==================== block 1
==> config.mk <==
export PLATFORM = sky130hd
export DESIGN_NAME = pwm8_capture
export DESIGN_NICKNAME = d
export VERILOG_FILES = /design/src/rtl/pwm8_capture.sv
export SDC_FILE = /design/constraint.sdc
export NUM_CORES = 1
export LEC_CHECK = 0
export ABC_AREA = 1
export CAP_MARGIN = 15
export CORE_MARGIN = 3
export CORE_UTILIZATION = 50
export DETAILED_ROUTE_END_ITERATION = 16
export PLACE_DENSITY = 0.72
export SLEW_MARGIN = 30
export SYNTH_ARGS = -nofsm -noshare
export SYNTH_HDL_FRONTEND = slang
export SYNTH_SLANG_ARGS = --single-unit
==> constraint.sdc <==
create_clock -name clk -period 1.9 [get_ports clk]
set_input_delay 0.19 -clock clk [delete_from_list [all_inputs] [get_ports clk]]
set_output_delay 0.19 -clock clk [all_outputs]
set_load 0.03 [all_outputs]
==> src/rtl/pwm8_capture.sv <==
// PWM capture: measures high time and period of an asynchronous PWM input in clk cycles,
// reporting on each rising edge and flagging a stuck input after TIMEOUT quiet cycles.
module pwm8_capture #(
    // 10 bits so the period counter can actually reach the 512-cycle timeout
    parameter int CNT_W   = 10,
    parameter int TIMEOUT = 512
) (
    input  logic             clk,
    input  logic             rst,
    input  logic             pwm_i,
    output logic [7:0]       duty_o,
    output logic [CNT_W-1:0] period_o,
    output logic             valid_o,
    output logic             stuck_o
);

    localparam logic [CNT_W-1:0] CNT_MAX = '1;
    localparam logic [CNT_W-1:0] CNT_ONE = CNT_W'(1);
    localparam logic [CNT_W-1:0] TO_LIM  = CNT_W'(TIMEOUT);

    logic             s1, s2, s3;
    logic             rise;
    logic             armed;
    logic             to_done;
    logic [CNT_W-1:0] period_cnt;
    logic [CNT_W-1:0] high_cnt;
    logic [7:0]       high_sat;
    logic             timeout_hit;

    assign rise        = s2 & ~s3;
    assign high_sat    = (high_cnt > CNT_W'(255)) ? 8'hFF : high_cnt[7:0];
    assign timeout_hit = ~rise & (period_cnt >= TO_LIM) & ~to_done;

    always_ff @(posedge clk or negedge rst) begin
        if (!rst) begin
            s1 <= 1'b0;
            s2 <= 1'b0;
            s3 <= 1'b0;
        end else begin
            s1 <= pwm_i;
            s2 <= s1;
            s3 <= s2;
        end
    end

    always_ff @(posedge clk or negedge rst) begin
        if (!rst) begin
            period_cnt <= '0;
            high_cnt   <= '0;
        end else if (rise) begin
            period_cnt <= CNT_ONE;
            high_cnt   <= CNT_ONE;
        end else begin
            if (period_cnt != CNT_MAX) begin
                period_cnt <= period_cnt + CNT_ONE;
            end
            if (s2 && (high_cnt != CNT_MAX)) begin
                high_cnt <= high_cnt + CNT_ONE;
            end
        end
    end

    // A rise only reports once armed; a timeout disarms so the next rise starts a fresh period.
    always_ff @(posedge clk or negedge rst) begin
        if (!rst) begin
            armed    <= 1'b0;
            to_done  <= 1'b0;
            duty_o   <= '0;
            period_o <= '0;
            stuck_o  <= 1'b0;
            valid_o  <= 1'b0;
        end else if (rise) begin
            to_done <= 1'b0;
            if (armed) begin
                duty_o   <= high_sat;
                period_o <= period_cnt;
                stuck_o  <= 1'b0;
                valid_o  <= 1'b1;
            end else begin
                armed   <= 1'b1;
                valid_o <= 1'b0;
            end
        end else if (timeout_hit) begin
            duty_o   <= s2 ? 8'hFF : 8'h00;
            period_o <= '0;
            stuck_o  <= 1'b1;
            valid_o  <= 1'b1;
            to_done  <= 1'b1;
            armed    <= 1'b0;
        end else begin
            valid_o <= 1'b0;
        end
    end

endmodule

==================== block 2
### config.mk
export PLATFORM = sky130hd
export DESIGN_NAME = cpu_seq
export DESIGN_NICKNAME = d
export VERILOG_FILES = /design/src/rtl/cpu_seq.sv
export SDC_FILE = /design/constraint.sdc
export NUM_CORES = 1
export LEC_CHECK = 0
export CORE_ASPECT_RATIO = 1.75
export CORE_MARGIN = 5
export CORE_UTILIZATION = 47
export CTS_CLUSTER_SIZE = 16
export DETAILED_ROUTE_END_ITERATION = 10
export PLACE_DENSITY = 0.92
export SKIP_CTS_REPAIR_TIMING = 1
export SLEW_MARGIN = 20
export SYNTH_ARGS = -nofsm -noshare
export SYNTH_HDL_FRONTEND = slang
export SYNTH_SLANG_ARGS = --single-unit
### constraint.sdc
create_clock -name clk -period 2.4 [get_ports clk]
set_input_delay 0.24 -clock clk [delete_from_list [all_inputs] [get_ports clk]]
set_output_delay 0.24 -clock clk [all_outputs]
set_load 0.03 [all_outputs]
### src/rtl/cpu_seq.sv
// Multi-cycle fetch/decode/memory/writeback sequencer for the 8-bit accumulator CPU.
// Optional single-step mode: define CPU_SEQ_STEP_EN.
module cpu_seq #(
  parameter int unsigned PC_W      = 5,
  parameter int unsigned TIMEOUT   = 15,
  parameter logic [7:0]  HALT_INST = 8'h0F
) (
  input  logic            clk,
  input  logic            reset,
  input  logic            run,
  output logic            imem_req,
  output logic [PC_W-1:0] imem_addr,
  input  logic            imem_ack,
  input  logic [7:0]      inst_i,
  output logic [7:0]      inst_o,
  input  logic            dec_rmem,
  input  logic            dec_wmem,
  input  logic            dec_wresreg,
  input  logic            dec_wpc,
  input  logic [PC_W-1:0] dec_pc,
  output logic            dmem_req,
  output logic            dmem_we,
  input  logic            dmem_ack,
  output logic            resreg_we,
  output logic [PC_W-1:0] pc,
  output logic            busy,
  output logic            halted,
  output logic            err
);

  typedef enum logic [2:0] {
    S_IDLE, S_FETCH, S_DECODE, S_MEM, S_WB, S_HALT, S_ERR
  } state_t;

  // Last waiting cycle index; an ack arriving in that cycle still completes.
  localparam logic [3:0] TMO_LAST = 4'(TIMEOUT - 1);

  state_t     state, next;
  logic [3:0] cnt;
  logic       go;

`ifdef CPU_SEQ_STEP_EN
  logic run_q;

  always_ff @(posedge clk) begin
    if (!reset) run_q <= 1'b0;
    else        run_q <= run;
  end

  assign go = run & ~run_q;
`else
  assign go = run;
`endif

  assign imem_addr = pc;

  always_comb begin
    next = state;
    case (state)
      S_IDLE:   if (go) next = S_FETCH;
      S_FETCH: begin
        if (imem_ack)             next = S_DECODE;
        else if (cnt == TMO_LAST) next = S_ERR;
      end
      S_DECODE: begin
        if (inst_o == HALT_INST)       next = S_HALT;
        else if (dec_rmem || dec_wmem) next = S_MEM;
        else                           next = S_WB;
      end
      S_MEM: begin
        if (dmem_ack)             next = S_WB;
        else if (cnt == TMO_LAST) next = S_ERR;
      end
      S_WB: begin
`ifdef CPU_SEQ_STEP_EN
        next = S_IDLE;
`else
        next = run ? S_FETCH : S_IDLE;
`endif
      end
      S_HALT:   next = S_HALT;
      S_ERR:    next = S_ERR;
      default:  next = S_IDLE;
    endcase
  end

  // Outputs are flopped from the next state so they align with the state they describe.
  always_ff @(posedge clk) begin
    if (!reset) begin
      state     <= S_IDLE;
      pc        <= '0;
      inst_o    <= '0;
      cnt       <= '0;
      imem_req  <= 1'b0;
      dmem_req  <= 1'b0;
      dmem_we   <= 1'b0;
      resreg_we <= 1'b0;
      busy      <= 1'b0;
      halted    <= 1'b0;
      err       <= 1'b0;
    end else begin
      state <= next;
      if (state == S_FETCH && imem_ack) inst_o <= inst_i;
      if (state == S_WB) pc <= dec_wpc ? dec_pc : pc + PC_W'(1);
      if (next != state)                          cnt <= '0;
      else if (state == S_FETCH || state == S_MEM) cnt <= cnt + 4'd1;
      imem_req  <= (next == S_FETCH);
      dmem_req  <= (next == S_MEM);
      dmem_we   <= (next == S_MEM) && dec_wmem;
      resreg_we <= (next == S_WB) && dec_wresreg;
      busy      <= (next == S_FETCH) || (next == S_DECODE) ||
                   (next == S_MEM)   || (next == S_WB);
      halted    <= (next == S_HALT);
      err       <= (next == S_ERR);
    end
  end

endmodule
==> block_2/pins.png <==
Pins as bars across the die edge, other pins in gray.
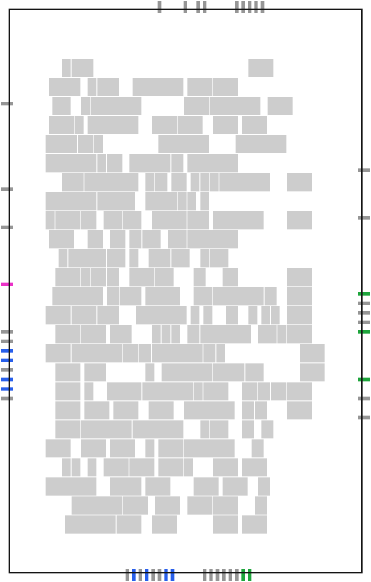
- run: magenta (pins 1; direction input; edge left)
- pc: green (pins 5; direction output; edge 3 right, 2 bottom)
- inst_o: blue (pins 8; direction output; edge 4 left, 4 bottom)
Horiz. Die Dim: 50.2 um
Port Buffers: 46
Die Ht: 80.4 um

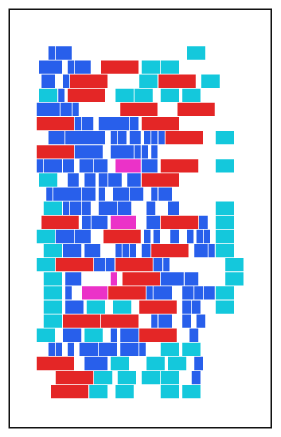
(block_2/cell_classes.png)
- clock drivers and dummy loads: magenta (cells 4; share of their area 2.6%)
- all other logic: blue (cells 108; share of their area 41%)
- flops: red (cells 27; share of their area 31%)
- other buffers and delay cells: cyan (cells 46; share of their area 26%)
Seq area share: 30.1%
core area: 2720 um2
row cnt: 25

==> reports/metrics.yaml, block 2 <==
status:
  status: "finished, final reports clean"
logic_synthesis:
  top_area_cell: "dfxtp_1"
  netlist_instances: 147
  synthArstFlopShare_pct: 0
power_and_ir_drop:
  netSwitchingPower_uw: 265
  cellPowerDensity_nw_per_um2: 532
  power_uw: 956
finish:
  clkbuf_count: 4
  final_nets: 211
  comb_cells: 101
  comb_share_pct: 38.4
  n_all_buffers: 46
critical_path:
  crit_type: "reg -> reg"
  cp.arrival_ns: 2.01
  crit_path_start_kind: "flop"
  startpoint: "state[0]$_SDFF_PN0_"
  worst-r2r-setup-slack_ns: 0.54
sta:
  tns_ns: 0
  maxSlewHeadroom_pct: 66.9
  tightest_slew_ns: 0.495
cts:
  cts_tree: "done"
run:
  warning_count: 27
die:
  die-area_um2: 4040
block 2: cells by family (layout without fill, tap and decap cells):
logic type | after synthesis | count (layout) | synth area share [%]
simple gates | 56 | 56 | 21.9
compound gates | 30 | 30 | 18.3
flops | 27 | 27 | 40.6
buf+inv | 19 | 57 | 7.52
mux | 9 | 9 | 6.77
fa+ha+maj | 3 | 3 | 2.82
xor+xnor | 3 | 3 | 1.98
block 2: registers in the layout, indices dropped and copies added, names as in the netlist, 3 cells and up:
signal and flops:
cnt 4, imem_addr 5, inst_o 8, state 3
block 2: metrics by stage:
| stage | area (um2) | setup WS, ns |
|---|---|---|
| after floorplan | 1330 | 0.788 |
| after global placement | 1750 | 0.605 |
| after detailed placement | 1750 | 0.512 |
| after CTS | 1800 | 0.522 |
| after global routing | 1800 | 0.381 |
| final | 1800 | 0.538 |
block 2: routing by layer:
metal	up-vias	GRT usage (%)	share of wire, %
li1	584	-	-
met1	543	16.0	35
met2	37	32.4	58
met3	9	2.97	5.4
met4	0	8.14	2.4
met5	-	0	0
block 2: critical path: stages, from the launching register on:
cell and delay [ns]:
dfxtp_1 0.45, nor2b_1 0.47, and3_1 0.51, mux2i_1 0.26, nor2_1 0.05
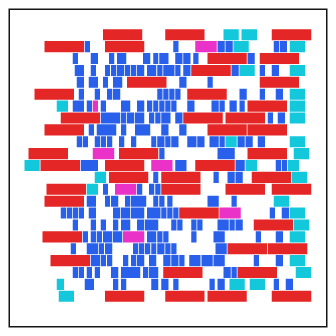
(block_1/cell_classes.png)
- all other logic: blue (cells 211; share of their area 41%)
- flops: red (cells 45; share of their area 45%)
- other buffers and delay cells: cyan (cells 29; share of their area 11%)
- clock drivers and dummy loads: magenta (cells 7; share of their area 3.4%)

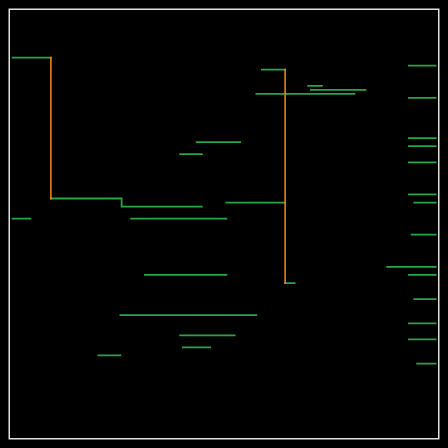
(block_1/metal_stack.png)
Only two layers are drawn.
- met4: orange (wire length 59.8 um)
- met3: green (wire length 224 um)
vias: 1776
total global routing track utilization: 18.5%
Avg WL per Cell: 12.7 um

==> reports/metrics.yaml, block 1 <==
status:
  status: "finished, final reports clean"
die:
  die_y_um: 72.3
critical_path:
  crit_required_ns: 2.08
  cp_cell_sequence: "ha_1, nand3_1, nor2_2, nand3_2, nor2_2, nand2_2, nand2_1, nand2_1"
  cp.arrival_ns: 1.82
run:
  warning_count: 28
placed_design:
  gp_congestion: 0.919
  postPlaceCellArea_um2: 2470
grt:
  use_met2_pct: 27.8
drt:
  drt_iter0_drc: 85
  ant_nets: 0
logic_synthesis:
  netlist_area_um2: 2200
  synthArstFlopShare_pct: 100
sta:
  hold_ws_ns: 0.331
finish:
  drive_above_1_share_pct: 11.3
  comb_share_pct: 36.0
  syn_to_final_growth_pct: 16.8
block 1: cells by family (layout without fill, tap and decap cells):
logic type                 after synthesis  in the layout  share of synthesized area (%)
AOI/OAI and AO/OA                       19             19                           5.58
xor gates and xnor gates                 2              2                          0.797
adders and majority gates                3              3                           1.71
buffers and inverters                   32             60                           6.66
DFF                                     45             45                           51.2
and+or+nand+nor                        163            163                           34.0
block 1: power breakdown:
part	switching [uW]	internal, uW
registers	120	1050
logic	241	172
clock network	300	289
total	660	1510
block 1: worst max path at each step:
stage	startpoint	endpoint	slack, ns	cells after the start
after floorplan	period_cnt[0]$_DFFE_PN0P_	period_cnt[0]$_DFFE_PN0P_	0.51	8
after global placement	period_cnt[0]$_DFFE_PN0P_	period_cnt[1]$_DFFE_PN0P_	0.39	8
after detailed placement	period_cnt[0]$_DFFE_PN0P_	period_cnt[0]$_DFFE_PN0P_	0.29	8
after CTS	period_cnt[0]$_DFFE_PN0P_	period_cnt[0]$_DFFE_PN0P_	0.27	8
after global routing	period_cnt[0]$_DFFE_PN0P_	period_cnt[1]$_DFFE_PN0P_	0.08	8
final	period_cnt[0]$_DFFE_PN0P_	period_cnt[0]$_DFFE_PN0P_	0.26	8

==================== block 3
==> block_3/clock_map.png <==
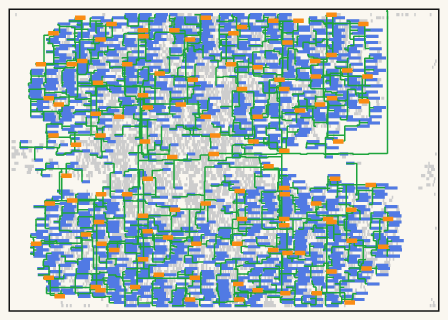

$ cat src/rtl/dl11_multi_if.sv
// Bus-side and host-side access channels of the multi-line DL11 unit.
// The CPU bus and the host port each carry one request per cycle; ack follows one cycle later.
interface dl11_multi_if #(
  parameter int CHB = 2
);
  logic            uartreq;
  logic [CHB+2:0]  uartaddr;
  logic            uartwr;
  logic [15:0]     uartwdata;
  logic            uartack;
  logic [15:0]     uartrdata;

  logic            uarthostreq;
  logic [CHB+1:0]  uarthostaddr;
  logic            uarthostwr;
  logic [31:0]     uarthostwdata;
  logic            uarthostack;
  logic [31:0]     uarthostrdata;

  modport master (
    output uartreq, uartaddr, uartwr, uartwdata,
    input  uartack, uartrdata,
    output uarthostreq, uarthostaddr, uarthostwr, uarthostwdata,
    input  uarthostack, uarthostrdata
  );

  modport slave (
    input  uartreq, uartaddr, uartwr, uartwdata,
    output uartack, uartrdata,
    input  uarthostreq, uarthostaddr, uarthostwr, uarthostwdata,
    output uarthostack, uarthostrdata
  );
endinterface

$ cat src/rtl/dl11_multi.sv
// Multi-channel DL11-compatible serial line unit: per-channel RCSR/RBUF/XCSR/XBUF on the
// CPU bus, a 32-bit host port draining TX and injecting RX, and per-channel level IRQs.
module dl11_multi #(
  parameter int NCHAN = 4,
  parameter int CHB   = 2,
  parameter int DEPTH = 16
) (
  input  logic             clk,
  input  logic             busrst,
  dl11_multi_if.slave      bus,
  output logic [NCHAN-1:0] rxirq,
  output logic [NCHAN-1:0] txirq
);

  localparam int PW = $clog2(DEPTH);
  localparam int CW = PW + 1;
  localparam logic [CHB:0]  NCHAN_W = (CHB+1)'(NCHAN);
  localparam logic [CW-1:0] FULL_CNT = CW'(DEPTH);

  typedef enum logic [1:0] {
    BREG_RCSR = 2'd0,
    BREG_RBUF = 2'd1,
    BREG_XCSR = 2'd2,
    BREG_XBUF = 2'd3
  } breg_e;

  typedef enum logic [1:0] {
    HREG_DATA = 2'd0,
    HREG_STAT = 2'd1,
    HREG_RSV2 = 2'd2,
    HREG_RSV3 = 2'd3
  } hreg_e;

  typedef struct packed {
    logic [PW-1:0] wp;
    logic [PW-1:0] rp;
    logic [CW-1:0] cnt;
  } fifo_t;

  // Ring-buffer occupancy update; flush overrides any concurrent push or pop.
  function automatic fifo_t fifo_next(input fifo_t f, input logic push, input logic pop,
                                      input logic flush);
    fifo_t n;
    n = f;
    if (flush) begin
      n = '0;
    end else begin
      if (push) n.wp = f.wp + 1'b1;
      if (pop)  n.rp = f.rp + 1'b1;
      if (push && !pop)      n.cnt = f.cnt + 1'b1;
      else if (pop && !push) n.cnt = f.cnt - 1'b1;
    end
    return n;
  endfunction

  // ---------------------------------------------------------------- state
  fifo_t            rx_q [NCHAN];
  fifo_t            rx_d [NCHAN];
  fifo_t            tx_q [NCHAN];
  fifo_t            tx_d [NCHAN];
  logic [7:0]       rx_mem_q [NCHAN][DEPTH];
  logic [7:0]       tx_mem_q [NCHAN][DEPTH];

  logic [NCHAN-1:0] rx_ie_q, rx_ie_d;
  logic [NCHAN-1:0] tx_ie_q, tx_ie_d;
  logic [NCHAN-1:0] ovr_q,   ovr_d;
  logic [NCHAN-1:0] rxirq_q, rxirq_d;
  logic [NCHAN-1:0] txirq_q, txirq_d;

  logic             b_ack_q, b_ack_d;
  logic [15:0]      b_rdata_q, b_rdata_d;
  logic             h_ack_q, h_ack_d;
  logic [31:0]      h_rdata_q, h_rdata_d;

  // ---------------------------------------------------------------- decode
  logic [CHB-1:0]   b_ch, h_ch;
  breg_e            b_reg;
  hreg_e            h_reg;
  logic             b_ok, h_ok;
  logic             b_rd, b_wr, h_rd, h_wr;
  logic [NCHAN-1:0] b_sel, h_sel;

  assign b_ch  = bus.uartaddr[CHB+2:3];
  assign b_reg = breg_e'(bus.uartaddr[2:1]);
  assign h_ch  = bus.uarthostaddr[CHB+1:2];
  assign h_reg = hreg_e'(bus.uarthostaddr[1:0]);

  // Out-of-range channels are still acked but never touch any channel state.
  assign b_ok = ({1'b0, b_ch} < NCHAN_W);
  assign h_ok = ({1'b0, h_ch} < NCHAN_W);

  assign b_rd = bus.uartreq     & ~bus.uartwr     & b_ok;
  assign b_wr = bus.uartreq     &  bus.uartwr     & b_ok;
  assign h_rd = bus.uarthostreq & ~bus.uarthostwr & h_ok;
  assign h_wr = bus.uarthostreq &  bus.uarthostwr & h_ok;

  logic unused_bits;
  assign unused_bits = ^{bus.uartaddr[0], bus.uartwdata[15:8], bus.uarthostwdata[31:8]};

  // ---------------------------------------------------------------- flags
  logic [NCHAN-1:0] rx_empty, rx_full, tx_empty, tx_full;

  // NOTE: every always_comb output gets a default before any condition, so no latch is inferred.
  always_comb begin
    rx_empty = '0;
    rx_full  = '0;
    tx_empty = '0;
    tx_full  = '0;
    b_sel    = '0;
    h_sel    = '0;
    for (int i = 0; i < NCHAN; i++) begin
      rx_empty[i] = (rx_q[i].cnt == '0);
      rx_full[i]  = (rx_q[i].cnt == FULL_CNT);
      tx_empty[i] = (tx_q[i].cnt == '0);
      tx_full[i]  = (tx_q[i].cnt == FULL_CNT);
      b_sel[i]    = b_ok && (b_ch == CHB'(i));
      h_sel[i]    = h_ok && (h_ch == CHB'(i));
    end
  end

  // ---------------------------------------------------------------- FIFO events
  logic [NCHAN-1:0] rx_push, rx_pop, rx_flush;
  logic [NCHAN-1:0] tx_push, tx_pop, tx_flush;
  logic [NCHAN-1:0] rbuf_rd, ovr_set;

  always_comb begin
    rx_push  = '0;
    rx_pop   = '0;
    rx_flush = '0;
    tx_push  = '0;
    tx_pop   = '0;
    tx_flush = '0;
    rbuf_rd  = '0;
    ovr_set  = '0;
    for (int i = 0; i < NCHAN; i++) begin
      rbuf_rd[i]  = b_rd && b_sel[i] && (b_reg == BREG_RBUF);
      rx_pop[i]   = rbuf_rd[i] && !rx_empty[i];
      tx_push[i]  = b_wr && b_sel[i] && (b_reg == BREG_XBUF) && !tx_full[i];
      rx_push[i]  = h_wr && h_sel[i] && (h_reg == HREG_DATA) && !rx_full[i];
      ovr_set[i]  = h_wr && h_sel[i] && (h_reg == HREG_DATA) &&  rx_full[i];
      tx_pop[i]   = h_rd && h_sel[i] && (h_reg == HREG_DATA) && !tx_empty[i];
      tx_flush[i] = h_wr && h_sel[i] && (h_reg == HREG_STAT) && bus.uarthostwdata[0];
      rx_flush[i] = h_wr && h_sel[i] && (h_reg == HREG_STAT) && bus.uarthostwdata[1];
    end
  end

  // ---------------------------------------------------------------- next state
  always_comb begin
    rx_ie_d = rx_ie_q;
    tx_ie_d = tx_ie_q;
    ovr_d   = ovr_q;
    rxirq_d = '0;
    txirq_d = '0;
    for (int i = 0; i < NCHAN; i++) begin
      rx_d[i] = fifo_next(rx_q[i], rx_push[i], rx_pop[i], rx_flush[i]);
      tx_d[i] = fifo_next(tx_q[i], tx_push[i], tx_pop[i], tx_flush[i]);
      if (b_wr && b_sel[i] && (b_reg == BREG_RCSR)) rx_ie_d[i] = bus.uartwdata[6];
      if (b_wr && b_sel[i] && (b_reg == BREG_XCSR)) tx_ie_d[i] = bus.uartwdata[6];
      // A fresh overrun outranks the clear from a concurrent RBUF read.
      if (rbuf_rd[i] || rx_flush[i]) ovr_d[i] = 1'b0;
      if (ovr_set[i])                ovr_d[i] = 1'b1;
      rxirq_d[i] = rx_ie_q[i] & ~rx_empty[i];
      txirq_d[i] = tx_ie_q[i] & ~tx_full[i];
    end
  end

  // ---------------------------------------------------------------- read muxes
  always_comb begin
    b_ack_d   = bus.uartreq;
    b_rdata_d = '0;
    if (b_rd) begin
      unique case (b_reg)
        BREG_RCSR: b_rdata_d = {8'd0, ~rx_empty[b_ch], rx_ie_q[b_ch], 6'd0};
        BREG_RBUF: b_rdata_d = {ovr_q[b_ch], ovr_q[b_ch], 6'd0,
                                rx_empty[b_ch] ? 8'd0 : rx_mem_q[b_ch][rx_q[b_ch].rp]};
        BREG_XCSR: b_rdata_d = {8'd0, ~tx_full[b_ch], tx_ie_q[b_ch], 6'd0};
        BREG_XBUF: b_rdata_d = '0;
      endcase
    end
  end

  always_comb begin
    h_ack_d   = bus.uarthostreq;
    h_rdata_d = '0;
    if (h_rd) begin
      unique case (h_reg)
        HREG_DATA: h_rdata_d = {~tx_empty[h_ch], 23'd0,
                                tx_empty[h_ch] ? 8'd0 : tx_mem_q[h_ch][tx_q[h_ch].rp]};
        HREG_STAT: h_rdata_d = {~rx_full[h_ch], 7'd0, 8'(rx_q[h_ch].cnt),
                                8'd0, 8'(tx_q[h_ch].cnt)};
        HREG_RSV2, HREG_RSV3: h_rdata_d = '0;
      endcase
    end
  end

  // ---------------------------------------------------------------- registers
  // NOTE: sequential state uses non-blocking assignments so every register samples pre-edge values.
  always_ff @(posedge clk) begin
    if (busrst) begin
      b_ack_q   <= 1'b0;
      b_rdata_q <= '0;
      h_ack_q   <= 1'b0;
      h_rdata_q <= '0;
      rx_ie_q   <= '0;
      tx_ie_q   <= '0;
      ovr_q     <= '0;
      rxirq_q   <= '0;
      txirq_q   <= '0;
      for (int i = 0; i < NCHAN; i++) begin
        rx_q[i] <= '0;
        tx_q[i] <= '0;
      end
    end else begin
      b_ack_q   <= b_ack_d;
      b_rdata_q <= b_rdata_d;
      h_ack_q   <= h_ack_d;
      h_rdata_q <= h_rdata_d;
      rx_ie_q   <= rx_ie_d;
      tx_ie_q   <= tx_ie_d;
      ovr_q     <= ovr_d;
      rxirq_q   <= rxirq_d;
      txirq_q   <= txirq_d;
      for (int i = 0; i < NCHAN; i++) begin
        rx_q[i] <= rx_d[i];
        tx_q[i] <= tx_d[i];
      end
    end
  end

  // NOTE: byte storage is left unreset; validity is tracked entirely by the pointers and counts.
  always_ff @(posedge clk) begin
    for (int i = 0; i < NCHAN; i++) begin
      if (rx_push[i]) rx_mem_q[i][rx_q[i].wp] <= bus.uarthostwdata[7:0];
      if (tx_push[i]) tx_mem_q[i][tx_q[i].wp] <= bus.uartwdata[7:0];
    end
  end

  assign bus.uartack       = b_ack_q;
  assign bus.uartrdata     = b_rdata_q;
  assign bus.uarthostack   = h_ack_q;
  assign bus.uarthostrdata = h_rdata_q;
  assign rxirq             = rxirq_q;
  assign txirq             = txirq_q;

endmodule
$ cat src/flat_wrapper.sv
// flat-port wrapper written by rule: the top's interface ports become plain ports
module dl11_multi_flat 
#(
  parameter int NCHAN = 4,
  parameter int CHB   = 2,
  parameter int DEPTH = 16
)
  (clk, busrst, rxirq, txirq, bus_uartreq, bus_uartaddr, bus_uartwr, bus_uartwdata, bus_uartack, bus_uartrdata, bus_uarthostreq, bus_uarthostaddr, bus_uarthostwr, bus_uarthostwdata, bus_uarthostack, bus_uarthostrdata);
  dl11_multi_if #(.CHB(CHB)) bus_i ();
  input  logic clk;
  input  logic busrst;
  output logic [NCHAN-1:0] rxirq;
  output logic [NCHAN-1:0] txirq;
  input wire logic [$bits(bus_i.uartreq)-1:0] bus_uartreq;
  input wire logic [$bits(bus_i.uartaddr)-1:0] bus_uartaddr;
  input wire logic [$bits(bus_i.uartwr)-1:0] bus_uartwr;
  input wire logic [$bits(bus_i.uartwdata)-1:0] bus_uartwdata;
  output wire logic [$bits(bus_i.uartack)-1:0] bus_uartack;
  output wire logic [$bits(bus_i.uartrdata)-1:0] bus_uartrdata;
  input wire logic [$bits(bus_i.uarthostreq)-1:0] bus_uarthostreq;
  input wire logic [$bits(bus_i.uarthostaddr)-1:0] bus_uarthostaddr;
  input wire logic [$bits(bus_i.uarthostwr)-1:0] bus_uarthostwr;
  input wire logic [$bits(bus_i.uarthostwdata)-1:0] bus_uarthostwdata;
  output wire logic [$bits(bus_i.uarthostack)-1:0] bus_uarthostack;
  output wire logic [$bits(bus_i.uarthostrdata)-1:0] bus_uarthostrdata;
  assign bus_i.uartreq = bus_uartreq;
  assign bus_i.uartaddr = bus_uartaddr;
  assign bus_i.uartwr = bus_uartwr;
  assign bus_i.uartwdata = bus_uartwdata;
  assign bus_uartack = bus_i.uartack;
  assign bus_uartrdata = bus_i.uartrdata;
  assign bus_i.uarthostreq = bus_uarthostreq;
  assign bus_i.uarthostaddr = bus_uarthostaddr;
  assign bus_i.uarthostwr = bus_uarthostwr;
  assign bus_i.uarthostwdata = bus_uarthostwdata;
  assign bus_uarthostack = bus_i.uarthostack;
  assign bus_uarthostrdata = bus_i.uarthostrdata;
  dl11_multi #(.NCHAN(NCHAN), .CHB(CHB), .DEPTH(DEPTH)) u_core (.clk(clk), .busrst(busrst), .bus(bus_i), .rxirq(rxirq), .txirq(txirq));
endmodule
$ cat config.mk
export PLATFORM = sky130hd
export DESIGN_NAME = dl11_multi_flat
export DESIGN_NICKNAME = d
export VERILOG_FILES = /design/src/rtl/dl11_multi_if.sv /design/src/rtl/dl11_multi.sv /design/src/flat_wrapper.sv
export SDC_FILE = /design/constraint.sdc
export NUM_CORES = 1
export LEC_CHECK = 0
export ABC_AREA = 1
export CAP_MARGIN = 0
export CORE_ASPECT_RATIO = 0.7
export CORE_UTILIZATION = 50
export DETAILED_ROUTE_END_ITERATION = 8
export GPL_ROUTABILITY_DRIVEN = 0
export PLACE_DENSITY = 0.76
export SETUP_SLACK_MARGIN = 0.02
export SYNTH_ARGS = -nofsm -noshare
export SYNTH_HDL_FRONTEND = slang
export SYNTH_SLANG_ARGS = --single-unit
$ cat constraint.sdc
create_clock -name clk -period 3.4 [get_ports clk]
set_clock_uncertainty 0.1 [all_clocks]
set_input_delay 0.85 -clock clk [delete_from_list [all_inputs] [get_ports clk]]
set_output_delay 0.85 -clock clk [all_outputs]
set_load 0.05 [all_outputs]
==================== block 4
`config.mk`:
```
export PLATFORM = sky130hd
export DESIGN_NAME = prog_launch_seq
export DESIGN_NICKNAME = d
export VERILOG_FILES = /design/src/rtl/prog_launch_pkg.sv /design/src/rtl/launch_addr_buf.sv /design/src/rtl/prog_launch_seq.sv
export SDC_FILE = /design/constraint.sdc
export NUM_CORES = 1
export LEC_CHECK = 0
export ABC_AREA = 1
export CAP_MARGIN = 10
export CORE_MARGIN = 1.5
export CORE_UTILIZATION = 55
export CTS_BUF_LIST = sky130_fd_sc_hd__clkbuf_8 sky130_fd_sc_hd__clkbuf_16
export DETAILED_ROUTE_END_ITERATION = 8
export PLACE_DENSITY_LB_ADDON = 0.15
export SKIP_LAST_GASP = 1
export SLEW_MARGIN = 0
export SYNTH_ARGS = -nofsm -noshare
export SYNTH_HDL_FRONTEND = slang
export SYNTH_SLANG_ARGS = --single-unit
```
`constraint.sdc`:
```
create_clock -name clock_i -period 2 [get_ports clock_i]
set_input_delay 0.5 -clock clock_i [delete_from_list [all_inputs] [get_ports clock_i]]
set_output_delay 0.5 -clock clock_i [all_outputs]
set_load 0.1 [all_outputs]
```
`src/rtl/prog_launch_pkg.sv`:
```
// prog_launch_pkg: shared types and defaults for the program launch sequencer.
// Contents:
//   state_e    - sequencer states (IDLE, LAUNCH, RUN, NEXT, FINISH)
//   DEF_*      - default parameter values for the sequencer
//   idx_width  - width of a slot index for a given slot count
package prog_launch_pkg;

  localparam int DEF_ADDR_W  = 8;
  localparam int DEF_DEPTH   = 4;
  localparam int DEF_CNT_W   = 16;
  localparam int DEF_TIMEOUT = 4096;

  typedef enum logic [2:0] {
    ST_IDLE   = 3'd0,
    ST_LAUNCH = 3'd1,
    ST_RUN    = 3'd2,
    ST_NEXT   = 3'd3,
    ST_FINISH = 3'd4
  } state_e;

  // Smallest width able to index depth slots; never below one bit.
  function automatic int idx_width(input int depth);
    int w;
    w = 32'sd1;
    while ((32'sd1 << w) < depth) begin
      w = w + 32'sd1;
    end
    return w;
  endfunction

endpackage

```
`src/rtl/launch_addr_buf.sv`:
```
// launch_addr_buf: DEPTH x ADDR_W store of program start addresses.
// Ports:
//   clock_i, reset_n_i - clock and asynchronous active-low reset (empties buffer)
//   load_i             - qualified write: store load_addr_i at slot[count]
//   load_addr_i        - address to store
//   clear_i            - qualified clear: count back to zero (wins over load)
//   rd_idx_i           - slot to read
//   rd_addr_o          - contents of slot[rd_idx_i]
//   count_o            - number of valid slots, 0..DEPTH
module launch_addr_buf
  import prog_launch_pkg::*;
#(
  parameter int ADDR_W = DEF_ADDR_W,
  parameter int DEPTH  = DEF_DEPTH
) (
  input  logic                        clock_i,
  input  logic                        reset_n_i,
  input  logic                        load_i,
  input  logic [ADDR_W-1:0]           load_addr_i,
  input  logic                        clear_i,
  input  logic [idx_width(DEPTH)-1:0] rd_idx_i,
  output logic [ADDR_W-1:0]           rd_addr_o,
  output logic [idx_width(DEPTH):0]   count_o
);

  localparam int IDX_W = idx_width(DEPTH);
  localparam logic [IDX_W:0] DEPTH_C   = (IDX_W+1)'(DEPTH);
  localparam logic [IDX_W:0] COUNT_ONE = (IDX_W+1)'(32'd1);

  logic [ADDR_W-1:0] slot_r [DEPTH];
  logic [IDX_W:0]    count_r;

  // Slot array and fill count; clear wins, writes past full are dropped.
  always_ff @(posedge clock_i or negedge reset_n_i) begin
    if (!reset_n_i) begin
      count_r <= {(IDX_W+1){1'b0}};
      for (int i = 0; i < DEPTH; i++) begin
        slot_r[i] <= {ADDR_W{1'b0}};
      end
    end else if (clear_i) begin
      count_r <= {(IDX_W+1){1'b0}};
    end else if (load_i && (count_r < DEPTH_C)) begin
      slot_r[count_r[IDX_W-1:0]] <= load_addr_i;
      count_r                    <= count_r + COUNT_ONE;
    end
  end

  assign rd_addr_o = slot_r[rd_idx_i];
  assign count_o   = count_r;

endmodule

```
`src/rtl/prog_launch_seq.sv`:
```
// prog_launch_seq: launches each buffered program start address on the CPU in
// turn, waits for a fresh rising edge of done, and reports the elapsed cycles.
// Ports:
//   clock_i, reset_n_i          - clock, asynchronous active-low reset
//   load_valid_i/load_addr_i    - store an address in the next free slot
//   load_ready_o                - the store is accepted this cycle
//   clear_i                     - empty the buffer (only while idle)
//   go_i                        - run every stored program in order
//   cpu_start_o/cpu_start_addr_o- one-cycle start pulse and held start address
//   cpu_done_i                  - CPU done level
//   busy_o                      - sequence in progress
//   prog_idx_o                  - current or last program index
//   prog_done_o/cycles_o        - completion pulse and its cycle count (held)
//   all_done_o                  - pulse at the end of a sequence
//   timeout_o                   - sticky: the last sequence aborted a program
// Build option: define PROG_LAUNCH_TIMEOUT_EN to abort a program once its
// counter reaches TIMEOUT; otherwise RUN waits forever and timeout_o is 0.
module prog_launch_seq
  import prog_launch_pkg::*;
#(
  parameter int ADDR_W  = DEF_ADDR_W,
  parameter int DEPTH   = DEF_DEPTH,
  parameter int CNT_W   = DEF_CNT_W,
  parameter int TIMEOUT = DEF_TIMEOUT
) (
  input  logic                        clock_i,
  input  logic                        reset_n_i,
  input  logic                        load_valid_i,
  input  logic [ADDR_W-1:0]           load_addr_i,
  output logic                        load_ready_o,
  input  logic                        clear_i,
  input  logic                        go_i,
  output logic                        cpu_start_o,
  output logic [ADDR_W-1:0]           cpu_start_addr_o,
  input  logic                        cpu_done_i,
  output logic                        busy_o,
  output logic [idx_width(DEPTH)-1:0] prog_idx_o,
  output logic                        prog_done_o,
  output logic [CNT_W-1:0]            cycles_o,
  output logic                        all_done_o,
  output logic                        timeout_o
);

  localparam int IDX_W = idx_width(DEPTH);
  localparam logic [IDX_W:0]   DEPTH_C   = (IDX_W+1)'(DEPTH);
  localparam logic [IDX_W:0]   COUNT_ONE = (IDX_W+1)'(32'd1);
  localparam logic [IDX_W-1:0] IDX_ONE   = IDX_W'(32'd1);
  localparam logic [CNT_W-1:0] CNT_ONE   = CNT_W'(32'd1);
  localparam logic [CNT_W-1:0] CNT_MAX   = {CNT_W{1'b1}};

  state_e            state_r;
  logic [IDX_W-1:0]  idx_r;
  logic [CNT_W-1:0]  cnt_r;
  logic [CNT_W-1:0]  cycles_r;
  logic [ADDR_W-1:0] start_addr_r;
  logic              done_q_r;
  logic              cpu_start_r;
  logic              busy_r;
  logic              prog_done_r;
  logic              all_done_r;
  logic              timeout_r;
  logic              out_en_r;

  logic [IDX_W-1:0]  rd_idx_s;
  logic [ADDR_W-1:0] rd_addr_s;
  logic [IDX_W:0]    count_s;
  logic              idle_s;
  logic              load_ready_s;
  logic              clear_s;
  logic              last_s;
  logic              rise_s;
  logic              abort_s;

  assign idle_s = (state_r == ST_IDLE);

  // out_en_r keeps load_ready_o low while reset is held; go wins over a
  // same-cycle load or clear so the run always sees the list it started with.
  assign load_ready_s = out_en_r && idle_s && (count_s < DEPTH_C) && !clear_i && !go_i;
  assign clear_s      = idle_s && clear_i && !go_i;

  assign last_s = ({1'b0, idx_r} == (count_s - COUNT_ONE));
  assign rise_s = cpu_done_i && !done_q_r;

`ifdef PROG_LAUNCH_TIMEOUT_EN
  localparam logic [CNT_W-1:0] TIMEOUT_C = CNT_W'(TIMEOUT);
  assign abort_s = (cnt_r >= TIMEOUT_C);
`else
  assign abort_s = 1'b0;
`endif

  // Read slot 0 for the first launch, idx+1 when stepping to the next one.
  always_comb begin
    rd_idx_s = {IDX_W{1'b0}};
    if (state_r == ST_NEXT) begin
      rd_idx_s = idx_r + IDX_ONE;
    end else begin
      rd_idx_s = {IDX_W{1'b0}};
    end
  end

  launch_addr_buf #(
    .ADDR_W (ADDR_W),
    .DEPTH  (DEPTH)
  ) u_buf (
    .clock_i     (clock_i),
    .reset_n_i   (reset_n_i),
    .load_i      (load_valid_i && load_ready_s),
    .load_addr_i (load_addr_i),
    .clear_i     (clear_s),
    .rd_idx_i    (rd_idx_s),
    .rd_addr_o   (rd_addr_s),
    .count_o     (count_s)
  );

  // Sequencer FSM, per-program cycle counter and all registered outputs.
  always_ff @(posedge clock_i or negedge reset_n_i) begin
    if (!reset_n_i) begin
      state_r      <= ST_IDLE;
      idx_r        <= {IDX_W{1'b0}};
      cnt_r        <= {CNT_W{1'b0}};
      cycles_r     <= {CNT_W{1'b0}};
      start_addr_r <= {ADDR_W{1'b0}};
      done_q_r     <= 1'b0;
      cpu_start_r  <= 1'b0;
      busy_r       <= 1'b0;
      prog_done_r  <= 1'b0;
      all_done_r   <= 1'b0;
      timeout_r    <= 1'b0;
      out_en_r     <= 1'b0;
    end else begin
      out_en_r    <= 1'b1;
      done_q_r    <= cpu_done_i;
      cpu_start_r <= 1'b0;
      prog_done_r <= 1'b0;
      all_done_r  <= 1'b0;
      case (state_r)
        ST_IDLE: begin
          if (go_i) begin
            timeout_r <= 1'b0;
            if (count_s != {(IDX_W+1){1'b0}}) begin
              state_r      <= ST_LAUNCH;
              busy_r       <= 1'b1;
              idx_r        <= {IDX_W{1'b0}};
              cpu_start_r  <= 1'b1;
              start_addr_r <= rd_addr_s;
            end else begin
              // Empty list: report the end of a zero-length run at once.
              state_r    <= ST_FINISH;
              all_done_r <= 1'b1;
            end
          end
        end
        ST_LAUNCH: begin
          cnt_r   <= CNT_ONE;
          state_r <= ST_RUN;
        end
        ST_RUN: begin
          if (cnt_r != CNT_MAX) begin
            cnt_r <= cnt_r + CNT_ONE;
          end
          // Only a fresh edge completes; a level left high is ignored.
          if (rise_s) begin
            prog_done_r <= 1'b1;
            cycles_r    <= cnt_r;
            state_r     <= ST_NEXT;
          end else if (abort_s) begin
            // cnt_r equals TIMEOUT on the first cycle it is reached.
            prog_done_r <= 1'b1;
            cycles_r    <= cnt_r;
            timeout_r   <= 1'b1;
            state_r     <= ST_NEXT;
          end
        end
        ST_NEXT: begin
          if (last_s) begin
            state_r    <= ST_FINISH;
            all_done_r <= 1'b1;
            busy_r     <= 1'b0;
          end else begin
            idx_r        <= rd_idx_s;
            state_r      <= ST_LAUNCH;
            cpu_start_r  <= 1'b1;
            start_addr_r <= rd_addr_s;
          end
        end
        ST_FINISH: begin
          state_r <= ST_IDLE;
        end
        default: begin
          state_r <= ST_IDLE;
          busy_r  <= 1'b0;
        end
      endcase
    end
  end

  assign load_ready_o     = load_ready_s;
  assign cpu_start_o      = cpu_start_r;
  assign cpu_start_addr_o = start_addr_r;
  assign busy_o           = busy_r;
  assign prog_idx_o       = idx_r;
  assign prog_done_o      = prog_done_r;
  assign cycles_o         = cycles_r;
  assign all_done_o       = all_done_r;
  assign timeout_o        = timeout_r;

endmodule

```
==================== block 5
**config.mk**
```make
export PLATFORM = sky130hd
export DESIGN_NAME = mem_arbiter_flat
export DESIGN_NICKNAME = d
export VERILOG_FILES = /design/src/rtl/mem_arbiter_if.sv /design/src/rtl/mem_arbiter.sv /design/src/flat_wrapper.sv
export SDC_FILE = /design/constraint.sdc
export NUM_CORES = 1
export LEC_CHECK = 0
export ABC_AREA = 1
export CORE_ASPECT_RATIO = 0.5
export CORE_MARGIN = 1.5
export CORE_UTILIZATION = 34
export DETAILED_ROUTE_END_ITERATION = 6
export PLACE_DENSITY = 0.95
export RECOVER_POWER = 50
export SLEW_MARGIN = 20
export SYNTH_ARGS = -nofsm -noshare
export SYNTH_HDL_FRONTEND = slang
export SYNTH_SLANG_ARGS = --single-unit
```
**constraint.sdc**
```tcl
create_clock -name clk -period 5.44 [get_ports clk]
set_clock_uncertainty 0.05 [all_clocks]
set_input_delay 1.36 -clock clk [delete_from_list [all_inputs] [get_ports clk]]
set_output_delay 1.36 -clock clk [all_outputs]
set_load 0.03 [all_outputs]
```
**src/rtl/mem_arbiter_if.sv**
```systemverilog
// Signal bundle between the I/D cache fill FSMs, main memory and mem_arbiter.
// slave = arbiter side, master = caches/memory side.
interface mem_arbiter_if #(
  parameter int ADDR_W = 16,
  parameter int DATA_W = 16
);
  logic              i_miss;
  logic [ADDR_W-1:0] i_addr;
  logic              d_miss;
  logic [ADDR_W-1:0] d_addr;
  logic              d_wr_req;
  logic [ADDR_W-1:0] d_wr_addr;
  logic [DATA_W-1:0] d_wr_data;
  logic [DATA_W-1:0] mem_data_in;
  logic              mem_valid_in;
  logic              mem_enable;
  logic              mem_wr;
  logic [ADDR_W-1:0] mem_addr;
  logic [DATA_W-1:0] mem_wdata;
  logic              i_grant;
  logic              d_grant;
  logic [DATA_W-1:0] i_data;
  logic              i_valid;
  logic [DATA_W-1:0] d_data;
  logic              d_valid;
  logic              d_wr_ack;

  modport slave (
    input  i_miss, i_addr, d_miss, d_addr, d_wr_req, d_wr_addr, d_wr_data,
           mem_data_in, mem_valid_in,
    output mem_enable, mem_wr, mem_addr, mem_wdata, i_grant, d_grant,
           i_data, i_valid, d_data, d_valid, d_wr_ack
  );

  modport master (
    output i_miss, i_addr, d_miss, d_addr, d_wr_req, d_wr_addr, d_wr_data,
           mem_data_in, mem_valid_in,
    input  mem_enable, mem_wr, mem_addr, mem_wdata, i_grant, d_grant,
           i_data, i_valid, d_data, d_valid, d_wr_ack
  );
endinterface

```
**src/rtl/mem_arbiter.sv**
```systemverilog
// Arbitrates I/D cache block fills and D-cache write-through stores onto one pipelined memory.
// Define ARB_RR_EN for round-robin between fill requests (stores always win).
module mem_arbiter #(
  parameter int WORDS  = 8,
  parameter int ADDR_W = 16,
  parameter int DATA_W = 16
) (
  input  logic         clk,
  input  logic         rst_n,
  mem_arbiter_if.slave bus
);

  typedef enum logic [1:0] {IDLE, WRITE, ISSUE, DRAIN} state_t;

  localparam int                CW       = (WORDS > 1) ? $clog2(WORDS) : 1;
  localparam logic [CW-1:0]     LAST     = CW'(WORDS - 1);
  localparam logic [ADDR_W-1:0] BLK_MASK = ADDR_W'(2 * WORDS - 1);

  state_t            state, state_nx;
  logic [CW-1:0]     issue_cnt, ret_cnt;
  logic [ADDR_W-1:0] base, base_nx;
  logic              owner_d, owner_d_nx;
  logic              pick_d, accept, ret, fill_nx;

`ifdef ARB_RR_EN
  logic last_i;

  // On a tie, serve the cache that did not get the previous fill.
  assign pick_d = bus.d_miss && (!bus.i_miss || last_i);

  always_ff @(posedge clk) begin
    if (!rst_n)
      last_i <= 1'b1;
    else if (accept)
      last_i <= !owner_d_nx;
  end
`else
  assign pick_d = bus.d_miss;
`endif

  always_comb begin
    state_nx       = state;
    base_nx        = base;
    owner_d_nx     = owner_d;
    accept         = 1'b0;
    ret            = 1'b0;
    bus.mem_enable = 1'b0;
    bus.mem_wr     = 1'b0;
    bus.mem_addr   = '0;
    bus.mem_wdata  = '0;
    bus.d_wr_ack   = 1'b0;
    // Outputs are forced quiet while reset is held so a burst in flight is dropped at once.
    if (rst_n) begin
      case (state)
        IDLE: begin
          if (bus.d_wr_req) begin
            state_nx = WRITE;
          end else if (bus.d_miss || bus.i_miss) begin
            accept     = 1'b1;
            owner_d_nx = pick_d;
            base_nx    = (pick_d ? bus.d_addr : bus.i_addr) & ~BLK_MASK;
            state_nx   = ISSUE;
          end
        end
        WRITE: begin
          bus.mem_enable = 1'b1;
          bus.mem_wr     = 1'b1;
          bus.mem_addr   = bus.d_wr_addr;
          bus.mem_wdata  = bus.d_wr_data;
          bus.d_wr_ack   = 1'b1;
          state_nx       = IDLE;
        end
        ISSUE: begin
          bus.mem_enable = 1'b1;
          bus.mem_addr   = base | ADDR_W'({issue_cnt, 1'b0});
          ret            = bus.mem_valid_in;
          if (issue_cnt == LAST)
            state_nx = DRAIN;
        end
        DRAIN: begin
          ret = bus.mem_valid_in;
          if (ret && ret_cnt == LAST)
            state_nx = IDLE;
        end
      endcase
    end
    fill_nx     = (state_nx == ISSUE) || (state_nx == DRAIN);
    bus.i_valid = ret && !owner_d;
    bus.d_valid = ret && owner_d;
    bus.i_data  = bus.i_valid ? bus.mem_data_in : '0;
    bus.d_data  = bus.d_valid ? bus.mem_data_in : '0;
  end

  // Counters wrap naturally inside the block; both restart when a new fill is accepted.
  always_ff @(posedge clk) begin
    if (!rst_n) begin
      state       <= IDLE;
      issue_cnt   <= '0;
      ret_cnt     <= '0;
      base        <= '0;
      owner_d     <= 1'b0;
      bus.i_grant <= 1'b0;
      bus.d_grant <= 1'b0;
    end else begin
      state       <= state_nx;
      base        <= base_nx;
      owner_d     <= owner_d_nx;
      bus.i_grant <= fill_nx && !owner_d_nx;
      bus.d_grant <= fill_nx && owner_d_nx;
      if (accept) begin
        issue_cnt <= '0;
        ret_cnt   <= '0;
      end else begin
        if (state == ISSUE)
          issue_cnt <= issue_cnt + CW'(1);
        if (ret)
          ret_cnt <= ret_cnt + CW'(1);
      end
    end
  end

endmodule
```
**src/flat_wrapper.sv**
```systemverilog
// flat-port wrapper written by rule: the top's interface ports become plain ports
module mem_arbiter_flat 
#(
  parameter int WORDS  = 8,
  parameter int ADDR_W = 16,
  parameter int DATA_W = 16
)
  (clk, rst_n, bus_i_miss, bus_i_addr, bus_d_miss, bus_d_addr, bus_d_wr_req, bus_d_wr_addr, bus_d_wr_data, bus_mem_data_in, bus_mem_valid_in, bus_mem_enable, bus_mem_wr, bus_mem_addr, bus_mem_wdata, bus_i_grant, bus_d_grant, bus_i_data, bus_i_valid, bus_d_data, bus_d_valid, bus_d_wr_ack);
  mem_arbiter_if #(.ADDR_W(ADDR_W), .DATA_W(DATA_W)) bus_i ();
  input  logic clk;
  input  logic rst_n;
  input wire logic [$bits(bus_i.i_miss)-1:0] bus_i_miss;
  input wire logic [$bits(bus_i.i_addr)-1:0] bus_i_addr;
  input wire logic [$bits(bus_i.d_miss)-1:0] bus_d_miss;
  input wire logic [$bits(bus_i.d_addr)-1:0] bus_d_addr;
  input wire logic [$bits(bus_i.d_wr_req)-1:0] bus_d_wr_req;
  input wire logic [$bits(bus_i.d_wr_addr)-1:0] bus_d_wr_addr;
  input wire logic [$bits(bus_i.d_wr_data)-1:0] bus_d_wr_data;
  input wire logic [$bits(bus_i.mem_data_in)-1:0] bus_mem_data_in;
  input wire logic [$bits(bus_i.mem_valid_in)-1:0] bus_mem_valid_in;
  output wire logic [$bits(bus_i.mem_enable)-1:0] bus_mem_enable;
  output wire logic [$bits(bus_i.mem_wr)-1:0] bus_mem_wr;
  output wire logic [$bits(bus_i.mem_addr)-1:0] bus_mem_addr;
  output wire logic [$bits(bus_i.mem_wdata)-1:0] bus_mem_wdata;
  output wire logic [$bits(bus_i.i_grant)-1:0] bus_i_grant;
  output wire logic [$bits(bus_i.d_grant)-1:0] bus_d_grant;
  output wire logic [$bits(bus_i.i_data)-1:0] bus_i_data;
  output wire logic [$bits(bus_i.i_valid)-1:0] bus_i_valid;
  output wire logic [$bits(bus_i.d_data)-1:0] bus_d_data;
  output wire logic [$bits(bus_i.d_valid)-1:0] bus_d_valid;
  output wire logic [$bits(bus_i.d_wr_ack)-1:0] bus_d_wr_ack;
  assign bus_i.i_miss = bus_i_miss;
  assign bus_i.i_addr = bus_i_addr;
  assign bus_i.d_miss = bus_d_miss;
  assign bus_i.d_addr = bus_d_addr;
  assign bus_i.d_wr_req = bus_d_wr_req;
  assign bus_i.d_wr_addr = bus_d_wr_addr;
  assign bus_i.d_wr_data = bus_d_wr_data;
  assign bus_i.mem_data_in = bus_mem_data_in;
  assign bus_i.mem_valid_in = bus_mem_valid_in;
  assign bus_mem_enable = bus_i.mem_enable;
  assign bus_mem_wr = bus_i.mem_wr;
  assign bus_mem_addr = bus_i.mem_addr;
  assign bus_mem_wdata = bus_i.mem_wdata;
  assign bus_i_grant = bus_i.i_grant;
  assign bus_d_grant = bus_i.d_grant;
  assign bus_i_data = bus_i.i_data;
  assign bus_i_valid = bus_i.i_valid;
  assign bus_d_data = bus_i.d_data;
  assign bus_d_valid = bus_i.d_valid;
  assign bus_d_wr_ack = bus_i.d_wr_ack;
  mem_arbiter #(.WORDS(WORDS), .ADDR_W(ADDR_W), .DATA_W(DATA_W)) u_core (.clk(clk), .rst_n(rst_n), .bus(bus_i));
endmodule
```
==> block_3/final_congestion.png <==
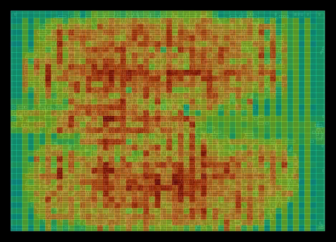
Top Usage Layer GRT: met1
Avg WL per Cell: 21.5 um
met2 Usage GRT: 36.2%

About block_3/clock_map.png:
- flip-flops: blue (count 1173)
- cells driving clock nets: orange (count 110)
- clock wires: green (length 12700 um)
- flops lie: widely spread

==> reports/metrics.yaml, block 3 <==
status:
  status: "finished, final reports clean"
worst_hold_path:
  min_from: "u_core.rx_ie_q[0]$_SDFFE_PP0P_"
logic_synthesis:
  edf_count: 1024
  yosys_warnings: 0
  syn_area_per_cell_um2: 11.1
  synthArstFlopShare_pct: 0
  netlist_instances: 4394
critical_path:
  startpoint: "bus_uartreq"
  cp_cell_sequence: "clkdlybuf4s50_1, nand2_1, nor2_1, nand4_1, inv_1, ha_1, inv_1, buf_4, fa_1, nand2_1, nand2_1, a21oi_1, nor2_1, nor2_1, nand2_1, o21ai_0, a21oi_1"
  crit_path_start_kind: "primary input"
  reg2reg_depth: 17
  cp_slowest_cell: "clkdlybuf4s50_1"
grt:
  use_met1_pct: 40.3
  grt_overflow: 0
  grt_pass1_vias: 33000
finish:
  drive_above_1_share_pct: 13.2
  utilization_pct: 59.2
  diodes: 0
placed_design:
  place_inst: 5987
cts:
  root_buffer: "clkbuf_16"
  clock_path_buffers: 3
sta:
  setup_viol: 0
  fin_crit_sh_pct: 93.0
power_and_ir_drop:
  cellPowerDensity_nw_per_um2: 522
-- block 3: flip-flops by register name, summed over array words and instances, names as in the netlist, 9 cells and up --
name,cells
u_core.tx_mem_q,512
u_core.bus.uarthostrdata,14
u_core.bus.uartrdata,9
u_core.tx_q,52
u_core.rx_mem_q,512
u_core.rx_q,52
-- block 3: cells by family (layout without fill, tap and decap cells) --
logic type | after synthesis | in the layout | share of synthesized area, %
other cells | 1 | 24 | 0.00766
buf+inv | 419 | 889 | 4.02
flops | 1173 | 1173 | 68.9
fa+ha+maj | 84 | 84 | 2.27
xor+xnor | 20 | 20 | 0.358
simple gates | 2333 | 2333 | 20.1
compound gates | 364 | 364 | 4.40
-- block 3: final cells by class --
type	instances	area (um2)
inverters	217	822
multi-input cells	2825	13400
well taps	1309	1640
clock inverters	65	584
flip-flops and latches	1173	33700
fillers	7525	39400
clock buffers	144	2980
repair buffers	463	3970
-- block 3: critical path: cells and delay by family --
family / cells / cell delay [ns]
buffers and inverters: 4 / 0.84
adders and majority gates: 2 / 0.60
and+or+nand+nor: 8 / 0.97
AOI/OAI and AO/OA: 3 / 0.37
-- block 3: repair_timing --
action,CTS,global route
resized,0,4
endpoints found under the setup margin,0,6
setup buffers,0,0
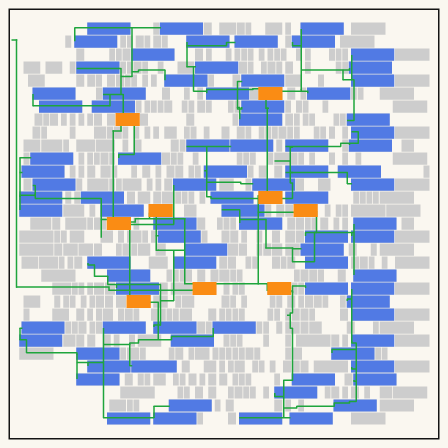
(block_4/clock_map.png)
- flip-flops: blue (count 86)
- clock wires: green (length 940 um)
- cells driving clock nets: orange (count 9)
- routed clock nets: 10
- flops lie: widely spread

==> reports/metrics.yaml, block 4 <==
run:
  warning_count: 31
  cap_violations: 0
critical_path:
  cp.arrival_ns: 1.45
  crit_family: "simple AND/OR/NAND/NOR gates"
  r2r_end: "prog_idx_o[0]$_DFFE_PN0P_"
drt:
  drc_errors: 0
power_and_ir_drop:
  clkPwrFrac_pct: 16.2
  netSwitchingPower_uw: 3130
  powerComb_uw: 3320
logic_synthesis:
  netlist_area_um2: 4120
  yosysSeqAreaShare_pct: 52.2
  yosysUniqueCellTypes: 25
  edf_count: 0
sta:
  finalHoldViolations: 0
  tns_ns: 0
  slew_violations: 0
finish:
  nNonClkInverters: 67
  comb_share_pct: 31.6
  flops: 86
  fillers: 534
  utilization_pct: 72.0
  final_nets: 600
  drive_above_1_share_pct: 13.2
  clk_share_pct: 3.55
grt:
  grtUsageMet3_pct: 4.11
  grt_pass1_wl_um: 15300
  grt_max_degree: 40
die:
  die_w_um: 89.6
cts:
  cts_tree: "done"
status:
  status: "finished, final reports clean"
## block 4: worst max path at each step
| stage | endpoint | depth (start not counted) | from |
|---|---|---|---|
| 2_1_floorplan | cpu_start_addr_o[4]$_DFFE_PN0P_ | 7 | prog_idx_o[0]$_DFFE_PN0P_ |
| 5_1_grt | load_ready_o | 6 | state_r[0]$_DFFE_PN0P_ |
| 4_1_cts | load_ready_o | 5 | clear_i |
| 3_5_place_dp | u_buf.slot_r[24]$_DFFE_PN0P_ | 7 | clear_i |
| 6_report | load_ready_o | 6 | state_r[1]$_DFFE_PN0P_ |
| 3_3_place_gp | u_buf.slot_r[31]$_DFFE_PN0P_ | 7 | clear_i |
## block 4: cells by family after synthesis
logic type               share of synthesized area, %
adder cells (fa/ha/maj)                          1.82
buffers and inverters                            7.92
other                                           0.182
flip-flops                                       52.2
AND-OR/OR-AND                                    10.1
AND/OR/NAND/NOR                                  26.5
XOR/XNOR                                         1.27
## block 4: repair_timing
action	in CTS	in global routing
endpoints found under the setup margin	0	13
buffers inserted	0	4
resized	0	3
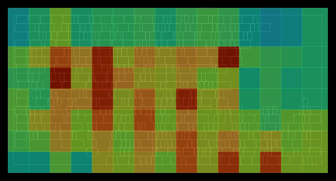
(block_5/final_congestion.png)
met2 Usage GRT: 38.9%
Avg WL per Cell: 11.8 um
Layout Utilization: 65.9%
total global routing track utilization: 19.3%
met1 GRT Util: 21.0%

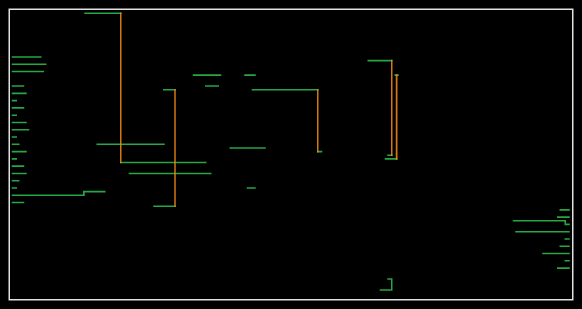
(block_5/metal_stack.png)
Only two layers are drawn.
- met4: orange (wire length 94.5 um)
- met3: green (wire length 195 um)
vias: 2256
drt total wl: 5880 um

==> reports/metrics.yaml, block 5 <==
cts:
  cts_inserted_buffers: 3
placed_design:
  pre_cts_slack_ns: 0.533
  gp_congestion: 0.782
drt:
  wl_met1_um: 2380
  highest_layer: "met4"
critical_path:
  r2r_end: "u_core.ret_cnt[0]$_SDFFE_PP0P_"
  critPathBufInv: 3
  crit_top_cell: "clkdlybuf4s50_1"
  r2r_start: "u_core.state[1]$_SDFF_PN0_"
  crit_path_start_kind: "primary input"
  worstSetupEndpoint: "bus_mem_addr[15]"
  end_kind: "output port"
die:
  initial_utilization_pct: 35.7
logic_synthesis:
  yosysUniqueCellTypes: 18
  edf_count: 0
  synth-simple-area-share_pct: 37.7
finish:
  layoutNonFillerInstCount: 498
  diodes: 0
status:
  status: "finished, final reports clean"
sta:
  setup_viol: 0
  finalHoldViolations: 0
worst_hold_path:
  hp-class: "reg -> reg"
  holdPathStages: 2
power_and_ir_drop:
  cellPowerDensity_nw_per_um2: 157
  seqPwrFrac_pct: 37.8
[block 5: power by group through the flow]
stage | logic [uW] | registers, uW | clock network, uW
floorplan | 121 | 197 | 0
global placement | 215 | 197 | 0
detailed placement | 218 | 198 | 0
CTS | 220 | 194 | 106
global route | 234 | 196 | 113
finish | 215 | 194 | 105
[block 5: sequential cells by signal, summed over array words and instances, names as in the netlist]
name and cells:
u_core.base 12, u_core.bus.d_grant 1, u_core.bus.i_grant 1, u_core.issue_cnt 3, u_core.owner_d 1, u_core.ret_cnt 3, u_core.state 2
[block 5: final cells by class]
| cell class | count | area [um2] |
|---|---|---|
| clock buffers | 4 | 45.0 |
| fillers | 420 | 1690 |
| inverters | 48 | 180 |
| multi-input cells | 204 | 1000 |
| flip-flops and latches | 23 | 460 |
| well taps | 70 | 87.6 |
| repair buffers | 149 | 1490 |
[block 5: cells in the final DEF (no fill, tap or decap)]
cell and count:
nand2_4 3, buf_4 1, a21oi_1 21, xnor2_1 1, clkbuf_1 1, nor2_4 1, inv_1 48, nor2_1 57
o211a_1 13, dfxtp_1 23, nand2_1 81, nand3_1 16, ha_1 8, o21bai_1 1, o21ai_0 2, clkdlybuf4s50_1 123
clkbuf_8 3, dlygate4sd3_1 25

==================== block 6
==> src/rtl/alu_pkg.sv <==
// Shared definitions for the UART command parser and the ALU it feeds:
// the operation encoding and the ASCII opcode bytes that select it.
package alu_pkg;

  typedef enum logic [1:0] {
    NOP = 2'd0,
    ADD = 2'd1,
    SUB = 2'd2
  } operation_t;

  localparam logic [7:0] OPC_ADD = 8'h2B;  // '+'
  localparam logic [7:0] OPC_SUB = 8'h2D;  // '-'

  typedef enum logic [1:0] {
    ST_IDLE  = 2'd0,
    ST_GET_A = 2'd1,
    ST_GET_B = 2'd2
  } parser_state_t;

  // Map an opcode byte to an operation; anything unrecognised yields NOP.
  function automatic operation_t decode_opcode(input logic [7:0] b);
    operation_t op;
    op = NOP;
    if (b == OPC_ADD) op = ADD;
    else if (b == OPC_SUB) op = SUB;
    return op;
  endfunction

endpackage

==> src/rtl/uart_cmd_parser.sv <==
// UART command parser: turns a 3-byte frame (opcode, A, B) into one ALU
// command strobe. Bad opcodes raise a one-cycle err pulse.
// Optional inter-byte timeout: define UART_CMD_TIMEOUT_EN to abandon a
// partial frame after TIMEOUT_CYCLES idle cycles (err pulse, back to IDLE).
module uart_cmd_parser
  import alu_pkg::*;
#(
  parameter int WIDTH          = 6,
  parameter int TIMEOUT_CYCLES = 100000
) (
  input  logic             clk,
  input  logic             rst,
  input  logic [7:0]       rx_data,
  input  logic             rx_done,
  output operation_t       op_out,
  output logic [WIDTH-1:0] a_out,
  output logic [WIDTH-1:0] b_out,
  output logic             out_valid,
  output logic             err
);

  parser_state_t    state_q, state_d;
  operation_t       op_hold_q, op_hold_d;
  logic [WIDTH-1:0] a_hold_q, a_hold_d;
  operation_t       op_q, op_d;
  logic [WIDTH-1:0] a_q, a_d;
  logic [WIDTH-1:0] b_q, b_d;
  logic             out_valid_q, out_valid_d;
  logic             err_q, err_d;
  logic             timeout_hit;
  operation_t       rx_op;

  assign rx_op = decode_opcode(rx_data);

`ifdef UART_CMD_TIMEOUT_EN
  localparam int CNT_W = 24;
  localparam logic [CNT_W-1:0] CNT_LAST = CNT_W'(TIMEOUT_CYCLES - 1);

  logic [CNT_W-1:0] cnt_q, cnt_d;

  // Timeout fires only on an idle cycle inside a frame; a coinciding byte wins.
  always_comb begin
    timeout_hit = (state_q != ST_IDLE) && !rx_done && (cnt_q == CNT_LAST);
  end

  // Idle-cycle counter: cleared by every byte, by IDLE and by a timeout.
  always_comb begin
    cnt_d = cnt_q + 1'b1;
    if (rx_done || (state_q == ST_IDLE) || timeout_hit) cnt_d = '0;
  end

  // Counter register.
  always_ff @(posedge clk) begin
    if (rst) cnt_q <= '0;
    else     cnt_q <= cnt_d;
  end
`else
  assign timeout_hit = 1'b0;
`endif

  // State and output registers; outputs return to their idle values on reset.
  always_ff @(posedge clk) begin
    if (rst) begin
      state_q     <= ST_IDLE;
      op_q        <= NOP;
      a_q         <= '0;
      b_q         <= '0;
      out_valid_q <= 1'b0;
      err_q       <= 1'b0;
    end else begin
      state_q     <= state_d;
      op_q        <= op_d;
      a_q         <= a_d;
      b_q         <= b_d;
      out_valid_q <= out_valid_d;
      err_q       <= err_d;
    end
  end

  // Partial-frame holding registers; never visible on the outputs directly.
  always_ff @(posedge clk) begin
    op_hold_q <= op_hold_d;
    a_hold_q  <= a_hold_d;
  end

  // Next-state logic: advance one step per received byte.
  always_comb begin
    state_d = state_q;
    unique case (state_q)
      ST_IDLE: begin
        if (rx_done && (rx_op != NOP)) state_d = ST_GET_A;
      end
      ST_GET_A: begin
        if (rx_done)          state_d = ST_GET_B;
        else if (timeout_hit) state_d = ST_IDLE;
      end
      ST_GET_B: begin
        if (rx_done)          state_d = ST_IDLE;
        else if (timeout_hit) state_d = ST_IDLE;
      end
      default: state_d = ST_IDLE;
    endcase
  end

  // Output/datapath logic: capture fields and publish a command on byte B.
  always_comb begin
    op_hold_d   = op_hold_q;
    a_hold_d    = a_hold_q;
    op_d        = op_q;
    a_d         = a_q;
    b_d         = b_q;
    out_valid_d = 1'b0;
    err_d       = 1'b0;
    unique case (state_q)
      ST_IDLE: begin
        if (rx_done) begin
          if (rx_op != NOP) op_hold_d = rx_op;
          else              err_d     = 1'b1;
        end
      end
      ST_GET_A: begin
        if (rx_done) a_hold_d = rx_data[WIDTH-1:0];
        else         err_d    = timeout_hit;
      end
      ST_GET_B: begin
        if (rx_done) begin
          op_d        = op_hold_q;
          a_d         = a_hold_q;
          b_d         = rx_data[WIDTH-1:0];
          out_valid_d = 1'b1;
        end else begin
          err_d = timeout_hit;
        end
      end
      default: ;
    endcase
  end

  assign op_out    = op_q;
  assign a_out     = a_q;
  assign b_out     = b_q;
  assign out_valid = out_valid_q;
  assign err       = err_q;

endmodule

==> config.mk <==
export PLATFORM = sky130hd
export DESIGN_NAME = uart_cmd_parser
export DESIGN_NICKNAME = d
export VERILOG_FILES = /design/src/rtl/alu_pkg.sv /design/src/rtl/uart_cmd_parser.sv
export SDC_FILE = /design/constraint.sdc
export NUM_CORES = 1
export LEC_CHECK = 0
export CAP_MARGIN = 10
export CORE_MARGIN = 3
export CORE_UTILIZATION = 49
export CTS_CLUSTER_DIAMETER = 40
export DETAILED_ROUTE_END_ITERATION = 8
export PLACE_DENSITY = 0.83
export SYNTH_ARGS = -nofsm -noshare
export SYNTH_HDL_FRONTEND = slang
export SYNTH_SLANG_ARGS = --single-unit
==> constraint.sdc <==
create_clock -name clk -period 1.7 [get_ports clk]
set_input_delay 0.255 -clock clk [delete_from_list [all_inputs] [get_ports clk]]
set_output_delay 0.255 -clock clk [all_outputs]
set_load 0.05 [all_outputs]
==================== block 7
### src/rtl/mips_ifetch_if.sv
// Instruction-memory port of the MIPS fetch unit.
// Handshake: the fetch unit raises imem_req with imem_addr and holds both stable until
// the memory returns imem_ack=1 with imem_rdata in the same cycle; ack with req=0 is ignored.
interface mips_ifetch_if;
  logic        imem_req;
  logic [31:0] imem_addr;
  logic        imem_ack;
  logic [31:0] imem_rdata;

  modport master (
    output imem_req,
    output imem_addr,
    input  imem_ack,
    input  imem_rdata
  );

  modport slave (
    input  imem_req,
    input  imem_addr,
    output imem_ack,
    output imem_rdata
  );
endinterface

### src/rtl/mips_ifetch.sv
// Instruction fetch unit for the single-cycle MIPS core: holds the PC, fetches over req/ack,
// presents instr/op/pc to execute and computes the next PC from branch/jump/zero on accept.
module mips_ifetch #(
  parameter logic [31:0] PC_RESET = 32'h0000_0000
) (
  input  logic               clk,
  input  logic               rst,
  mips_ifetch_if.master      imem,
  output logic [31:0]        instr,
  output logic [5:0]         op,
  output logic [31:0]        pc,
  output logic               instr_valid,
  input  logic               instr_ready,
  input  logic               branch,
  input  logic               jump,
  input  logic               zero,
  output logic [31:0]        retired,
  output logic [1:0]         state_dbg
);

  typedef enum logic [1:0] {
    S_IDLE  = 2'd0,
    S_REQ   = 2'd1,
    S_VALID = 2'd2
  } state_t;

  state_t      state;
  logic [31:0] p4;
  logic [31:0] br_off;
  logic [31:0] npc;

  assign op        = instr[31:26];
  assign state_dbg = state;

  // Next PC is only consumed on an accept in S_VALID, so branch/jump/zero are don't-care elsewhere.
  always_comb begin
    p4     = pc + 32'd4;
    br_off = {{14{instr[15]}}, instr[15:0], 2'b00};
    npc    = p4;
    if (jump) begin
      npc = {p4[31:28], instr[25:0], 2'b00};
    end else if (branch && zero) begin
      npc = p4 + br_off;
    end
  end

  always_ff @(posedge clk) begin
    if (rst) begin
      state          <= S_IDLE;
      imem.imem_req  <= 1'b0;
      imem.imem_addr <= PC_RESET;
      instr          <= 32'h0;
      instr_valid    <= 1'b0;
      pc             <= PC_RESET;
      retired        <= 32'h0;
    end else begin
      case (state)
        S_IDLE: begin
          imem.imem_req  <= 1'b1;
          imem.imem_addr <= pc;
          state          <= S_REQ;
        end
        S_REQ: begin
          if (imem.imem_ack) begin
            instr         <= imem.imem_rdata;
            imem.imem_req <= 1'b0;
            instr_valid   <= 1'b1;
            state         <= S_VALID;
          end
        end
        S_VALID: begin
          // The request for the next word is issued in the same edge as the accept.
          if (instr_ready) begin
            pc             <= npc;
            imem.imem_addr <= npc;
            imem.imem_req  <= 1'b1;
            instr_valid    <= 1'b0;
            retired        <= retired + 32'd1;
            state          <= S_REQ;
          end
        end
        default: begin
          imem.imem_req <= 1'b0;
          instr_valid   <= 1'b0;
          state         <= S_IDLE;
        end
      endcase
    end
  end

endmodule

### src/flat_wrapper.sv
// flat-port wrapper written by rule: the top's interface ports become plain ports
module mips_ifetch_flat 
#(
  parameter logic [31:0] PC_RESET = 32'h0000_0000
)
  (clk, rst, instr, op, pc, instr_valid, instr_ready, branch, jump, zero, retired, state_dbg, imem_imem_req, imem_imem_addr, imem_imem_ack, imem_imem_rdata);
  mips_ifetch_if imem_i ();
  input  logic clk;
  input  logic rst;
  output logic [31:0] instr;
  output logic [5:0] op;
  output logic [31:0] pc;
  output logic instr_valid;
  input  logic instr_ready;
  input  logic branch;
  input  logic jump;
  input  logic zero;
  output logic [31:0] retired;
  output logic [1:0] state_dbg;
  output wire logic [$bits(imem_i.imem_req)-1:0] imem_imem_req;
  output wire logic [$bits(imem_i.imem_addr)-1:0] imem_imem_addr;
  input wire logic [$bits(imem_i.imem_ack)-1:0] imem_imem_ack;
  input wire logic [$bits(imem_i.imem_rdata)-1:0] imem_imem_rdata;
  assign imem_imem_req = imem_i.imem_req;
  assign imem_imem_addr = imem_i.imem_addr;
  assign imem_i.imem_ack = imem_imem_ack;
  assign imem_i.imem_rdata = imem_imem_rdata;
  mips_ifetch #(.PC_RESET(PC_RESET)) u_core (.clk(clk), .rst(rst), .imem(imem_i), .instr(instr), .op(op), .pc(pc), .instr_valid(instr_valid), .instr_ready(instr_ready), .branch(branch), .jump(jump), .zero(zero), .retired(retired), .state_dbg(state_dbg));
endmodule
### config.mk
export PLATFORM = sky130hd
export DESIGN_NAME = mips_ifetch_flat
export DESIGN_NICKNAME = d
export VERILOG_FILES = /design/src/rtl/mips_ifetch_if.sv /design/src/rtl/mips_ifetch.sv /design/src/flat_wrapper.sv
export SDC_FILE = /design/constraint.sdc
export NUM_CORES = 1
export LEC_CHECK = 0
export CORE_MARGIN = 4
export CORE_UTILIZATION = 38
export CTS_CLUSTER_DIAMETER = 80
export DETAILED_ROUTE_END_ITERATION = 7
export PLACE_DENSITY = 0.66
export SLEW_MARGIN = 10
export SYNTH_ARGS = -nofsm -noshare
export SYNTH_HDL_FRONTEND = slang
export SYNTH_SLANG_ARGS = --single-unit
### constraint.sdc
create_clock -name clk -period 10.9 [get_ports clk]
set_input_delay 3.27 -clock clk [delete_from_list [all_inputs] [get_ports clk]]
set_output_delay 3.27 -clock clk [all_outputs]
set_load 0.02 [all_outputs]
==> block_7/cell_classes.png <==
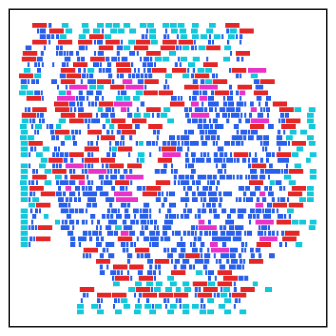
- other buffers and delay cells: cyan (cells 188; share of their area 18%)
- clock drivers and dummy loads: magenta (cells 32; share of their area 5.8%)
- all other logic: blue (cells 844; share of their area 50%)
- flops: red (cells 132; share of their area 26%)

==> reports/metrics.yaml, block 7 <==
cts:
  cts_sinks: 132
  cts_inserted_buffers: 17
critical_path:
  crit_required_ns: 11.18
  r2r_start: "u_core.pc[4]$_SDFFE_PP0P_"
  end_kind: "flop"
  worstSetupEndpoint: "u_core.retired[29]$_SDFFE_PP0P_"
grt:
  antenna_found_initial: 0
  grt_overflow: 0
power_and_ir_drop:
  intPower_uw: 899
  seqPwrFrac_pct: 40.3
  clkPwrFrac_pct: 46.4
die:
  row_count: 52
drt:
  drt_wl_total_um: 25800
  drc_errors: 0
sta:
  setup_viol: 0
logic_synthesis:
  syn_area_per_cell_um2: 7.68
  yosys_warnings: 0
run:
  cap_violations: 0
worst_hold_path:
  min_from: "u_core.imem.imem_addr[12]$_SDFFE_PP0P_"
finish:
  diodes: 0
  nNonClkInverters: 15
status:
  status: "finished, final reports clean"
-- block 7: layer usage --
| layer | part of all wire (%) | global-route usage, % | vias to the layer above |
|---|---|---|---|
| li1 | - | - | 3962 |
| met4 | 2.6 | 7.04 | 0 |
| met5 | 0 | 0 | - |
| met1 | 44 | 27.8 | 3759 |
| met3 | 6.7 | 5.40 | 49 |
| met2 | 47 | 35.9 | 281 |
-- block 7: power by group through the flow --
stage	combinational, uW	sequential [uW]	clock (uW)
3_3_place_gp	168	523	0
2_1_floorplan	83.2	535	0
4_1_cts	170	512	599
3_5_place_dp	169	523	0
5_1_grt	184	515	619
6_report	170	513	590
-- block 7: worst max-delay path: cells and delay by family --
kind          cells  cell delay [ns]
xor+xnor          1             0.14
simple gates      7             1.33
buf+inv           3             1.34
-- block 7: flip-flops by register name (all words and copies together) (netlist names) --
register,cells
u_core.imem.imem_addr,32
u_core.imem.imem_req,1
u_core.instr,32
u_core.instr_valid,1
u_core.pc,32
u_core.retired,32
u_core.state_dbg,2
-- block 7: logic make-up after synthesis --
group / share of synthesized area [%]
compound gates: 22.4
simple gates: 24.7
xor+xnor: 8.43
flops: 33.1
fa+ha+maj: 6.21
buf+inv: 4.20
mux: 0.893
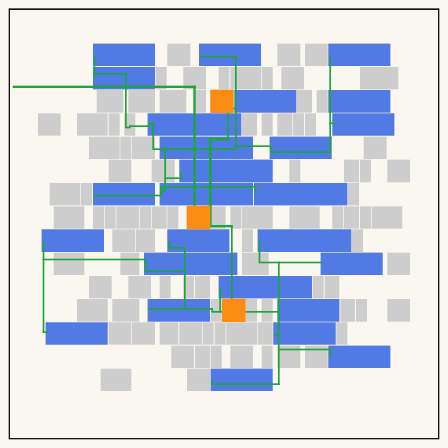
(block_6/clock_map.png)
- clock wires: green (length 263 um)
- flip-flops: blue (count 26)
- cells driving clock nets: orange (count 3)
- routed clock nets: 4

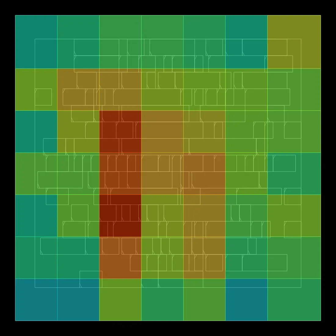
(block_6/final_congestion.png)
Layout Utilization: 69.1%
met3 GRT Util: 2.67%

==> reports/metrics.yaml, block 6 <==
sta:
  fin_crit_ns: 1.39
  setup_viol: 0
  grt_setup_unrepaired: "false"
  fin_crit_sh_pct: 81.8
logic_synthesis:
  top_area_cell: "dfxtp_1"
  yosysSeqAreaShare_pct: 62.9
  edf_count: 8
  netlist_area_um2: 955
  syn_area_per_cell_um2: 10.2
cts:
  clock_path_buffers: 2
  htreeDepth: 1
  cts_inserted_buffers: 3
critical_path:
  cpPeakStageDelay_ns: 0.55
  crit_required_ns: 1.73
  end_kind: "flop"
  critPathBufInv: 1
finish:
  clk_share_pct: 2.13
  comb_share_pct: 25.9
die:
  die_w_um: 50.1
  coreArea_um2: 1780
status:
  status: "finished, final reports clean"
grt:
  grt_pass1_wl_um: 2990
  antenna_found_initial: 0
run:
  warning_count: 26
placed_design:
  gp_congestion: 0.861
[block 6: flip-flops by register name, indices dropped and copies added, names as in the netlist]
name / count
state_q: 2
op_out: 2
a_out: 6
b_out: 6
a_hold_q: 6
out_valid: 1
op_hold_q: 2
err: 1
[block 6: worst reg2reg max path, stage by stage, from the launching register on]
cell	delay (ns)
dfxtp_1	0.42
nand2_1	0.07
nor2_1	0.21
buf_4	0.20
[block 6: where the power goes]
part           switching (uW)  internal [uW]  total, uW
clock network             172           85.9        257
logic                    27.6           28.8       56.4
registers               0.867            640        640
[block 6: cell families (layout without fill, tap and decap cells)]
logic type             after synthesis  count (layout)  synth area share (%)
AND/OR/NAND/NOR                     46              46                  22.2
flip-flops                          26              26                  62.9
AND-OR/OR-AND                       16              16                  10.4
buffers and inverters                5              34                  3.67
XOR/XNOR                             1               1                 0.918
[block 6: routing by layer]
| metal | up-vias | GRT usage (%) |
|---|---|---|
| li1 | 369 | - |
| met1 | 353 | 18.9 |
| met2 | 21 | 27.0 |
| met3 | 4 | 2.67 |
| met4 | 0 | 8.76 |
| met5 | - | 0 |
[block 6: repair_timing]
item	4_1_cts	5_1_grt
setup endpoints to repair	0	1
hold endpoints to repair	0	0
resized	0	1
hold buffers	0	0

==> gallery <==
Signal wires by layer.
Only two layers are drawn.
shot_01.png
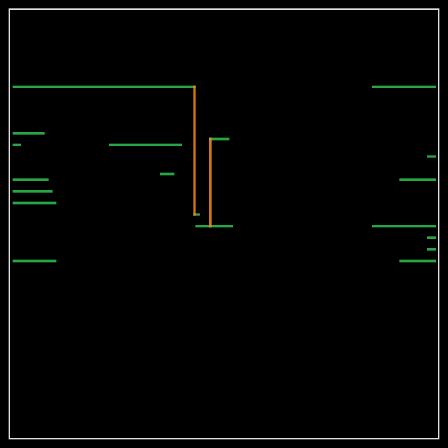
shot_02.png
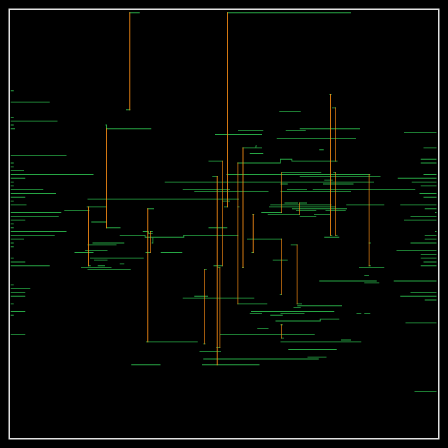
block 7: shot_02.png
block 6: shot_01.png
- most wire: shot_02.png


==================== block 8
==> block_8/metal_stack.png <==
Only two layers are drawn.
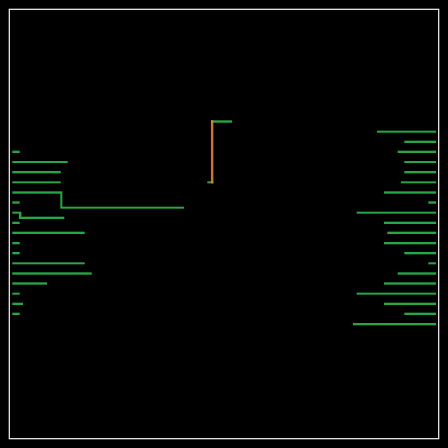

## config.mk

```make
export PLATFORM = sky130hd
export DESIGN_NAME = decoder_seq_flat
export DESIGN_NICKNAME = d
export VERILOG_FILES = /design/src/rtl/decoder_seq_if.sv /design/src/rtl/decoder_seq.sv /design/src/flat_wrapper.sv
export SDC_FILE = /design/constraint.sdc
export NUM_CORES = 1
export LEC_CHECK = 0
export ABC_AREA = 0
export CORE_MARGIN = 4
export CORE_UTILIZATION = 37
export DETAILED_ROUTE_END_ITERATION = 6
export PLACE_DENSITY = 0.84
export SLEW_MARGIN = 20
export SYNTH_ARGS = -nofsm -noshare
export SYNTH_HDL_FRONTEND = slang
export SYNTH_SLANG_ARGS = --single-unit
```

## constraint.sdc

```tcl
create_clock -name CLK -period 2.35 [get_ports CLK]
set_input_delay 0.3525 -clock CLK [delete_from_list [all_inputs] [get_ports CLK]]
set_output_delay 0.3525 -clock CLK [all_outputs]
set_load 0.05 [all_outputs]
```

## src/rtl/decoder_seq_if.sv

```systemverilog
// rtl/decoder_seq_if.sv - decoder input-bus sequencing interface
//
// Purpose: groups the M-cycle sequencing inputs and the decoder-facing
// outputs of decoder_seq into one bundle.
// Signals:
//   mcyc_ce       M-cycle advance enable (one CLK wide per M-cycle)
//   opcode_done   last M-cycle of the current instruction
//   din[7:0]      opcode byte fetched at an instruction boundary
//   intr_req      pending enabled interrupt
//   a[25:0]       complementary-pair decoder input vector
//   ir[7:0]       opcode register
//   state[2:0]    M-cycle counter
//   cb_mode       executing a CB-prefixed opcode
//   intr_dispatch executing the interrupt-dispatch pseudo-instruction
//   opcode_start  one-cycle pulse after a boundary update
//   seq_err       sticky state-counter overflow flag
// Modports: master drives the sequencing inputs; slave is the sequencer.
interface decoder_seq_if;
  logic        mcyc_ce;
  logic        opcode_done;
  logic [7:0]  din;
  logic        intr_req;
  logic [25:0] a;
  logic [7:0]  ir;
  logic [2:0]  state;
  logic        cb_mode;
  logic        intr_dispatch;
  logic        opcode_start;
  logic        seq_err;

  modport master (
    output mcyc_ce, opcode_done, din, intr_req,
    input  a, ir, state, cb_mode, intr_dispatch, opcode_start, seq_err
  );

  modport slave (
    input  mcyc_ce, opcode_done, din, intr_req,
    output a, ir, state, cb_mode, intr_dispatch, opcode_start, seq_err
  );
endinterface

```

## src/rtl/decoder_seq.sv

```systemverilog
// rtl/decoder_seq.sv - instruction-boundary sequencer driving the decoder a-bus
//
// Purpose: holds the opcode register, CB-prefix flag, interrupt-dispatch
// flag and 3-bit M-cycle counter, and presents them to the decoder as a
// 26-bit vector of complementary bit pairs.
// Ports:
//   CLK    system clock, rising edge
//   RESET  asynchronous active-high reset
//   bus    decoder_seq_if.slave (sequencing inputs, decoder-facing outputs)
module decoder_seq (
  input  logic         CLK,
  input  logic         RESET,
  decoder_seq_if.slave bus
);

  logic [7:0]  ir_q;
  logic [2:0]  state_q;
  logic        cb_q;
  logic        intr_q;
  logic        start_q;
  logic        err_q;
  logic [12:0] true_bits;
  logic        cb_suffix_next;

  // A CB prefix is pending only when the opcode just finished was a plain
  // 0xCB; a CB-suffix 0xCB or a dispatch must not re-arm it.
  assign cb_suffix_next = (ir_q == 8'hCB) && !cb_q && !intr_q;

  always_ff @(posedge CLK or posedge RESET) begin
    if (RESET) begin
      ir_q    <= 8'h00;
      state_q <= 3'd0;
      cb_q    <= 1'b0;
      intr_q  <= 1'b0;
      start_q <= 1'b0;
      err_q   <= 1'b0;
    end else begin
      start_q <= 1'b0;
      if (bus.mcyc_ce) begin
        if (bus.opcode_done) begin
          state_q <= 3'd0;
          // Guard keeps the pulse to a single cycle even if enables abut.
          start_q <= ~start_q;
          if (cb_suffix_next) begin
            cb_q   <= 1'b1;
            intr_q <= 1'b0;
            ir_q   <= bus.din;
          end else if (bus.intr_req) begin
            cb_q   <= 1'b0;
            intr_q <= 1'b1;
            ir_q   <= 8'h00;
          end else begin
            cb_q   <= 1'b0;
            intr_q <= 1'b0;
            ir_q   <= bus.din;
          end
        end else begin
          state_q <= state_q + 3'd1;
          if (state_q == 3'd7) begin
            err_q <= 1'b1;
          end
        end
      end
    end
  end

  // Pair k occupies a[2k+1] (true) and a[2k] (complement). Pair order from
  // the LSB: dispatch, cb, ir[7]..ir[0], state[2], state[1], state[0].
  assign true_bits = {state_q[0], state_q[1], state_q[2],
                      ir_q[0], ir_q[1], ir_q[2], ir_q[3],
                      ir_q[4], ir_q[5], ir_q[6], ir_q[7],
                      cb_q, intr_q};

  always_comb begin
    bus.a = '0;
    for (int k = 0; k < 13; k++) begin
      bus.a[2*k+1] = true_bits[k];
      bus.a[2*k]   = ~true_bits[k];
    end
  end

  assign bus.ir            = ir_q;
  assign bus.state         = state_q;
  assign bus.cb_mode       = cb_q;
  assign bus.intr_dispatch = intr_q;
  assign bus.opcode_start  = start_q;
  assign bus.seq_err       = err_q;

endmodule

```

## src/flat_wrapper.sv

```systemverilog
// flat-port wrapper written by rule: the top's interface ports become plain ports
module decoder_seq_flat 
  (CLK, RESET, bus_mcyc_ce, bus_opcode_done, bus_din, bus_intr_req, bus_a, bus_ir, bus_state, bus_cb_mode, bus_intr_dispatch, bus_opcode_start, bus_seq_err);
  decoder_seq_if bus_i ();
  input  logic CLK;
  input  logic RESET;
  input wire logic [$bits(bus_i.mcyc_ce)-1:0] bus_mcyc_ce;
  input wire logic [$bits(bus_i.opcode_done)-1:0] bus_opcode_done;
  input wire logic [$bits(bus_i.din)-1:0] bus_din;
  input wire logic [$bits(bus_i.intr_req)-1:0] bus_intr_req;
  output wire logic [$bits(bus_i.a)-1:0] bus_a;
  output wire logic [$bits(bus_i.ir)-1:0] bus_ir;
  output wire logic [$bits(bus_i.state)-1:0] bus_state;
  output wire logic [$bits(bus_i.cb_mode)-1:0] bus_cb_mode;
  output wire logic [$bits(bus_i.intr_dispatch)-1:0] bus_intr_dispatch;
  output wire logic [$bits(bus_i.opcode_start)-1:0] bus_opcode_start;
  output wire logic [$bits(bus_i.seq_err)-1:0] bus_seq_err;
  assign bus_i.mcyc_ce = bus_mcyc_ce;
  assign bus_i.opcode_done = bus_opcode_done;
  assign bus_i.din = bus_din;
  assign bus_i.intr_req = bus_intr_req;
  assign bus_a = bus_i.a;
  assign bus_ir = bus_i.ir;
  assign bus_state = bus_i.state;
  assign bus_cb_mode = bus_i.cb_mode;
  assign bus_intr_dispatch = bus_i.intr_dispatch;
  assign bus_opcode_start = bus_i.opcode_start;
  assign bus_seq_err = bus_i.seq_err;
  decoder_seq u_core (.CLK(CLK), .RESET(RESET), .bus(bus_i));
endmodule
```

==================== block 9
<file path="config.mk">
export PLATFORM = sky130hd
export DESIGN_NAME = assertion_result_collector
export DESIGN_NICKNAME = d
export VERILOG_FILES = /design/src/rtl/assertion_result_collector_pkg.sv /design/src/rtl/assertion_evt_fifo.sv /design/src/rtl/assertion_result_collector.sv
export SDC_FILE = /design/constraint.sdc
export NUM_CORES = 1
export LEC_CHECK = 0
export CORE_AREA = 2 2 196 198
export CTS_CLUSTER_DIAMETER = 80
export DETAILED_ROUTE_END_ITERATION = 6
export DIE_AREA = 0 0 198 200
export PLACE_DENSITY = 0.8
export SKIP_CTS_REPAIR_TIMING = 1
export SKIP_LAST_GASP = 1
export SLEW_MARGIN = 25
export SYNTH_ARGS = -nofsm -noshare
export SYNTH_HDL_FRONTEND = slang
export SYNTH_SLANG_ARGS = --single-unit
</file>
<file path="constraint.sdc">
create_clock -name clk -period 10.85 [get_ports clk]
set_clock_uncertainty 0.05 [all_clocks]
set_input_delay 2.17 -clock clk [delete_from_list [all_inputs] [get_ports clk]]
set_output_delay 2.17 -clock clk [all_outputs]
set_load 0.1 [all_outputs]
</file>
<file path="src/rtl/assertion_result_collector_pkg.sv">
// assertion_collector_pkg: shared event type and bit-vector helpers for the collector
package assertion_collector_pkg;
   localparam int MAX_CHK = 32;
   localparam int CHK_IDX_W = 2;
   typedef struct packed {
      logic [CHK_IDX_W-1:0] id;
      logic [31:0]          ts;
   } evt_t;
   function automatic int unsigned lowest_idx(input logic [MAX_CHK-1:0] v);
      int unsigned r;
      r = 0;
      for (int i = MAX_CHK - 1; i >= 0; i--) r = v[i] ? i : r;
      return r;
   endfunction
   function automatic int unsigned popcount(input logic [MAX_CHK-1:0] v);
      int unsigned r;
      r = 0;
      for (int i = 0; i < MAX_CHK; i++) r = r + int'(v[i]);
      return r;
   endfunction
endpackage

</file>
<file path="src/rtl/assertion_evt_fifo.sv">
// assertion_evt_fifo: show-ahead sync FIFO with flush and push-while-full-with-pop
module assertion_evt_fifo #(
   parameter int W     = 34,
   parameter int DEPTH = 8
) (
   input  logic         clk,
   input  logic         rst,
   input  logic         flush,
   input  logic         push,
   input  logic [W-1:0] din,
   input  logic         pop,
   output logic [W-1:0] dout,
   output logic         full,
   output logic         empty
);
   localparam int AW = $clog2(DEPTH);
   logic [AW:0]  wptr_q, rptr_q;
   logic [W-1:0] mem_q [DEPTH];
   logic         do_push, do_pop;
   // status flags, accepted handshakes and head data (zero while empty)
   always_comb begin
      empty   = wptr_q == rptr_q;
      full    = (wptr_q[AW] != rptr_q[AW]) && (wptr_q[AW-1:0] == rptr_q[AW-1:0]);
      do_pop  = pop && !empty;
      do_push = push && (!full || do_pop);
      dout    = empty ? '0 : mem_q[rptr_q[AW-1:0]];
   end
   // pointer update; flush wins over any handshake
   always_ff @(posedge clk or posedge rst) begin
      if (rst) begin
         wptr_q <= '0;
         rptr_q <= '0;
      end else if (flush) begin
         wptr_q <= '0;
         rptr_q <= '0;
      end else begin
         wptr_q <= wptr_q + (AW+1)'(do_push);
         rptr_q <= rptr_q + (AW+1)'(do_pop);
      end
   end
   // storage write; the slot being read when full is overwritten only after the edge
   always_ff @(posedge clk) begin
      if (do_push && !flush) mem_q[wptr_q[AW-1:0]] <= din;
   end
endmodule

</file>
<file path="src/rtl/assertion_result_collector.sv">
// assertion_result_collector: per-checker pass/fail stats, first-fail capture and failure event queue
module assertion_result_collector
   import assertion_collector_pkg::*;
#(
   parameter int NUM_CHK    = 4,
   parameter int CNT_W      = 16,
   parameter int TS_W       = 32,
   parameter int FIFO_DEPTH = 8,
   localparam int IW        = (NUM_CHK > 1) ? $clog2(NUM_CHK) : 1
) (
   input  logic               clk,
   input  logic               rst,
   input  logic [NUM_CHK-1:0] chk_pass,
   input  logic [NUM_CHK-1:0] chk_fail,
   input  logic [NUM_CHK-1:0] chk_active,
   input  logic               clear,
   input  logic [IW-1:0]      rd_sel,
   output logic [CNT_W-1:0]   rd_pass_cnt,
   output logic [CNT_W-1:0]   rd_fail_cnt,
   output logic               any_active,
   output logic               fail_sticky,
   output logic [IW-1:0]      first_fail_id,
   output logic [TS_W-1:0]    first_fail_ts,
   output logic               proto_err,
   output logic               evt_valid,
   input  logic               evt_ready,
   output logic [IW-1:0]      evt_id,
   output logic [TS_W-1:0]    evt_ts,
   output logic [CNT_W-1:0]   evt_drop_cnt
);
   localparam int SW = CNT_W + 7;
   logic [TS_W-1:0]    ts_q;
   logic [CNT_W-1:0]   pass_q [NUM_CHK];
   logic [CNT_W-1:0]   fail_q [NUM_CHK];
   logic [CNT_W-1:0]   drop_q, drop_d;
   logic               any_active_q, fail_sticky_q, proto_err_q;
   logic [IW-1:0]      ff_id_q;
   logic [TS_W-1:0]    ff_ts_q;
   logic [IW-1:0]      low_id;
   logic [SW-1:0]      drop_sum;
   logic               push, pop, full, empty;
   logic [IW+TS_W-1:0] head;
   // priority encode, handshakes and saturating drop accounting
   always_comb begin
      low_id   = IW'(lowest_idx(MAX_CHK'(chk_fail)));
      push     = |chk_fail && !clear;
      pop      = evt_ready && !empty;
      drop_sum = SW'(drop_q) + SW'(popcount(MAX_CHK'(chk_fail))) - SW'(|chk_fail)
               + SW'(push && full && !pop);
      drop_d   = clear ? '0 : (drop_sum > SW'({CNT_W{1'b1}}) ? '1 : drop_sum[CNT_W-1:0]);
   end
   // per-checker saturating pass/fail counters
   always_ff @(posedge clk or posedge rst) begin
      if (rst) begin
         for (int i = 0; i < NUM_CHK; i++) begin
            pass_q[i] <= '0;
            fail_q[i] <= '0;
         end
      end else begin
         for (int i = 0; i < NUM_CHK; i++) begin
            pass_q[i] <= clear ? '0 : pass_q[i] + CNT_W'(chk_pass[i] && !(&pass_q[i]));
            fail_q[i] <= clear ? '0 : fail_q[i] + CNT_W'(chk_fail[i] && !(&fail_q[i]));
         end
      end
   end
   // timestamp, activity, sticky flags and first-fail capture
   always_ff @(posedge clk or posedge rst) begin
      if (rst) begin
         ts_q          <= '0;
         any_active_q  <= 1'b0;
         drop_q        <= '0;
         fail_sticky_q <= 1'b0;
         proto_err_q   <= 1'b0;
         ff_id_q       <= '0;
         ff_ts_q       <= '0;
      end else begin
         ts_q         <= ts_q + TS_W'(1);
         any_active_q <= |chk_active;
         drop_q       <= drop_d;
         if (clear) begin
            fail_sticky_q <= 1'b0;
            proto_err_q   <= 1'b0;
            ff_id_q       <= '0;
            ff_ts_q       <= '0;
         end else begin
            proto_err_q <= proto_err_q | (|(chk_pass & chk_fail));
            if (!fail_sticky_q && |chk_fail) begin
               fail_sticky_q <= 1'b1;
               ff_id_q       <= low_id;
               ff_ts_q       <= ts_q;
            end
         end
      end
   end
   assertion_evt_fifo #(.W(IW + TS_W), .DEPTH(FIFO_DEPTH)) u_fifo (
      .clk   (clk),
      .rst   (rst),
      .flush (clear),
      .push  (push),
      .din   ({low_id, ts_q}),
      .pop   (evt_ready),
      .dout  (head),
      .full  (full),
      .empty (empty)
   );
   assign rd_pass_cnt   = pass_q[rd_sel];
   assign rd_fail_cnt   = fail_q[rd_sel];
   assign any_active    = any_active_q;
   assign fail_sticky   = fail_sticky_q;
   assign first_fail_id = ff_id_q;
   assign first_fail_ts = ff_ts_q;
   assign proto_err     = proto_err_q;
   assign evt_valid     = !empty;
   assign {evt_id, evt_ts} = head;
   assign evt_drop_cnt  = drop_q;
endmodule

</file>
==================== block 10
**config.mk**
```make
export PLATFORM = sky130hd
export DESIGN_NAME = pipe_seq_ctrl
export DESIGN_NICKNAME = d
export VERILOG_FILES = /design/src/rtl/pipe_seq_ctrl.sv
export SDC_FILE = /design/constraint.sdc
export NUM_CORES = 1
export LEC_CHECK = 0
export ABC_CLOCK_PERIOD_IN_PS = 1590
export CORE_UTILIZATION = 25
export DETAILED_ROUTE_END_ITERATION = 16
export HOLD_SLACK_MARGIN = 0.15
export PLACE_DENSITY = 0.53
export SYNTH_ARGS = -nofsm -noshare
export SYNTH_HDL_FRONTEND = slang
export SYNTH_SLANG_ARGS = --single-unit
```
**constraint.sdc**
```tcl
create_clock -name clk -period 1.59 [get_ports clk]
set_clock_uncertainty 0.05 [all_clocks]
set_input_delay 0.318 -clock clk [delete_from_list [all_inputs] [get_ports clk]]
set_output_delay 0.318 -clock clk [all_outputs]
set_load 0.005 [all_outputs]
```
**src/rtl/pipe_seq_ctrl.sv**
```systemverilog
// rtl/pipe_seq_ctrl.sv - D/E pipeline sequencing controller: load-use stalls, flushes, CALL/RET/INT micro-sequences
module pipe_seq_ctrl #(
    parameter int REG_W      = 3,
    parameter int LU_BUBBLES = 1
) (
    input  logic             clk,
    input  logic             rst,
    input  logic             dec_valid,
    input  logic [1:0]       dec_kind,
    input  logic [REG_W-1:0] dec_src1,
    input  logic [REG_W-1:0] dec_src2,
    input  logic             dec_use1,
    input  logic             dec_use2,
    input  logic             ex_mr,
    input  logic [REG_W-1:0] ex_rd,
    input  logic             ex_rw,
    input  logic             br_taken,
    input  logic             int_req,
    output logic             fd_hold,
    output logic             de_bubble,
    output logic             fd_flush,
    output logic [1:0]       phase,
    output logic [1:0]       seq_kind,
    output logic             busy
);

    typedef enum logic [2:0] {
        IDLE = 3'd0,
        LU   = 3'd1,
        S1   = 3'd2,
        S2   = 3'd3,
        S3   = 3'd4
    } state_t;

    localparam logic [1:0] KIND_INT = 2'b11;
    localparam logic [1:0] LU_LOAD  = 2'(LU_BUBBLES - 1);

    state_t     r_state;
    logic [1:0] r_cnt;
    logic [1:0] r_kind;
    logic       r_int_pend;
    logic       r_br_pend;

    state_t     w_state_nx;
    logic [1:0] w_cnt_nx;
    logic [1:0] w_kind_nx;
    logic       w_int_pend_nx;
    logic       w_br_pend_nx;
    logic       w_hazard;
    logic       w_br_any;

    assign w_hazard = ex_mr & ex_rw & dec_valid &
                      ((dec_use1 & (dec_src1 == ex_rd)) | (dec_use2 & (dec_src2 == ex_rd)));

    // A flush deferred from inside a sequence counts as a live branch in the first IDLE cycle.
    assign w_br_any = br_taken | r_br_pend;

    always_ff @(posedge clk or posedge rst) begin
        if (rst) begin
            r_state    <= IDLE;
            r_cnt      <= 2'd0;
            r_kind     <= 2'd0;
            r_int_pend <= 1'b0;
            r_br_pend  <= 1'b0;
        end else begin
            r_state    <= w_state_nx;
            r_cnt      <= w_cnt_nx;
            r_kind     <= w_kind_nx;
            r_int_pend <= w_int_pend_nx;
            r_br_pend  <= w_br_pend_nx;
        end
    end

    always_comb begin
        w_state_nx   = r_state;
        w_cnt_nx     = r_cnt;
        w_kind_nx    = r_kind;
        w_br_pend_nx = r_br_pend;
        case (r_state)
            IDLE: begin
                w_br_pend_nx = 1'b0;
                if (w_br_any) begin
                    w_state_nx = IDLE;
                end else if (r_int_pend && !w_hazard) begin
                    w_state_nx = S1;
                    w_kind_nx  = KIND_INT;
                end else if (w_hazard) begin
                    w_state_nx = LU;
                    w_cnt_nx   = LU_LOAD;
                end else if (dec_valid && dec_kind != 2'b00) begin
                    w_state_nx = S1;
                    w_kind_nx  = dec_kind;
                end
            end
            LU: begin
                if (br_taken || r_cnt == 2'd0) begin
                    w_state_nx = IDLE;
                    w_cnt_nx   = 2'd0;
                end else begin
                    w_cnt_nx = r_cnt - 2'd1;
                end
            end
            S1: begin
                w_state_nx = S2;
                if (br_taken) w_br_pend_nx = 1'b1;
            end
            S2: begin
                w_state_nx = (r_kind == KIND_INT) ? S3 : IDLE;
                if (br_taken) w_br_pend_nx = 1'b1;
            end
            S3: begin
                w_state_nx = IDLE;
                if (br_taken) w_br_pend_nx = 1'b1;
            end
            default: begin
                w_state_nx = IDLE;
                w_cnt_nx   = 2'd0;
            end
        endcase
        w_int_pend_nx = (w_state_nx == S1) ? 1'b0 : (r_int_pend | int_req);
    end

    // Moore decodes; only the flush term reacts in the same cycle, and reset masks it.
    always_comb begin
        fd_hold   = 1'b0;
        de_bubble = 1'b0;
        fd_flush  = 1'b0;
        phase     = 2'b00;
        seq_kind  = 2'b00;
        busy      = 1'b0;
        case (r_state)
            IDLE: begin
                if (w_br_any && !rst) begin
                    fd_flush  = 1'b1;
                    de_bubble = 1'b1;
                end
            end
            LU: begin
                fd_hold   = 1'b1;
                de_bubble = 1'b1;
                busy      = 1'b1;
                if (br_taken && !rst) fd_flush = 1'b1;
            end
            S1: begin
                phase    = 2'b01;
                fd_hold  = 1'b1;
                busy     = 1'b1;
                seq_kind = r_kind;
            end
            S2: begin
                phase    = 2'b10;
                fd_hold  = (r_kind == KIND_INT);
                busy     = 1'b1;
                seq_kind = r_kind;
            end
            S3: begin
                phase    = 2'b11;
                busy     = 1'b1;
                seq_kind = r_kind;
            end
            default: begin
                fd_hold = 1'b0;
            end
        endcase
    end

endmodule
```
==> block_9/pins.png <==
Pins as bars across the die edge, other pins in gray.
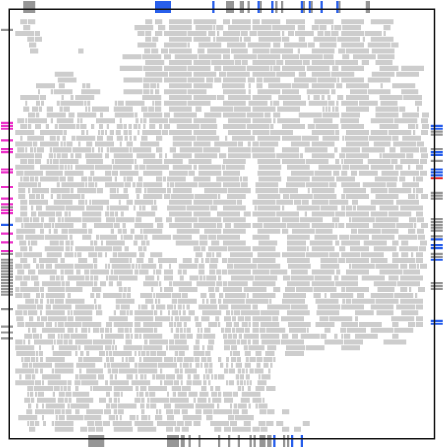
- first_fail_ts: blue (pins 32; direction output; edge 15 top, 13 right, 3 bottom, 1 left)
- evt_valid: red (pins 1; direction output; edge right)
- rd_fail_cnt: magenta (pins 16; direction output; edge left)

==> reports/metrics.yaml, block 9 <==
finish:
  n_all_buffers: 156
  largest_class: "sequential cells"
  fillers: 2475
  clk_share_pct: 6.93
  nNonClkInverters: 46
  flops: 493
critical_path:
  cp_num_cells: 18
  crit_fanout: 15
  worst-r2r-setup-slack_ns: 6.05
  reg2reg_depth: 13
  cpPeakStageDelay_ns: 0.80
logic_synthesis:
  edf_count: 272
  syn_area_per_cell_um2: 14.1
  flop_cell: "edfxtp_1"
  ys_ff: 493
  ys_area_um2: 22300
  netlist_instances: 1588
sta:
  max_clock_freq_ghz: 0.128
  fin_crit_sh_pct: 72.0
worst_hold_path:
  holdPathEnd: "first_fail_ts[3]$_DFFE_PP0P_"
drt:
  ant_nets: 0
  drt_iter0_drc: 1067
placed_design:
  postPlaceCellArea_um2: 24300
status:
  status: "finished, final reports clean"
[block 9: placed cells by master, fill, tap and decap left out, drive strengths merged, types with 2 or more instances in the layout]
master,instances
and3,41
mux4,100
nand4,30
a2111oi,2
clkdlybuf4s50,135
a22o,34
nor2,165
bufinv,10
or4,5
nand3,96
clkbuf,65
a211oi,6
a221oi,3
edfxtp,272
and4,14
buf,21
nor4,2
inv,47
nand2,56
clkinvlp,3
o31ai,2
clkinv,13
mux2i,34
or3,20
nor2b,22
o21a,5
xnor2,57
nor3,6
fa,3
o311ai,2
and2,2
dfrtp,221
nand2b,9
a21o,3
a311oi,2
xor2,101
a21oi,51
ha,55
o21ai,23
[block 9: metal layers]
| layer | global-route usage, % | vias to the layer above |
|---|---|---|
| li1 | - | 6138 |
| met1 | 34.1 | 7095 |
| met2 | 42.9 | 458 |
| met3 | 3.44 | 100 |
| met4 | 8.41 | 0 |
| met5 | 0 | - |
[block 9: power by group]
part / internal [uW] / switching (uW)
registers: 2030 / 75.6
clock network: 1140 / 718
logic: 789 / 1570
total: 3970 / 2360
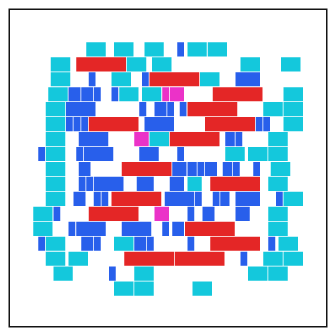
(block_8/cell_classes.png)
- all other logic: blue (cells 67; share of their area 30%)
- clock drivers and dummy loads: magenta (cells 4; share of their area 1.9%)
- other buffers and delay cells: cyan (cells 54; share of their area 40%)
- flops: red (cells 15; share of their area 28%)

Notes on block_8/metal_stack.png above:
- met4: orange (wire length 8.20 um)
- met3: green (wire length 208 um)
Avg WL per Cell: 12.8 um
drt total wl: 2150 um
vias: 781
total global routing track utilization: 13.8%

==> reports/metrics.yaml, block 8 <==
status:
  status: "finished, final reports clean"
drt:
  ant_nets: 0
placed_design:
  gp_congestion: 0.807
  place_inst: 164
finish:
  bufAreaShareNonClock_pct: 38.8
  drive_above_1_share_pct: 8.57
  clkbuf_count: 4
  area.combinational_um2: 329
logic_synthesis:
  yosys-top-cells-count: "inv_1 (22), dfrtp_1 (15), nand2_1 (15), buf_4 (13), nand2b_1 (9)"
  flop_cell: "dfrtp_1"
  top_cell: "inv_1"
  top_area_cell: "dfrtp_1"
  ys_area_um2: 906
cts:
  cts_resized: 0
  cts_tree: "done"
sta:
  maxSlewHeadroom_pct: 62.4
power_and_ir_drop:
  switching_share_pct: 46.0
  clkPwrFrac_pct: 15.0
die:
  row_count: 17
run:
  cap_violations: 0
## block 8: per-stage QoR
stage | setup WS, ns | utilization, % | area (um2) | total power [uW]
final | 0.407 | 60.9 | 1390 | 947
after detailed placement | 0.254 | 59.8 | 1360 | 817
after global routing | 0.303 | 60.9 | 1390 | 1000
after floorplan | 0.414 | - | 906 | 663
after CTS | 0.378 | 60.9 | 1390 | 962
after global placement | 0.288 | 59.8 | 1360 | 806
## block 8: routing by layer
metal  GRT usage (%)  vias to the layer above  wire (um)  part of all wire, %
met3            4.52                        2        208                  9.7
met4            3.97                        0          8                 0.37
met1            16.8                      357        849                   39
met2            23.1                       39       1090                   50
li1                -                      383          -                    -
met5               0                        -          0                    0
## block 8: power groups by stage
stage	clock (uW)	combinational (uW)	sequential [uW]
2_1_floorplan	0	260	403
3_5_place_dp	0	498	319
4_1_cts	150	499	314
6_report	142	493	313
5_1_grt	169	516	319
3_3_place_gp	0	491	316
## block 8: state kept, by name (all words and copies together) (netlist names)
name / cells
u_core.bus.intr_dispatch: 1
u_core.bus.ir: 8
u_core.bus.opcode_start: 1
u_core.bus.state: 3
u_core.bus.cb_mode: 1
u_core.bus.seq_err: 1
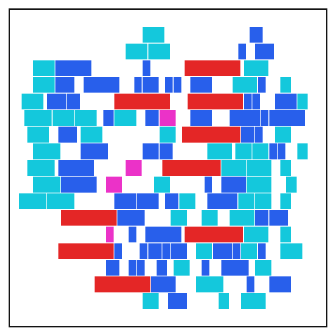
(block_10/cell_classes.png)
- clock drivers and dummy loads: magenta (cells 4; share of their area 2.2%)
- all other logic: blue (cells 63; share of their area 40%)
- other buffers and delay cells: cyan (cells 51; share of their area 39%)
- flops: red (cells 9; share of their area 19%)

==> reports/metrics.yaml, block 10 <==
logic_synthesis:
  ys_area_um2: 617
  aoi_share_pct: 12.8
critical_path:
  crit_top_cell: "buf_6"
  r2r_end: "r_kind[1]$_DFFE_PP0P_"
  cpPeakStageDelay_ns: 0.44
status:
  status: "finished, violations left"
  violations: "setup timing"
die:
  coreArea_um2: 2280
  die_w_um: 51.7
  ioPinCount: 28
cts:
  clock_path_buffers: 2
drt:
  drt_wl_total_um: 1760
  wl_met3_um: 97
finish:
  final_area_um2: 1230
  syn_to_final_growth_pct: 100
grt:
  use_met2_pct: 25.3
sta:
  setup_viol: 3
  finalWorstSetupSlack_ns: -0.0327
  fin_crit_ns: 1.62
placed_design:
  postPlaceCellArea_um2: 997
## block 10: placed cells by master (no fill, tap or decap), types with 2 or more instances in the layout
master / Yosys / routed
buf_4: 0 / 15
nor2_1: 13 / 12
clkdlybuf4s50_1: 0 / 12
buf_6: 0 / 9
dlymetal6s2s_1: 0 / 7
buf_2: 3 / 7
dfrtp_1: 9 / 6
inv_1: 6 / 5
nand2_1: 6 / 5
xnor2_2: 0 / 4
a21oi_2: 1 / 4
xnor2_1: 7 / 3
mux2i_1: 3 / 3
clkbuf_4: 0 / 3
dfrtp_2: 0 / 3
nand2b_1: 3 / 2
o22ai_1: 2 / 2
nor3_2: 0 / 2
## block 10: power groups by stage
stage / combinational (uW) / sequential (uW) / clock [uW]
2_1_floorplan: 458 / 369 / 0
3_3_place_gp: 913 / 405 / 0
3_5_place_dp: 924 / 404 / 0
4_1_cts: 1120 / 405 / 180
5_1_grt: 1350 / 421 / 197
6_report: 1220 / 414 / 169
## block 10: final cells by class
cell class / instances / share of cell area, %
inverters: 6 / 1.83
well taps: 28 / 2.84
flip-flops and latches: 9 / 18.6
clock buffers: 4 / 2.13
repair buffers: 51 / 37.4
multi-input cells: 57 / 37.2

==================== block 11
==> block_11/final_congestion.png <==
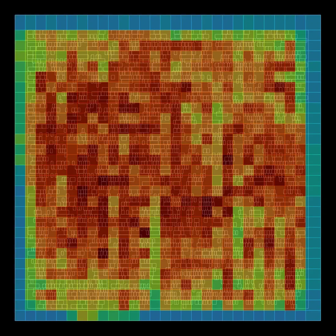
==> block_11/metal_stack.png <==
Only two layers are drawn.
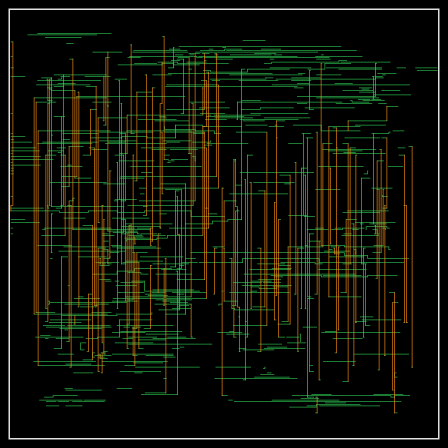
==> src/rtl/mdu_ctrl_pkg.sv <==
// Shared definitions for mdu_ctrl: op-code and FSM-state macros, plus typed
// package enums built from them.
`ifndef MDU_CTRL_DEFS_SVH
`define MDU_CTRL_DEFS_SVH
`ifndef WORD_WIDTH
`define WORD_WIDTH 32
`endif
`define MDU_OP_WIDTH 3
`define MDU_NOP   3'd0
`define MDU_MULT  3'd1
`define MDU_MULTU 3'd2
`define MDU_DIV   3'd3
`define MDU_DIVU  3'd4
`define MDU_MTHI  3'd5
`define MDU_MTLO  3'd6
`define MDU_IDLE  2'd0
`define MDU_MUL   2'd1
`define MDU_DIV_S 2'd2
`endif

package mdu_ctrl_pkg;

  localparam int MDU_OP_W = `MDU_OP_WIDTH;

  typedef enum logic [`MDU_OP_WIDTH-1:0] {
    OP_NOP   = `MDU_NOP,
    OP_MULT  = `MDU_MULT,
    OP_MULTU = `MDU_MULTU,
    OP_DIV   = `MDU_DIV,
    OP_DIVU  = `MDU_DIVU,
    OP_MTHI  = `MDU_MTHI,
    OP_MTLO  = `MDU_MTLO
  } mdu_op_e;

  typedef enum logic [1:0] {
    ST_IDLE = `MDU_IDLE,
    ST_MUL  = `MDU_MUL,
    ST_DIV  = `MDU_DIV_S
  } mdu_state_e;

endpackage

==> src/rtl/mdu_iter_step.sv <==
// One iteration of the MDU datapath: shift-add multiply step or restoring
// divide step on a {upper, lower} 2W-bit accumulator.
module mdu_iter_step #(
  parameter int W = 32
) (
  input  logic [2*W-1:0] acc_i,
  input  logic [W-1:0]   opr_i,
  input  logic           div_mode_i,
  output logic [2*W-1:0] acc_o
);

  logic [W:0]   add_sum;
  logic [W:0]   rem_sh;
  logic [W-1:0] rem_sub;
  logic         rem_geq;

  always_comb begin
    add_sum = {1'b0, acc_i[2*W-1:W]} + (acc_i[0] ? {1'b0, opr_i} : {(W+1){1'b0}});
    rem_sh  = acc_i[2*W-1:W-1];
    rem_geq = (rem_sh >= {1'b0, opr_i});
    // When the subtract is taken the difference is below the divisor, so W bits suffice.
    rem_sub = rem_sh[W-1:0] - opr_i;
    if (div_mode_i) begin
      if (rem_geq) acc_o = {rem_sub, acc_i[W-2:0], 1'b1};
      else         acc_o = {rem_sh[W-1:0], acc_i[W-2:0], 1'b0};
    end else begin
      acc_o = {add_sum, acc_i[W-1:1]};
    end
  end

endmodule

==> src/rtl/mdu_ctrl.sv <==
// Iterative multiply/divide unit with HI/LO registers and sequencing FSM.
// Optional MDU_FAST_MUL_EN: MULT/MULTU complete in one cycle via a `*` product.
module mdu_ctrl
  import mdu_ctrl_pkg::*;
#(
  parameter int W     = `WORD_WIDTH,
  parameter int CNT_W = 6
) (
  input  logic                     clk,
  input  logic                     rst_n,
  input  logic                     start,
  input  logic [`MDU_OP_WIDTH-1:0] mdu_op,
  input  logic [W-1:0]             op1,
  input  logic [W-1:0]             op2,
  input  logic                     flush,
  output logic                     busy,
  output logic                     done,
  output logic [W-1:0]             hi,
  output logic [W-1:0]             lo
);

  // state | meaning
  // IDLE  | accepts new ops; MTHI/MTLO and fast MULT complete here
  // MUL   | shift-add iterations, W cycles
  // DIV   | restoring-divide iterations, W cycles

  localparam logic [CNT_W-1:0] CNT_LAST = CNT_W'(W - 1);

  mdu_state_e       state_q, state_d;
  logic [2*W-1:0]   acc_q, acc_d;
  logic [W-1:0]     opr_q, opr_d;
  logic [CNT_W-1:0] cnt_q, cnt_d;
  logic             neg_q, neg_d;
  logic             rneg_q, rneg_d;
  logic [W-1:0]     hi_q, hi_d;
  logic [W-1:0]     lo_q, lo_d;
  logic             done_q, done_d;

  logic           accept, op_is_mul, op_is_div, op_signed;
  logic           s1, s2, last_iter;
  logic [W-1:0]   mag1, mag2, quo, rem;
  logic [2*W-1:0] step_acc;

  assign accept    = start && !flush && (state_q == ST_IDLE);
  assign op_is_mul = (mdu_op == OP_MULT) || (mdu_op == OP_MULTU);
  assign op_is_div = (mdu_op == OP_DIV)  || (mdu_op == OP_DIVU);
  assign op_signed = (mdu_op == OP_MULT) || (mdu_op == OP_DIV);
  assign s1        = op_signed && op1[W-1];
  assign s2        = op_signed && op2[W-1];
  // -0x80..0 reads back as 2^(W-1) when treated as unsigned, which is the correct magnitude.
  assign mag1      = s1 ? -op1 : op1;
  assign mag2      = s2 ? -op2 : op2;
  assign last_iter = (cnt_q == '0);
  assign quo       = step_acc[W-1:0];
  assign rem       = step_acc[2*W-1:W];

  mdu_iter_step #(.W(W)) u_step (
    .acc_i      (acc_q),
    .opr_i      (opr_q),
    .div_mode_i (state_q == ST_DIV),
    .acc_o      (step_acc)
  );

`ifdef MDU_FAST_MUL_EN
  logic [2*W-1:0] fast_prod;
  assign fast_prod = {{W{1'b0}}, mag1} * {{W{1'b0}}, mag2};
`endif

  always_ff @(posedge clk) begin
    if (!rst_n) begin
      state_q <= ST_IDLE;
      acc_q   <= '0;
      opr_q   <= '0;
      cnt_q   <= '0;
      neg_q   <= 1'b0;
      rneg_q  <= 1'b0;
      hi_q    <= '0;
      lo_q    <= '0;
      done_q  <= 1'b0;
    end else begin
      state_q <= state_d;
      acc_q   <= acc_d;
      opr_q   <= opr_d;
      cnt_q   <= cnt_d;
      neg_q   <= neg_d;
      rneg_q  <= rneg_d;
      hi_q    <= hi_d;
      lo_q    <= lo_d;
      done_q  <= done_d;
    end
  end

  always_comb begin
    state_d = state_q;
    case (state_q)
      ST_IDLE: begin
        if (accept) begin
`ifndef MDU_FAST_MUL_EN
          if (op_is_mul) state_d = ST_MUL;
`endif
          if (op_is_div) state_d = ST_DIV;
        end
      end
      ST_MUL, ST_DIV: begin
        if (flush || last_iter) state_d = ST_IDLE;
      end
      default: state_d = ST_IDLE;
    endcase
  end

  always_comb begin
    acc_d  = acc_q;
    opr_d  = opr_q;
    cnt_d  = cnt_q;
    neg_d  = neg_q;
    rneg_d = rneg_q;
    hi_d   = hi_q;
    lo_d   = lo_q;
    done_d = 1'b0;
    if (state_q == ST_IDLE) begin
      if (accept) begin
        if (op_is_mul) begin
`ifdef MDU_FAST_MUL_EN
          {hi_d, lo_d} = (s1 ^ s2) ? -fast_prod : fast_prod;
          done_d       = 1'b1;
`else
          acc_d = {{W{1'b0}}, mag2};
          opr_d = mag1;
          neg_d = s1 ^ s2;
          cnt_d = CNT_LAST;
`endif
        end else if (op_is_div) begin
          acc_d  = {{W{1'b0}}, mag1};
          opr_d  = mag2;
          neg_d  = s1 ^ s2;
          rneg_d = s1;
          cnt_d  = CNT_LAST;
        end else if (mdu_op == OP_MTHI) begin
          hi_d = op1;
        end else if (mdu_op == OP_MTLO) begin
          lo_d = op1;
        end
      end
    end else if (flush) begin
      cnt_d = '0;
    end else begin
      acc_d = step_acc;
      cnt_d = last_iter ? '0 : cnt_q - CNT_W'(1);
      if (last_iter) begin
        done_d = 1'b1;
        if (state_q == ST_MUL) begin
          {hi_d, lo_d} = neg_q ? -step_acc : step_acc;
        end else begin
          lo_d = neg_q  ? -quo : quo;
          hi_d = rneg_q ? -rem : rem;
        end
      end
    end
  end

  assign busy = (state_q != ST_IDLE);
  assign done = done_q;
  assign hi   = hi_q;
  assign lo   = lo_q;

endmodule

==> config.mk <==
export PLATFORM = sky130hd
export DESIGN_NAME = mdu_ctrl
export DESIGN_NICKNAME = d
export VERILOG_FILES = /design/src/rtl/mdu_ctrl_pkg.sv /design/src/rtl/mdu_iter_step.sv /design/src/rtl/mdu_ctrl.sv
export SDC_FILE = /design/constraint.sdc
export NUM_CORES = 1
export LEC_CHECK = 0
export ABC_AREA = 1
export CAP_MARGIN = 5
export CORE_MARGIN = 8
export CORE_UTILIZATION = 50
export CTS_CLUSTER_DIAMETER = 120
export DETAILED_ROUTE_END_ITERATION = 12
export PLACE_DENSITY_LB_ADDON = 0.1
export SLEW_MARGIN = 20
export SYNTH_ARGS = -nofsm -noshare
export SYNTH_HDL_FRONTEND = slang
export SYNTH_SLANG_ARGS = --single-unit
==> constraint.sdc <==
create_clock -name clk -period 9.2 [get_ports clk]
set_input_delay 1.84 -clock clk [delete_from_list [all_inputs] [get_ports clk]]
set_output_delay 1.84 -clock clk [all_outputs]
set_load 0.02 [all_outputs]
==> reports/metrics.yaml <==
cts:
  cts_resized: 0
  root_buffer: "clkbuf_16"
  clk_pin_slew_ns: 0.09
sta:
  maxSlewHeadroom_pct: 27.1
  fin_crit_sh_pct: 58.0
  setup_viol: 0
die:
  row_count: 68
  ioPinCount: 137
  die-area_um2: 41300
  initial_utilization_pct: 50.7
status:
  status: "finished, final reports clean"
power_and_ir_drop:
  netSwitchingPower_uw: 3900
  intPower_uw: 2600
  switching_share_pct: 60.0
  cellPowerDensity_nw_per_um2: 330
critical_path:
  crit_path_start_kind: "flop"
  cp_slowest_cell: "dfxtp_1"
drt:
  wl_met1_um: 28800
  wl_met3_um: 7420
grt:
  grt_pass1_vias: 20100
logic_synthesis:
  yosys-top-cells-count: "nand2_1 (863), inv_1 (452), nand3_1 (242), nor2_1 (239), a21oi_1 (191)"
  netlist.area_leader.share_pct: 19.5
run:
  warning_count: 29
About block_11/final_congestion.png:
total global routing track utilization: 37.2%
Avg WL per Cell: 22.2 um
met3 GRT Util: 7.89%
met2 Usage GRT: 59.4%

About block_11/metal_stack.png:
- met3: green (wire length 7420 um)
- met4: orange (wire length 7740 um)
vias: 21000
drt total wl: 78900 um

-- critical path, delay by kind of cell, from the launching register on --
kind | cells | cell delay [ns]
compound gates | 2 | 0.40
fa+ha+maj | 2 | 0.58
buf+inv | 3 | 0.27
flops | 1 | 0.53
simple gates | 22 | 3.38
-- how the worst max path moves through the flow --
stage,start,endpoint,slack (ns)
finish,opr_q[21]$_SDFFE_PN0P_,hi[14]$_SDFFE_PN0P_,3.86
global route,opr_q[28]$_SDFFE_PN0P_,hi[14]$_SDFFE_PN0P_,3.59
CTS,mdu_op[1],opr_q[14]$_SDFFE_PN0P_,3.94
detailed placement,mdu_op[1],opr_q[13]$_SDFFE_PN0P_,3.44
global placement,mdu_op[1],opr_q[6]$_SDFFE_PN0P_,3.63
floorplan,op1[1],acc_q[30]$_SDFFE_PN0P_,5.41
-- cell type report --
type,count,area [um2]
timing repair buffer,155,1500
multi-input combinational,2262,11700
inverter,481,1810
tap,455,569
fill,3566,14900
sequential,171,3420
clock inverter,15,214
clock buffer,17,425
-- flip-flops by register name (all words and copies together), names as in the netlist --
register	count
hi	32
state_q	2
lo	32
rneg_q	1
cnt_q	6
done	1
acc_q	64
neg_q	1
opr_q	32


## Gallery

Routed clock nets over the placement.
image #1
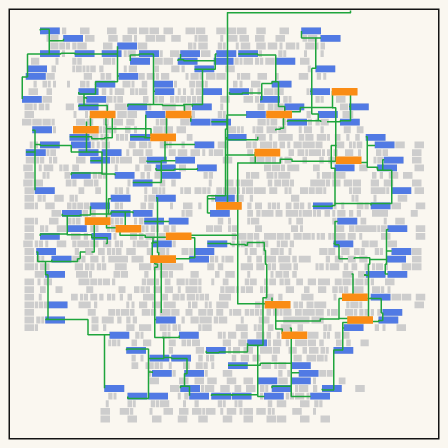
image #2
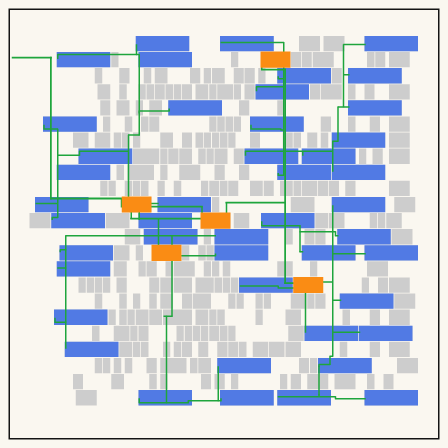
image #3
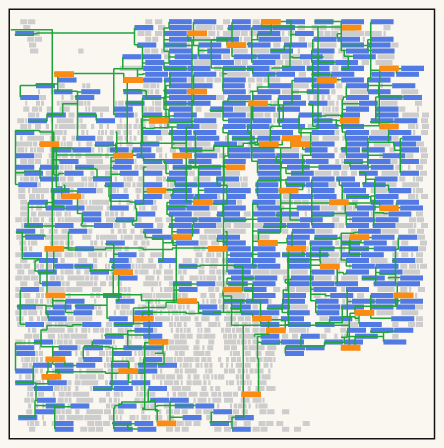
image #4
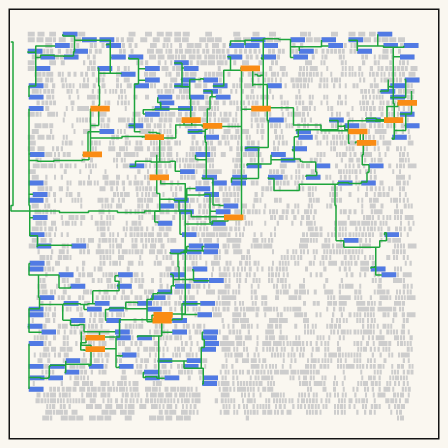
image #5
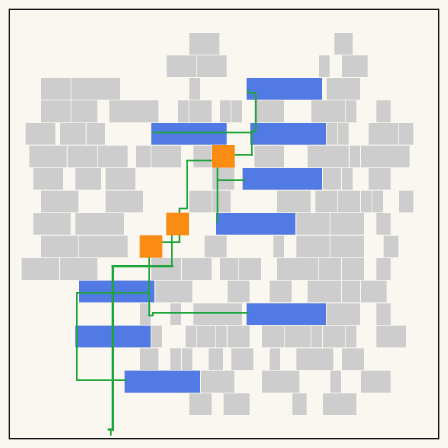
image #6
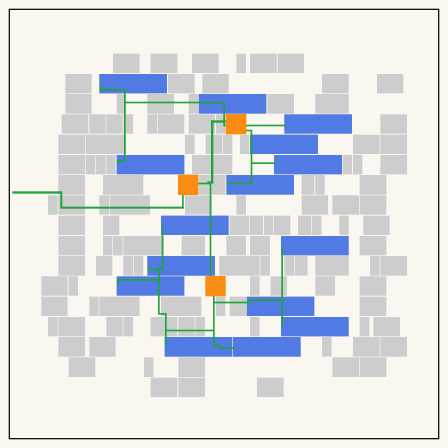
- image #6 = block 8
- image #2 = block 1
- image #5 = block 10
- image #4 = block 11
- image #1 = block 7
- image #3 = block 9

Key to image #2:
- clock wires: green (length 537 um)
- flip-flops: blue (count 45)
- cells driving clock nets: orange (count 5)
- routed clock nets: 6


==> notes/layouts.md <==
Pictures saved along the way, in no particular order.

Placement by cell class.
picture 1
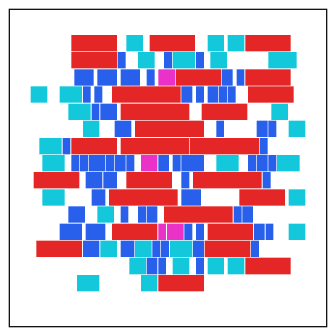
picture 2
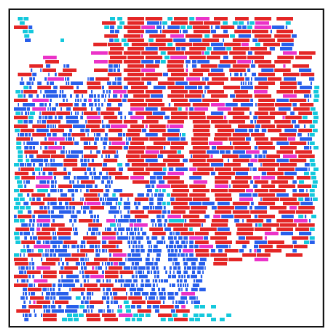
picture 3
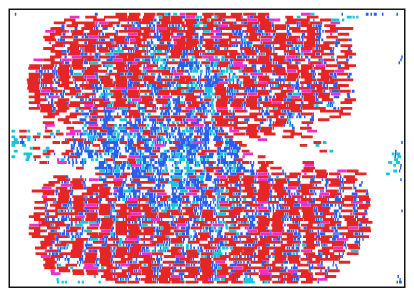
picture 4
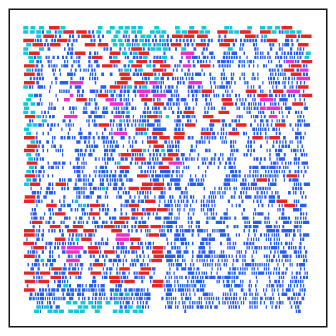
picture 5
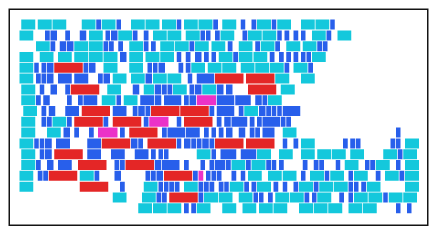
picture 6
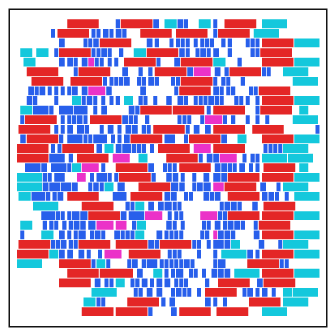
Of these, most cells: picture 3
- block 5 = picture 5
- block 11 = picture 4
- block 9 = picture 2
- block 4 = picture 6
- block 6 = picture 1
- block 3 = picture 3

No activity file was given, so power comes from the tool's default toggle rates.
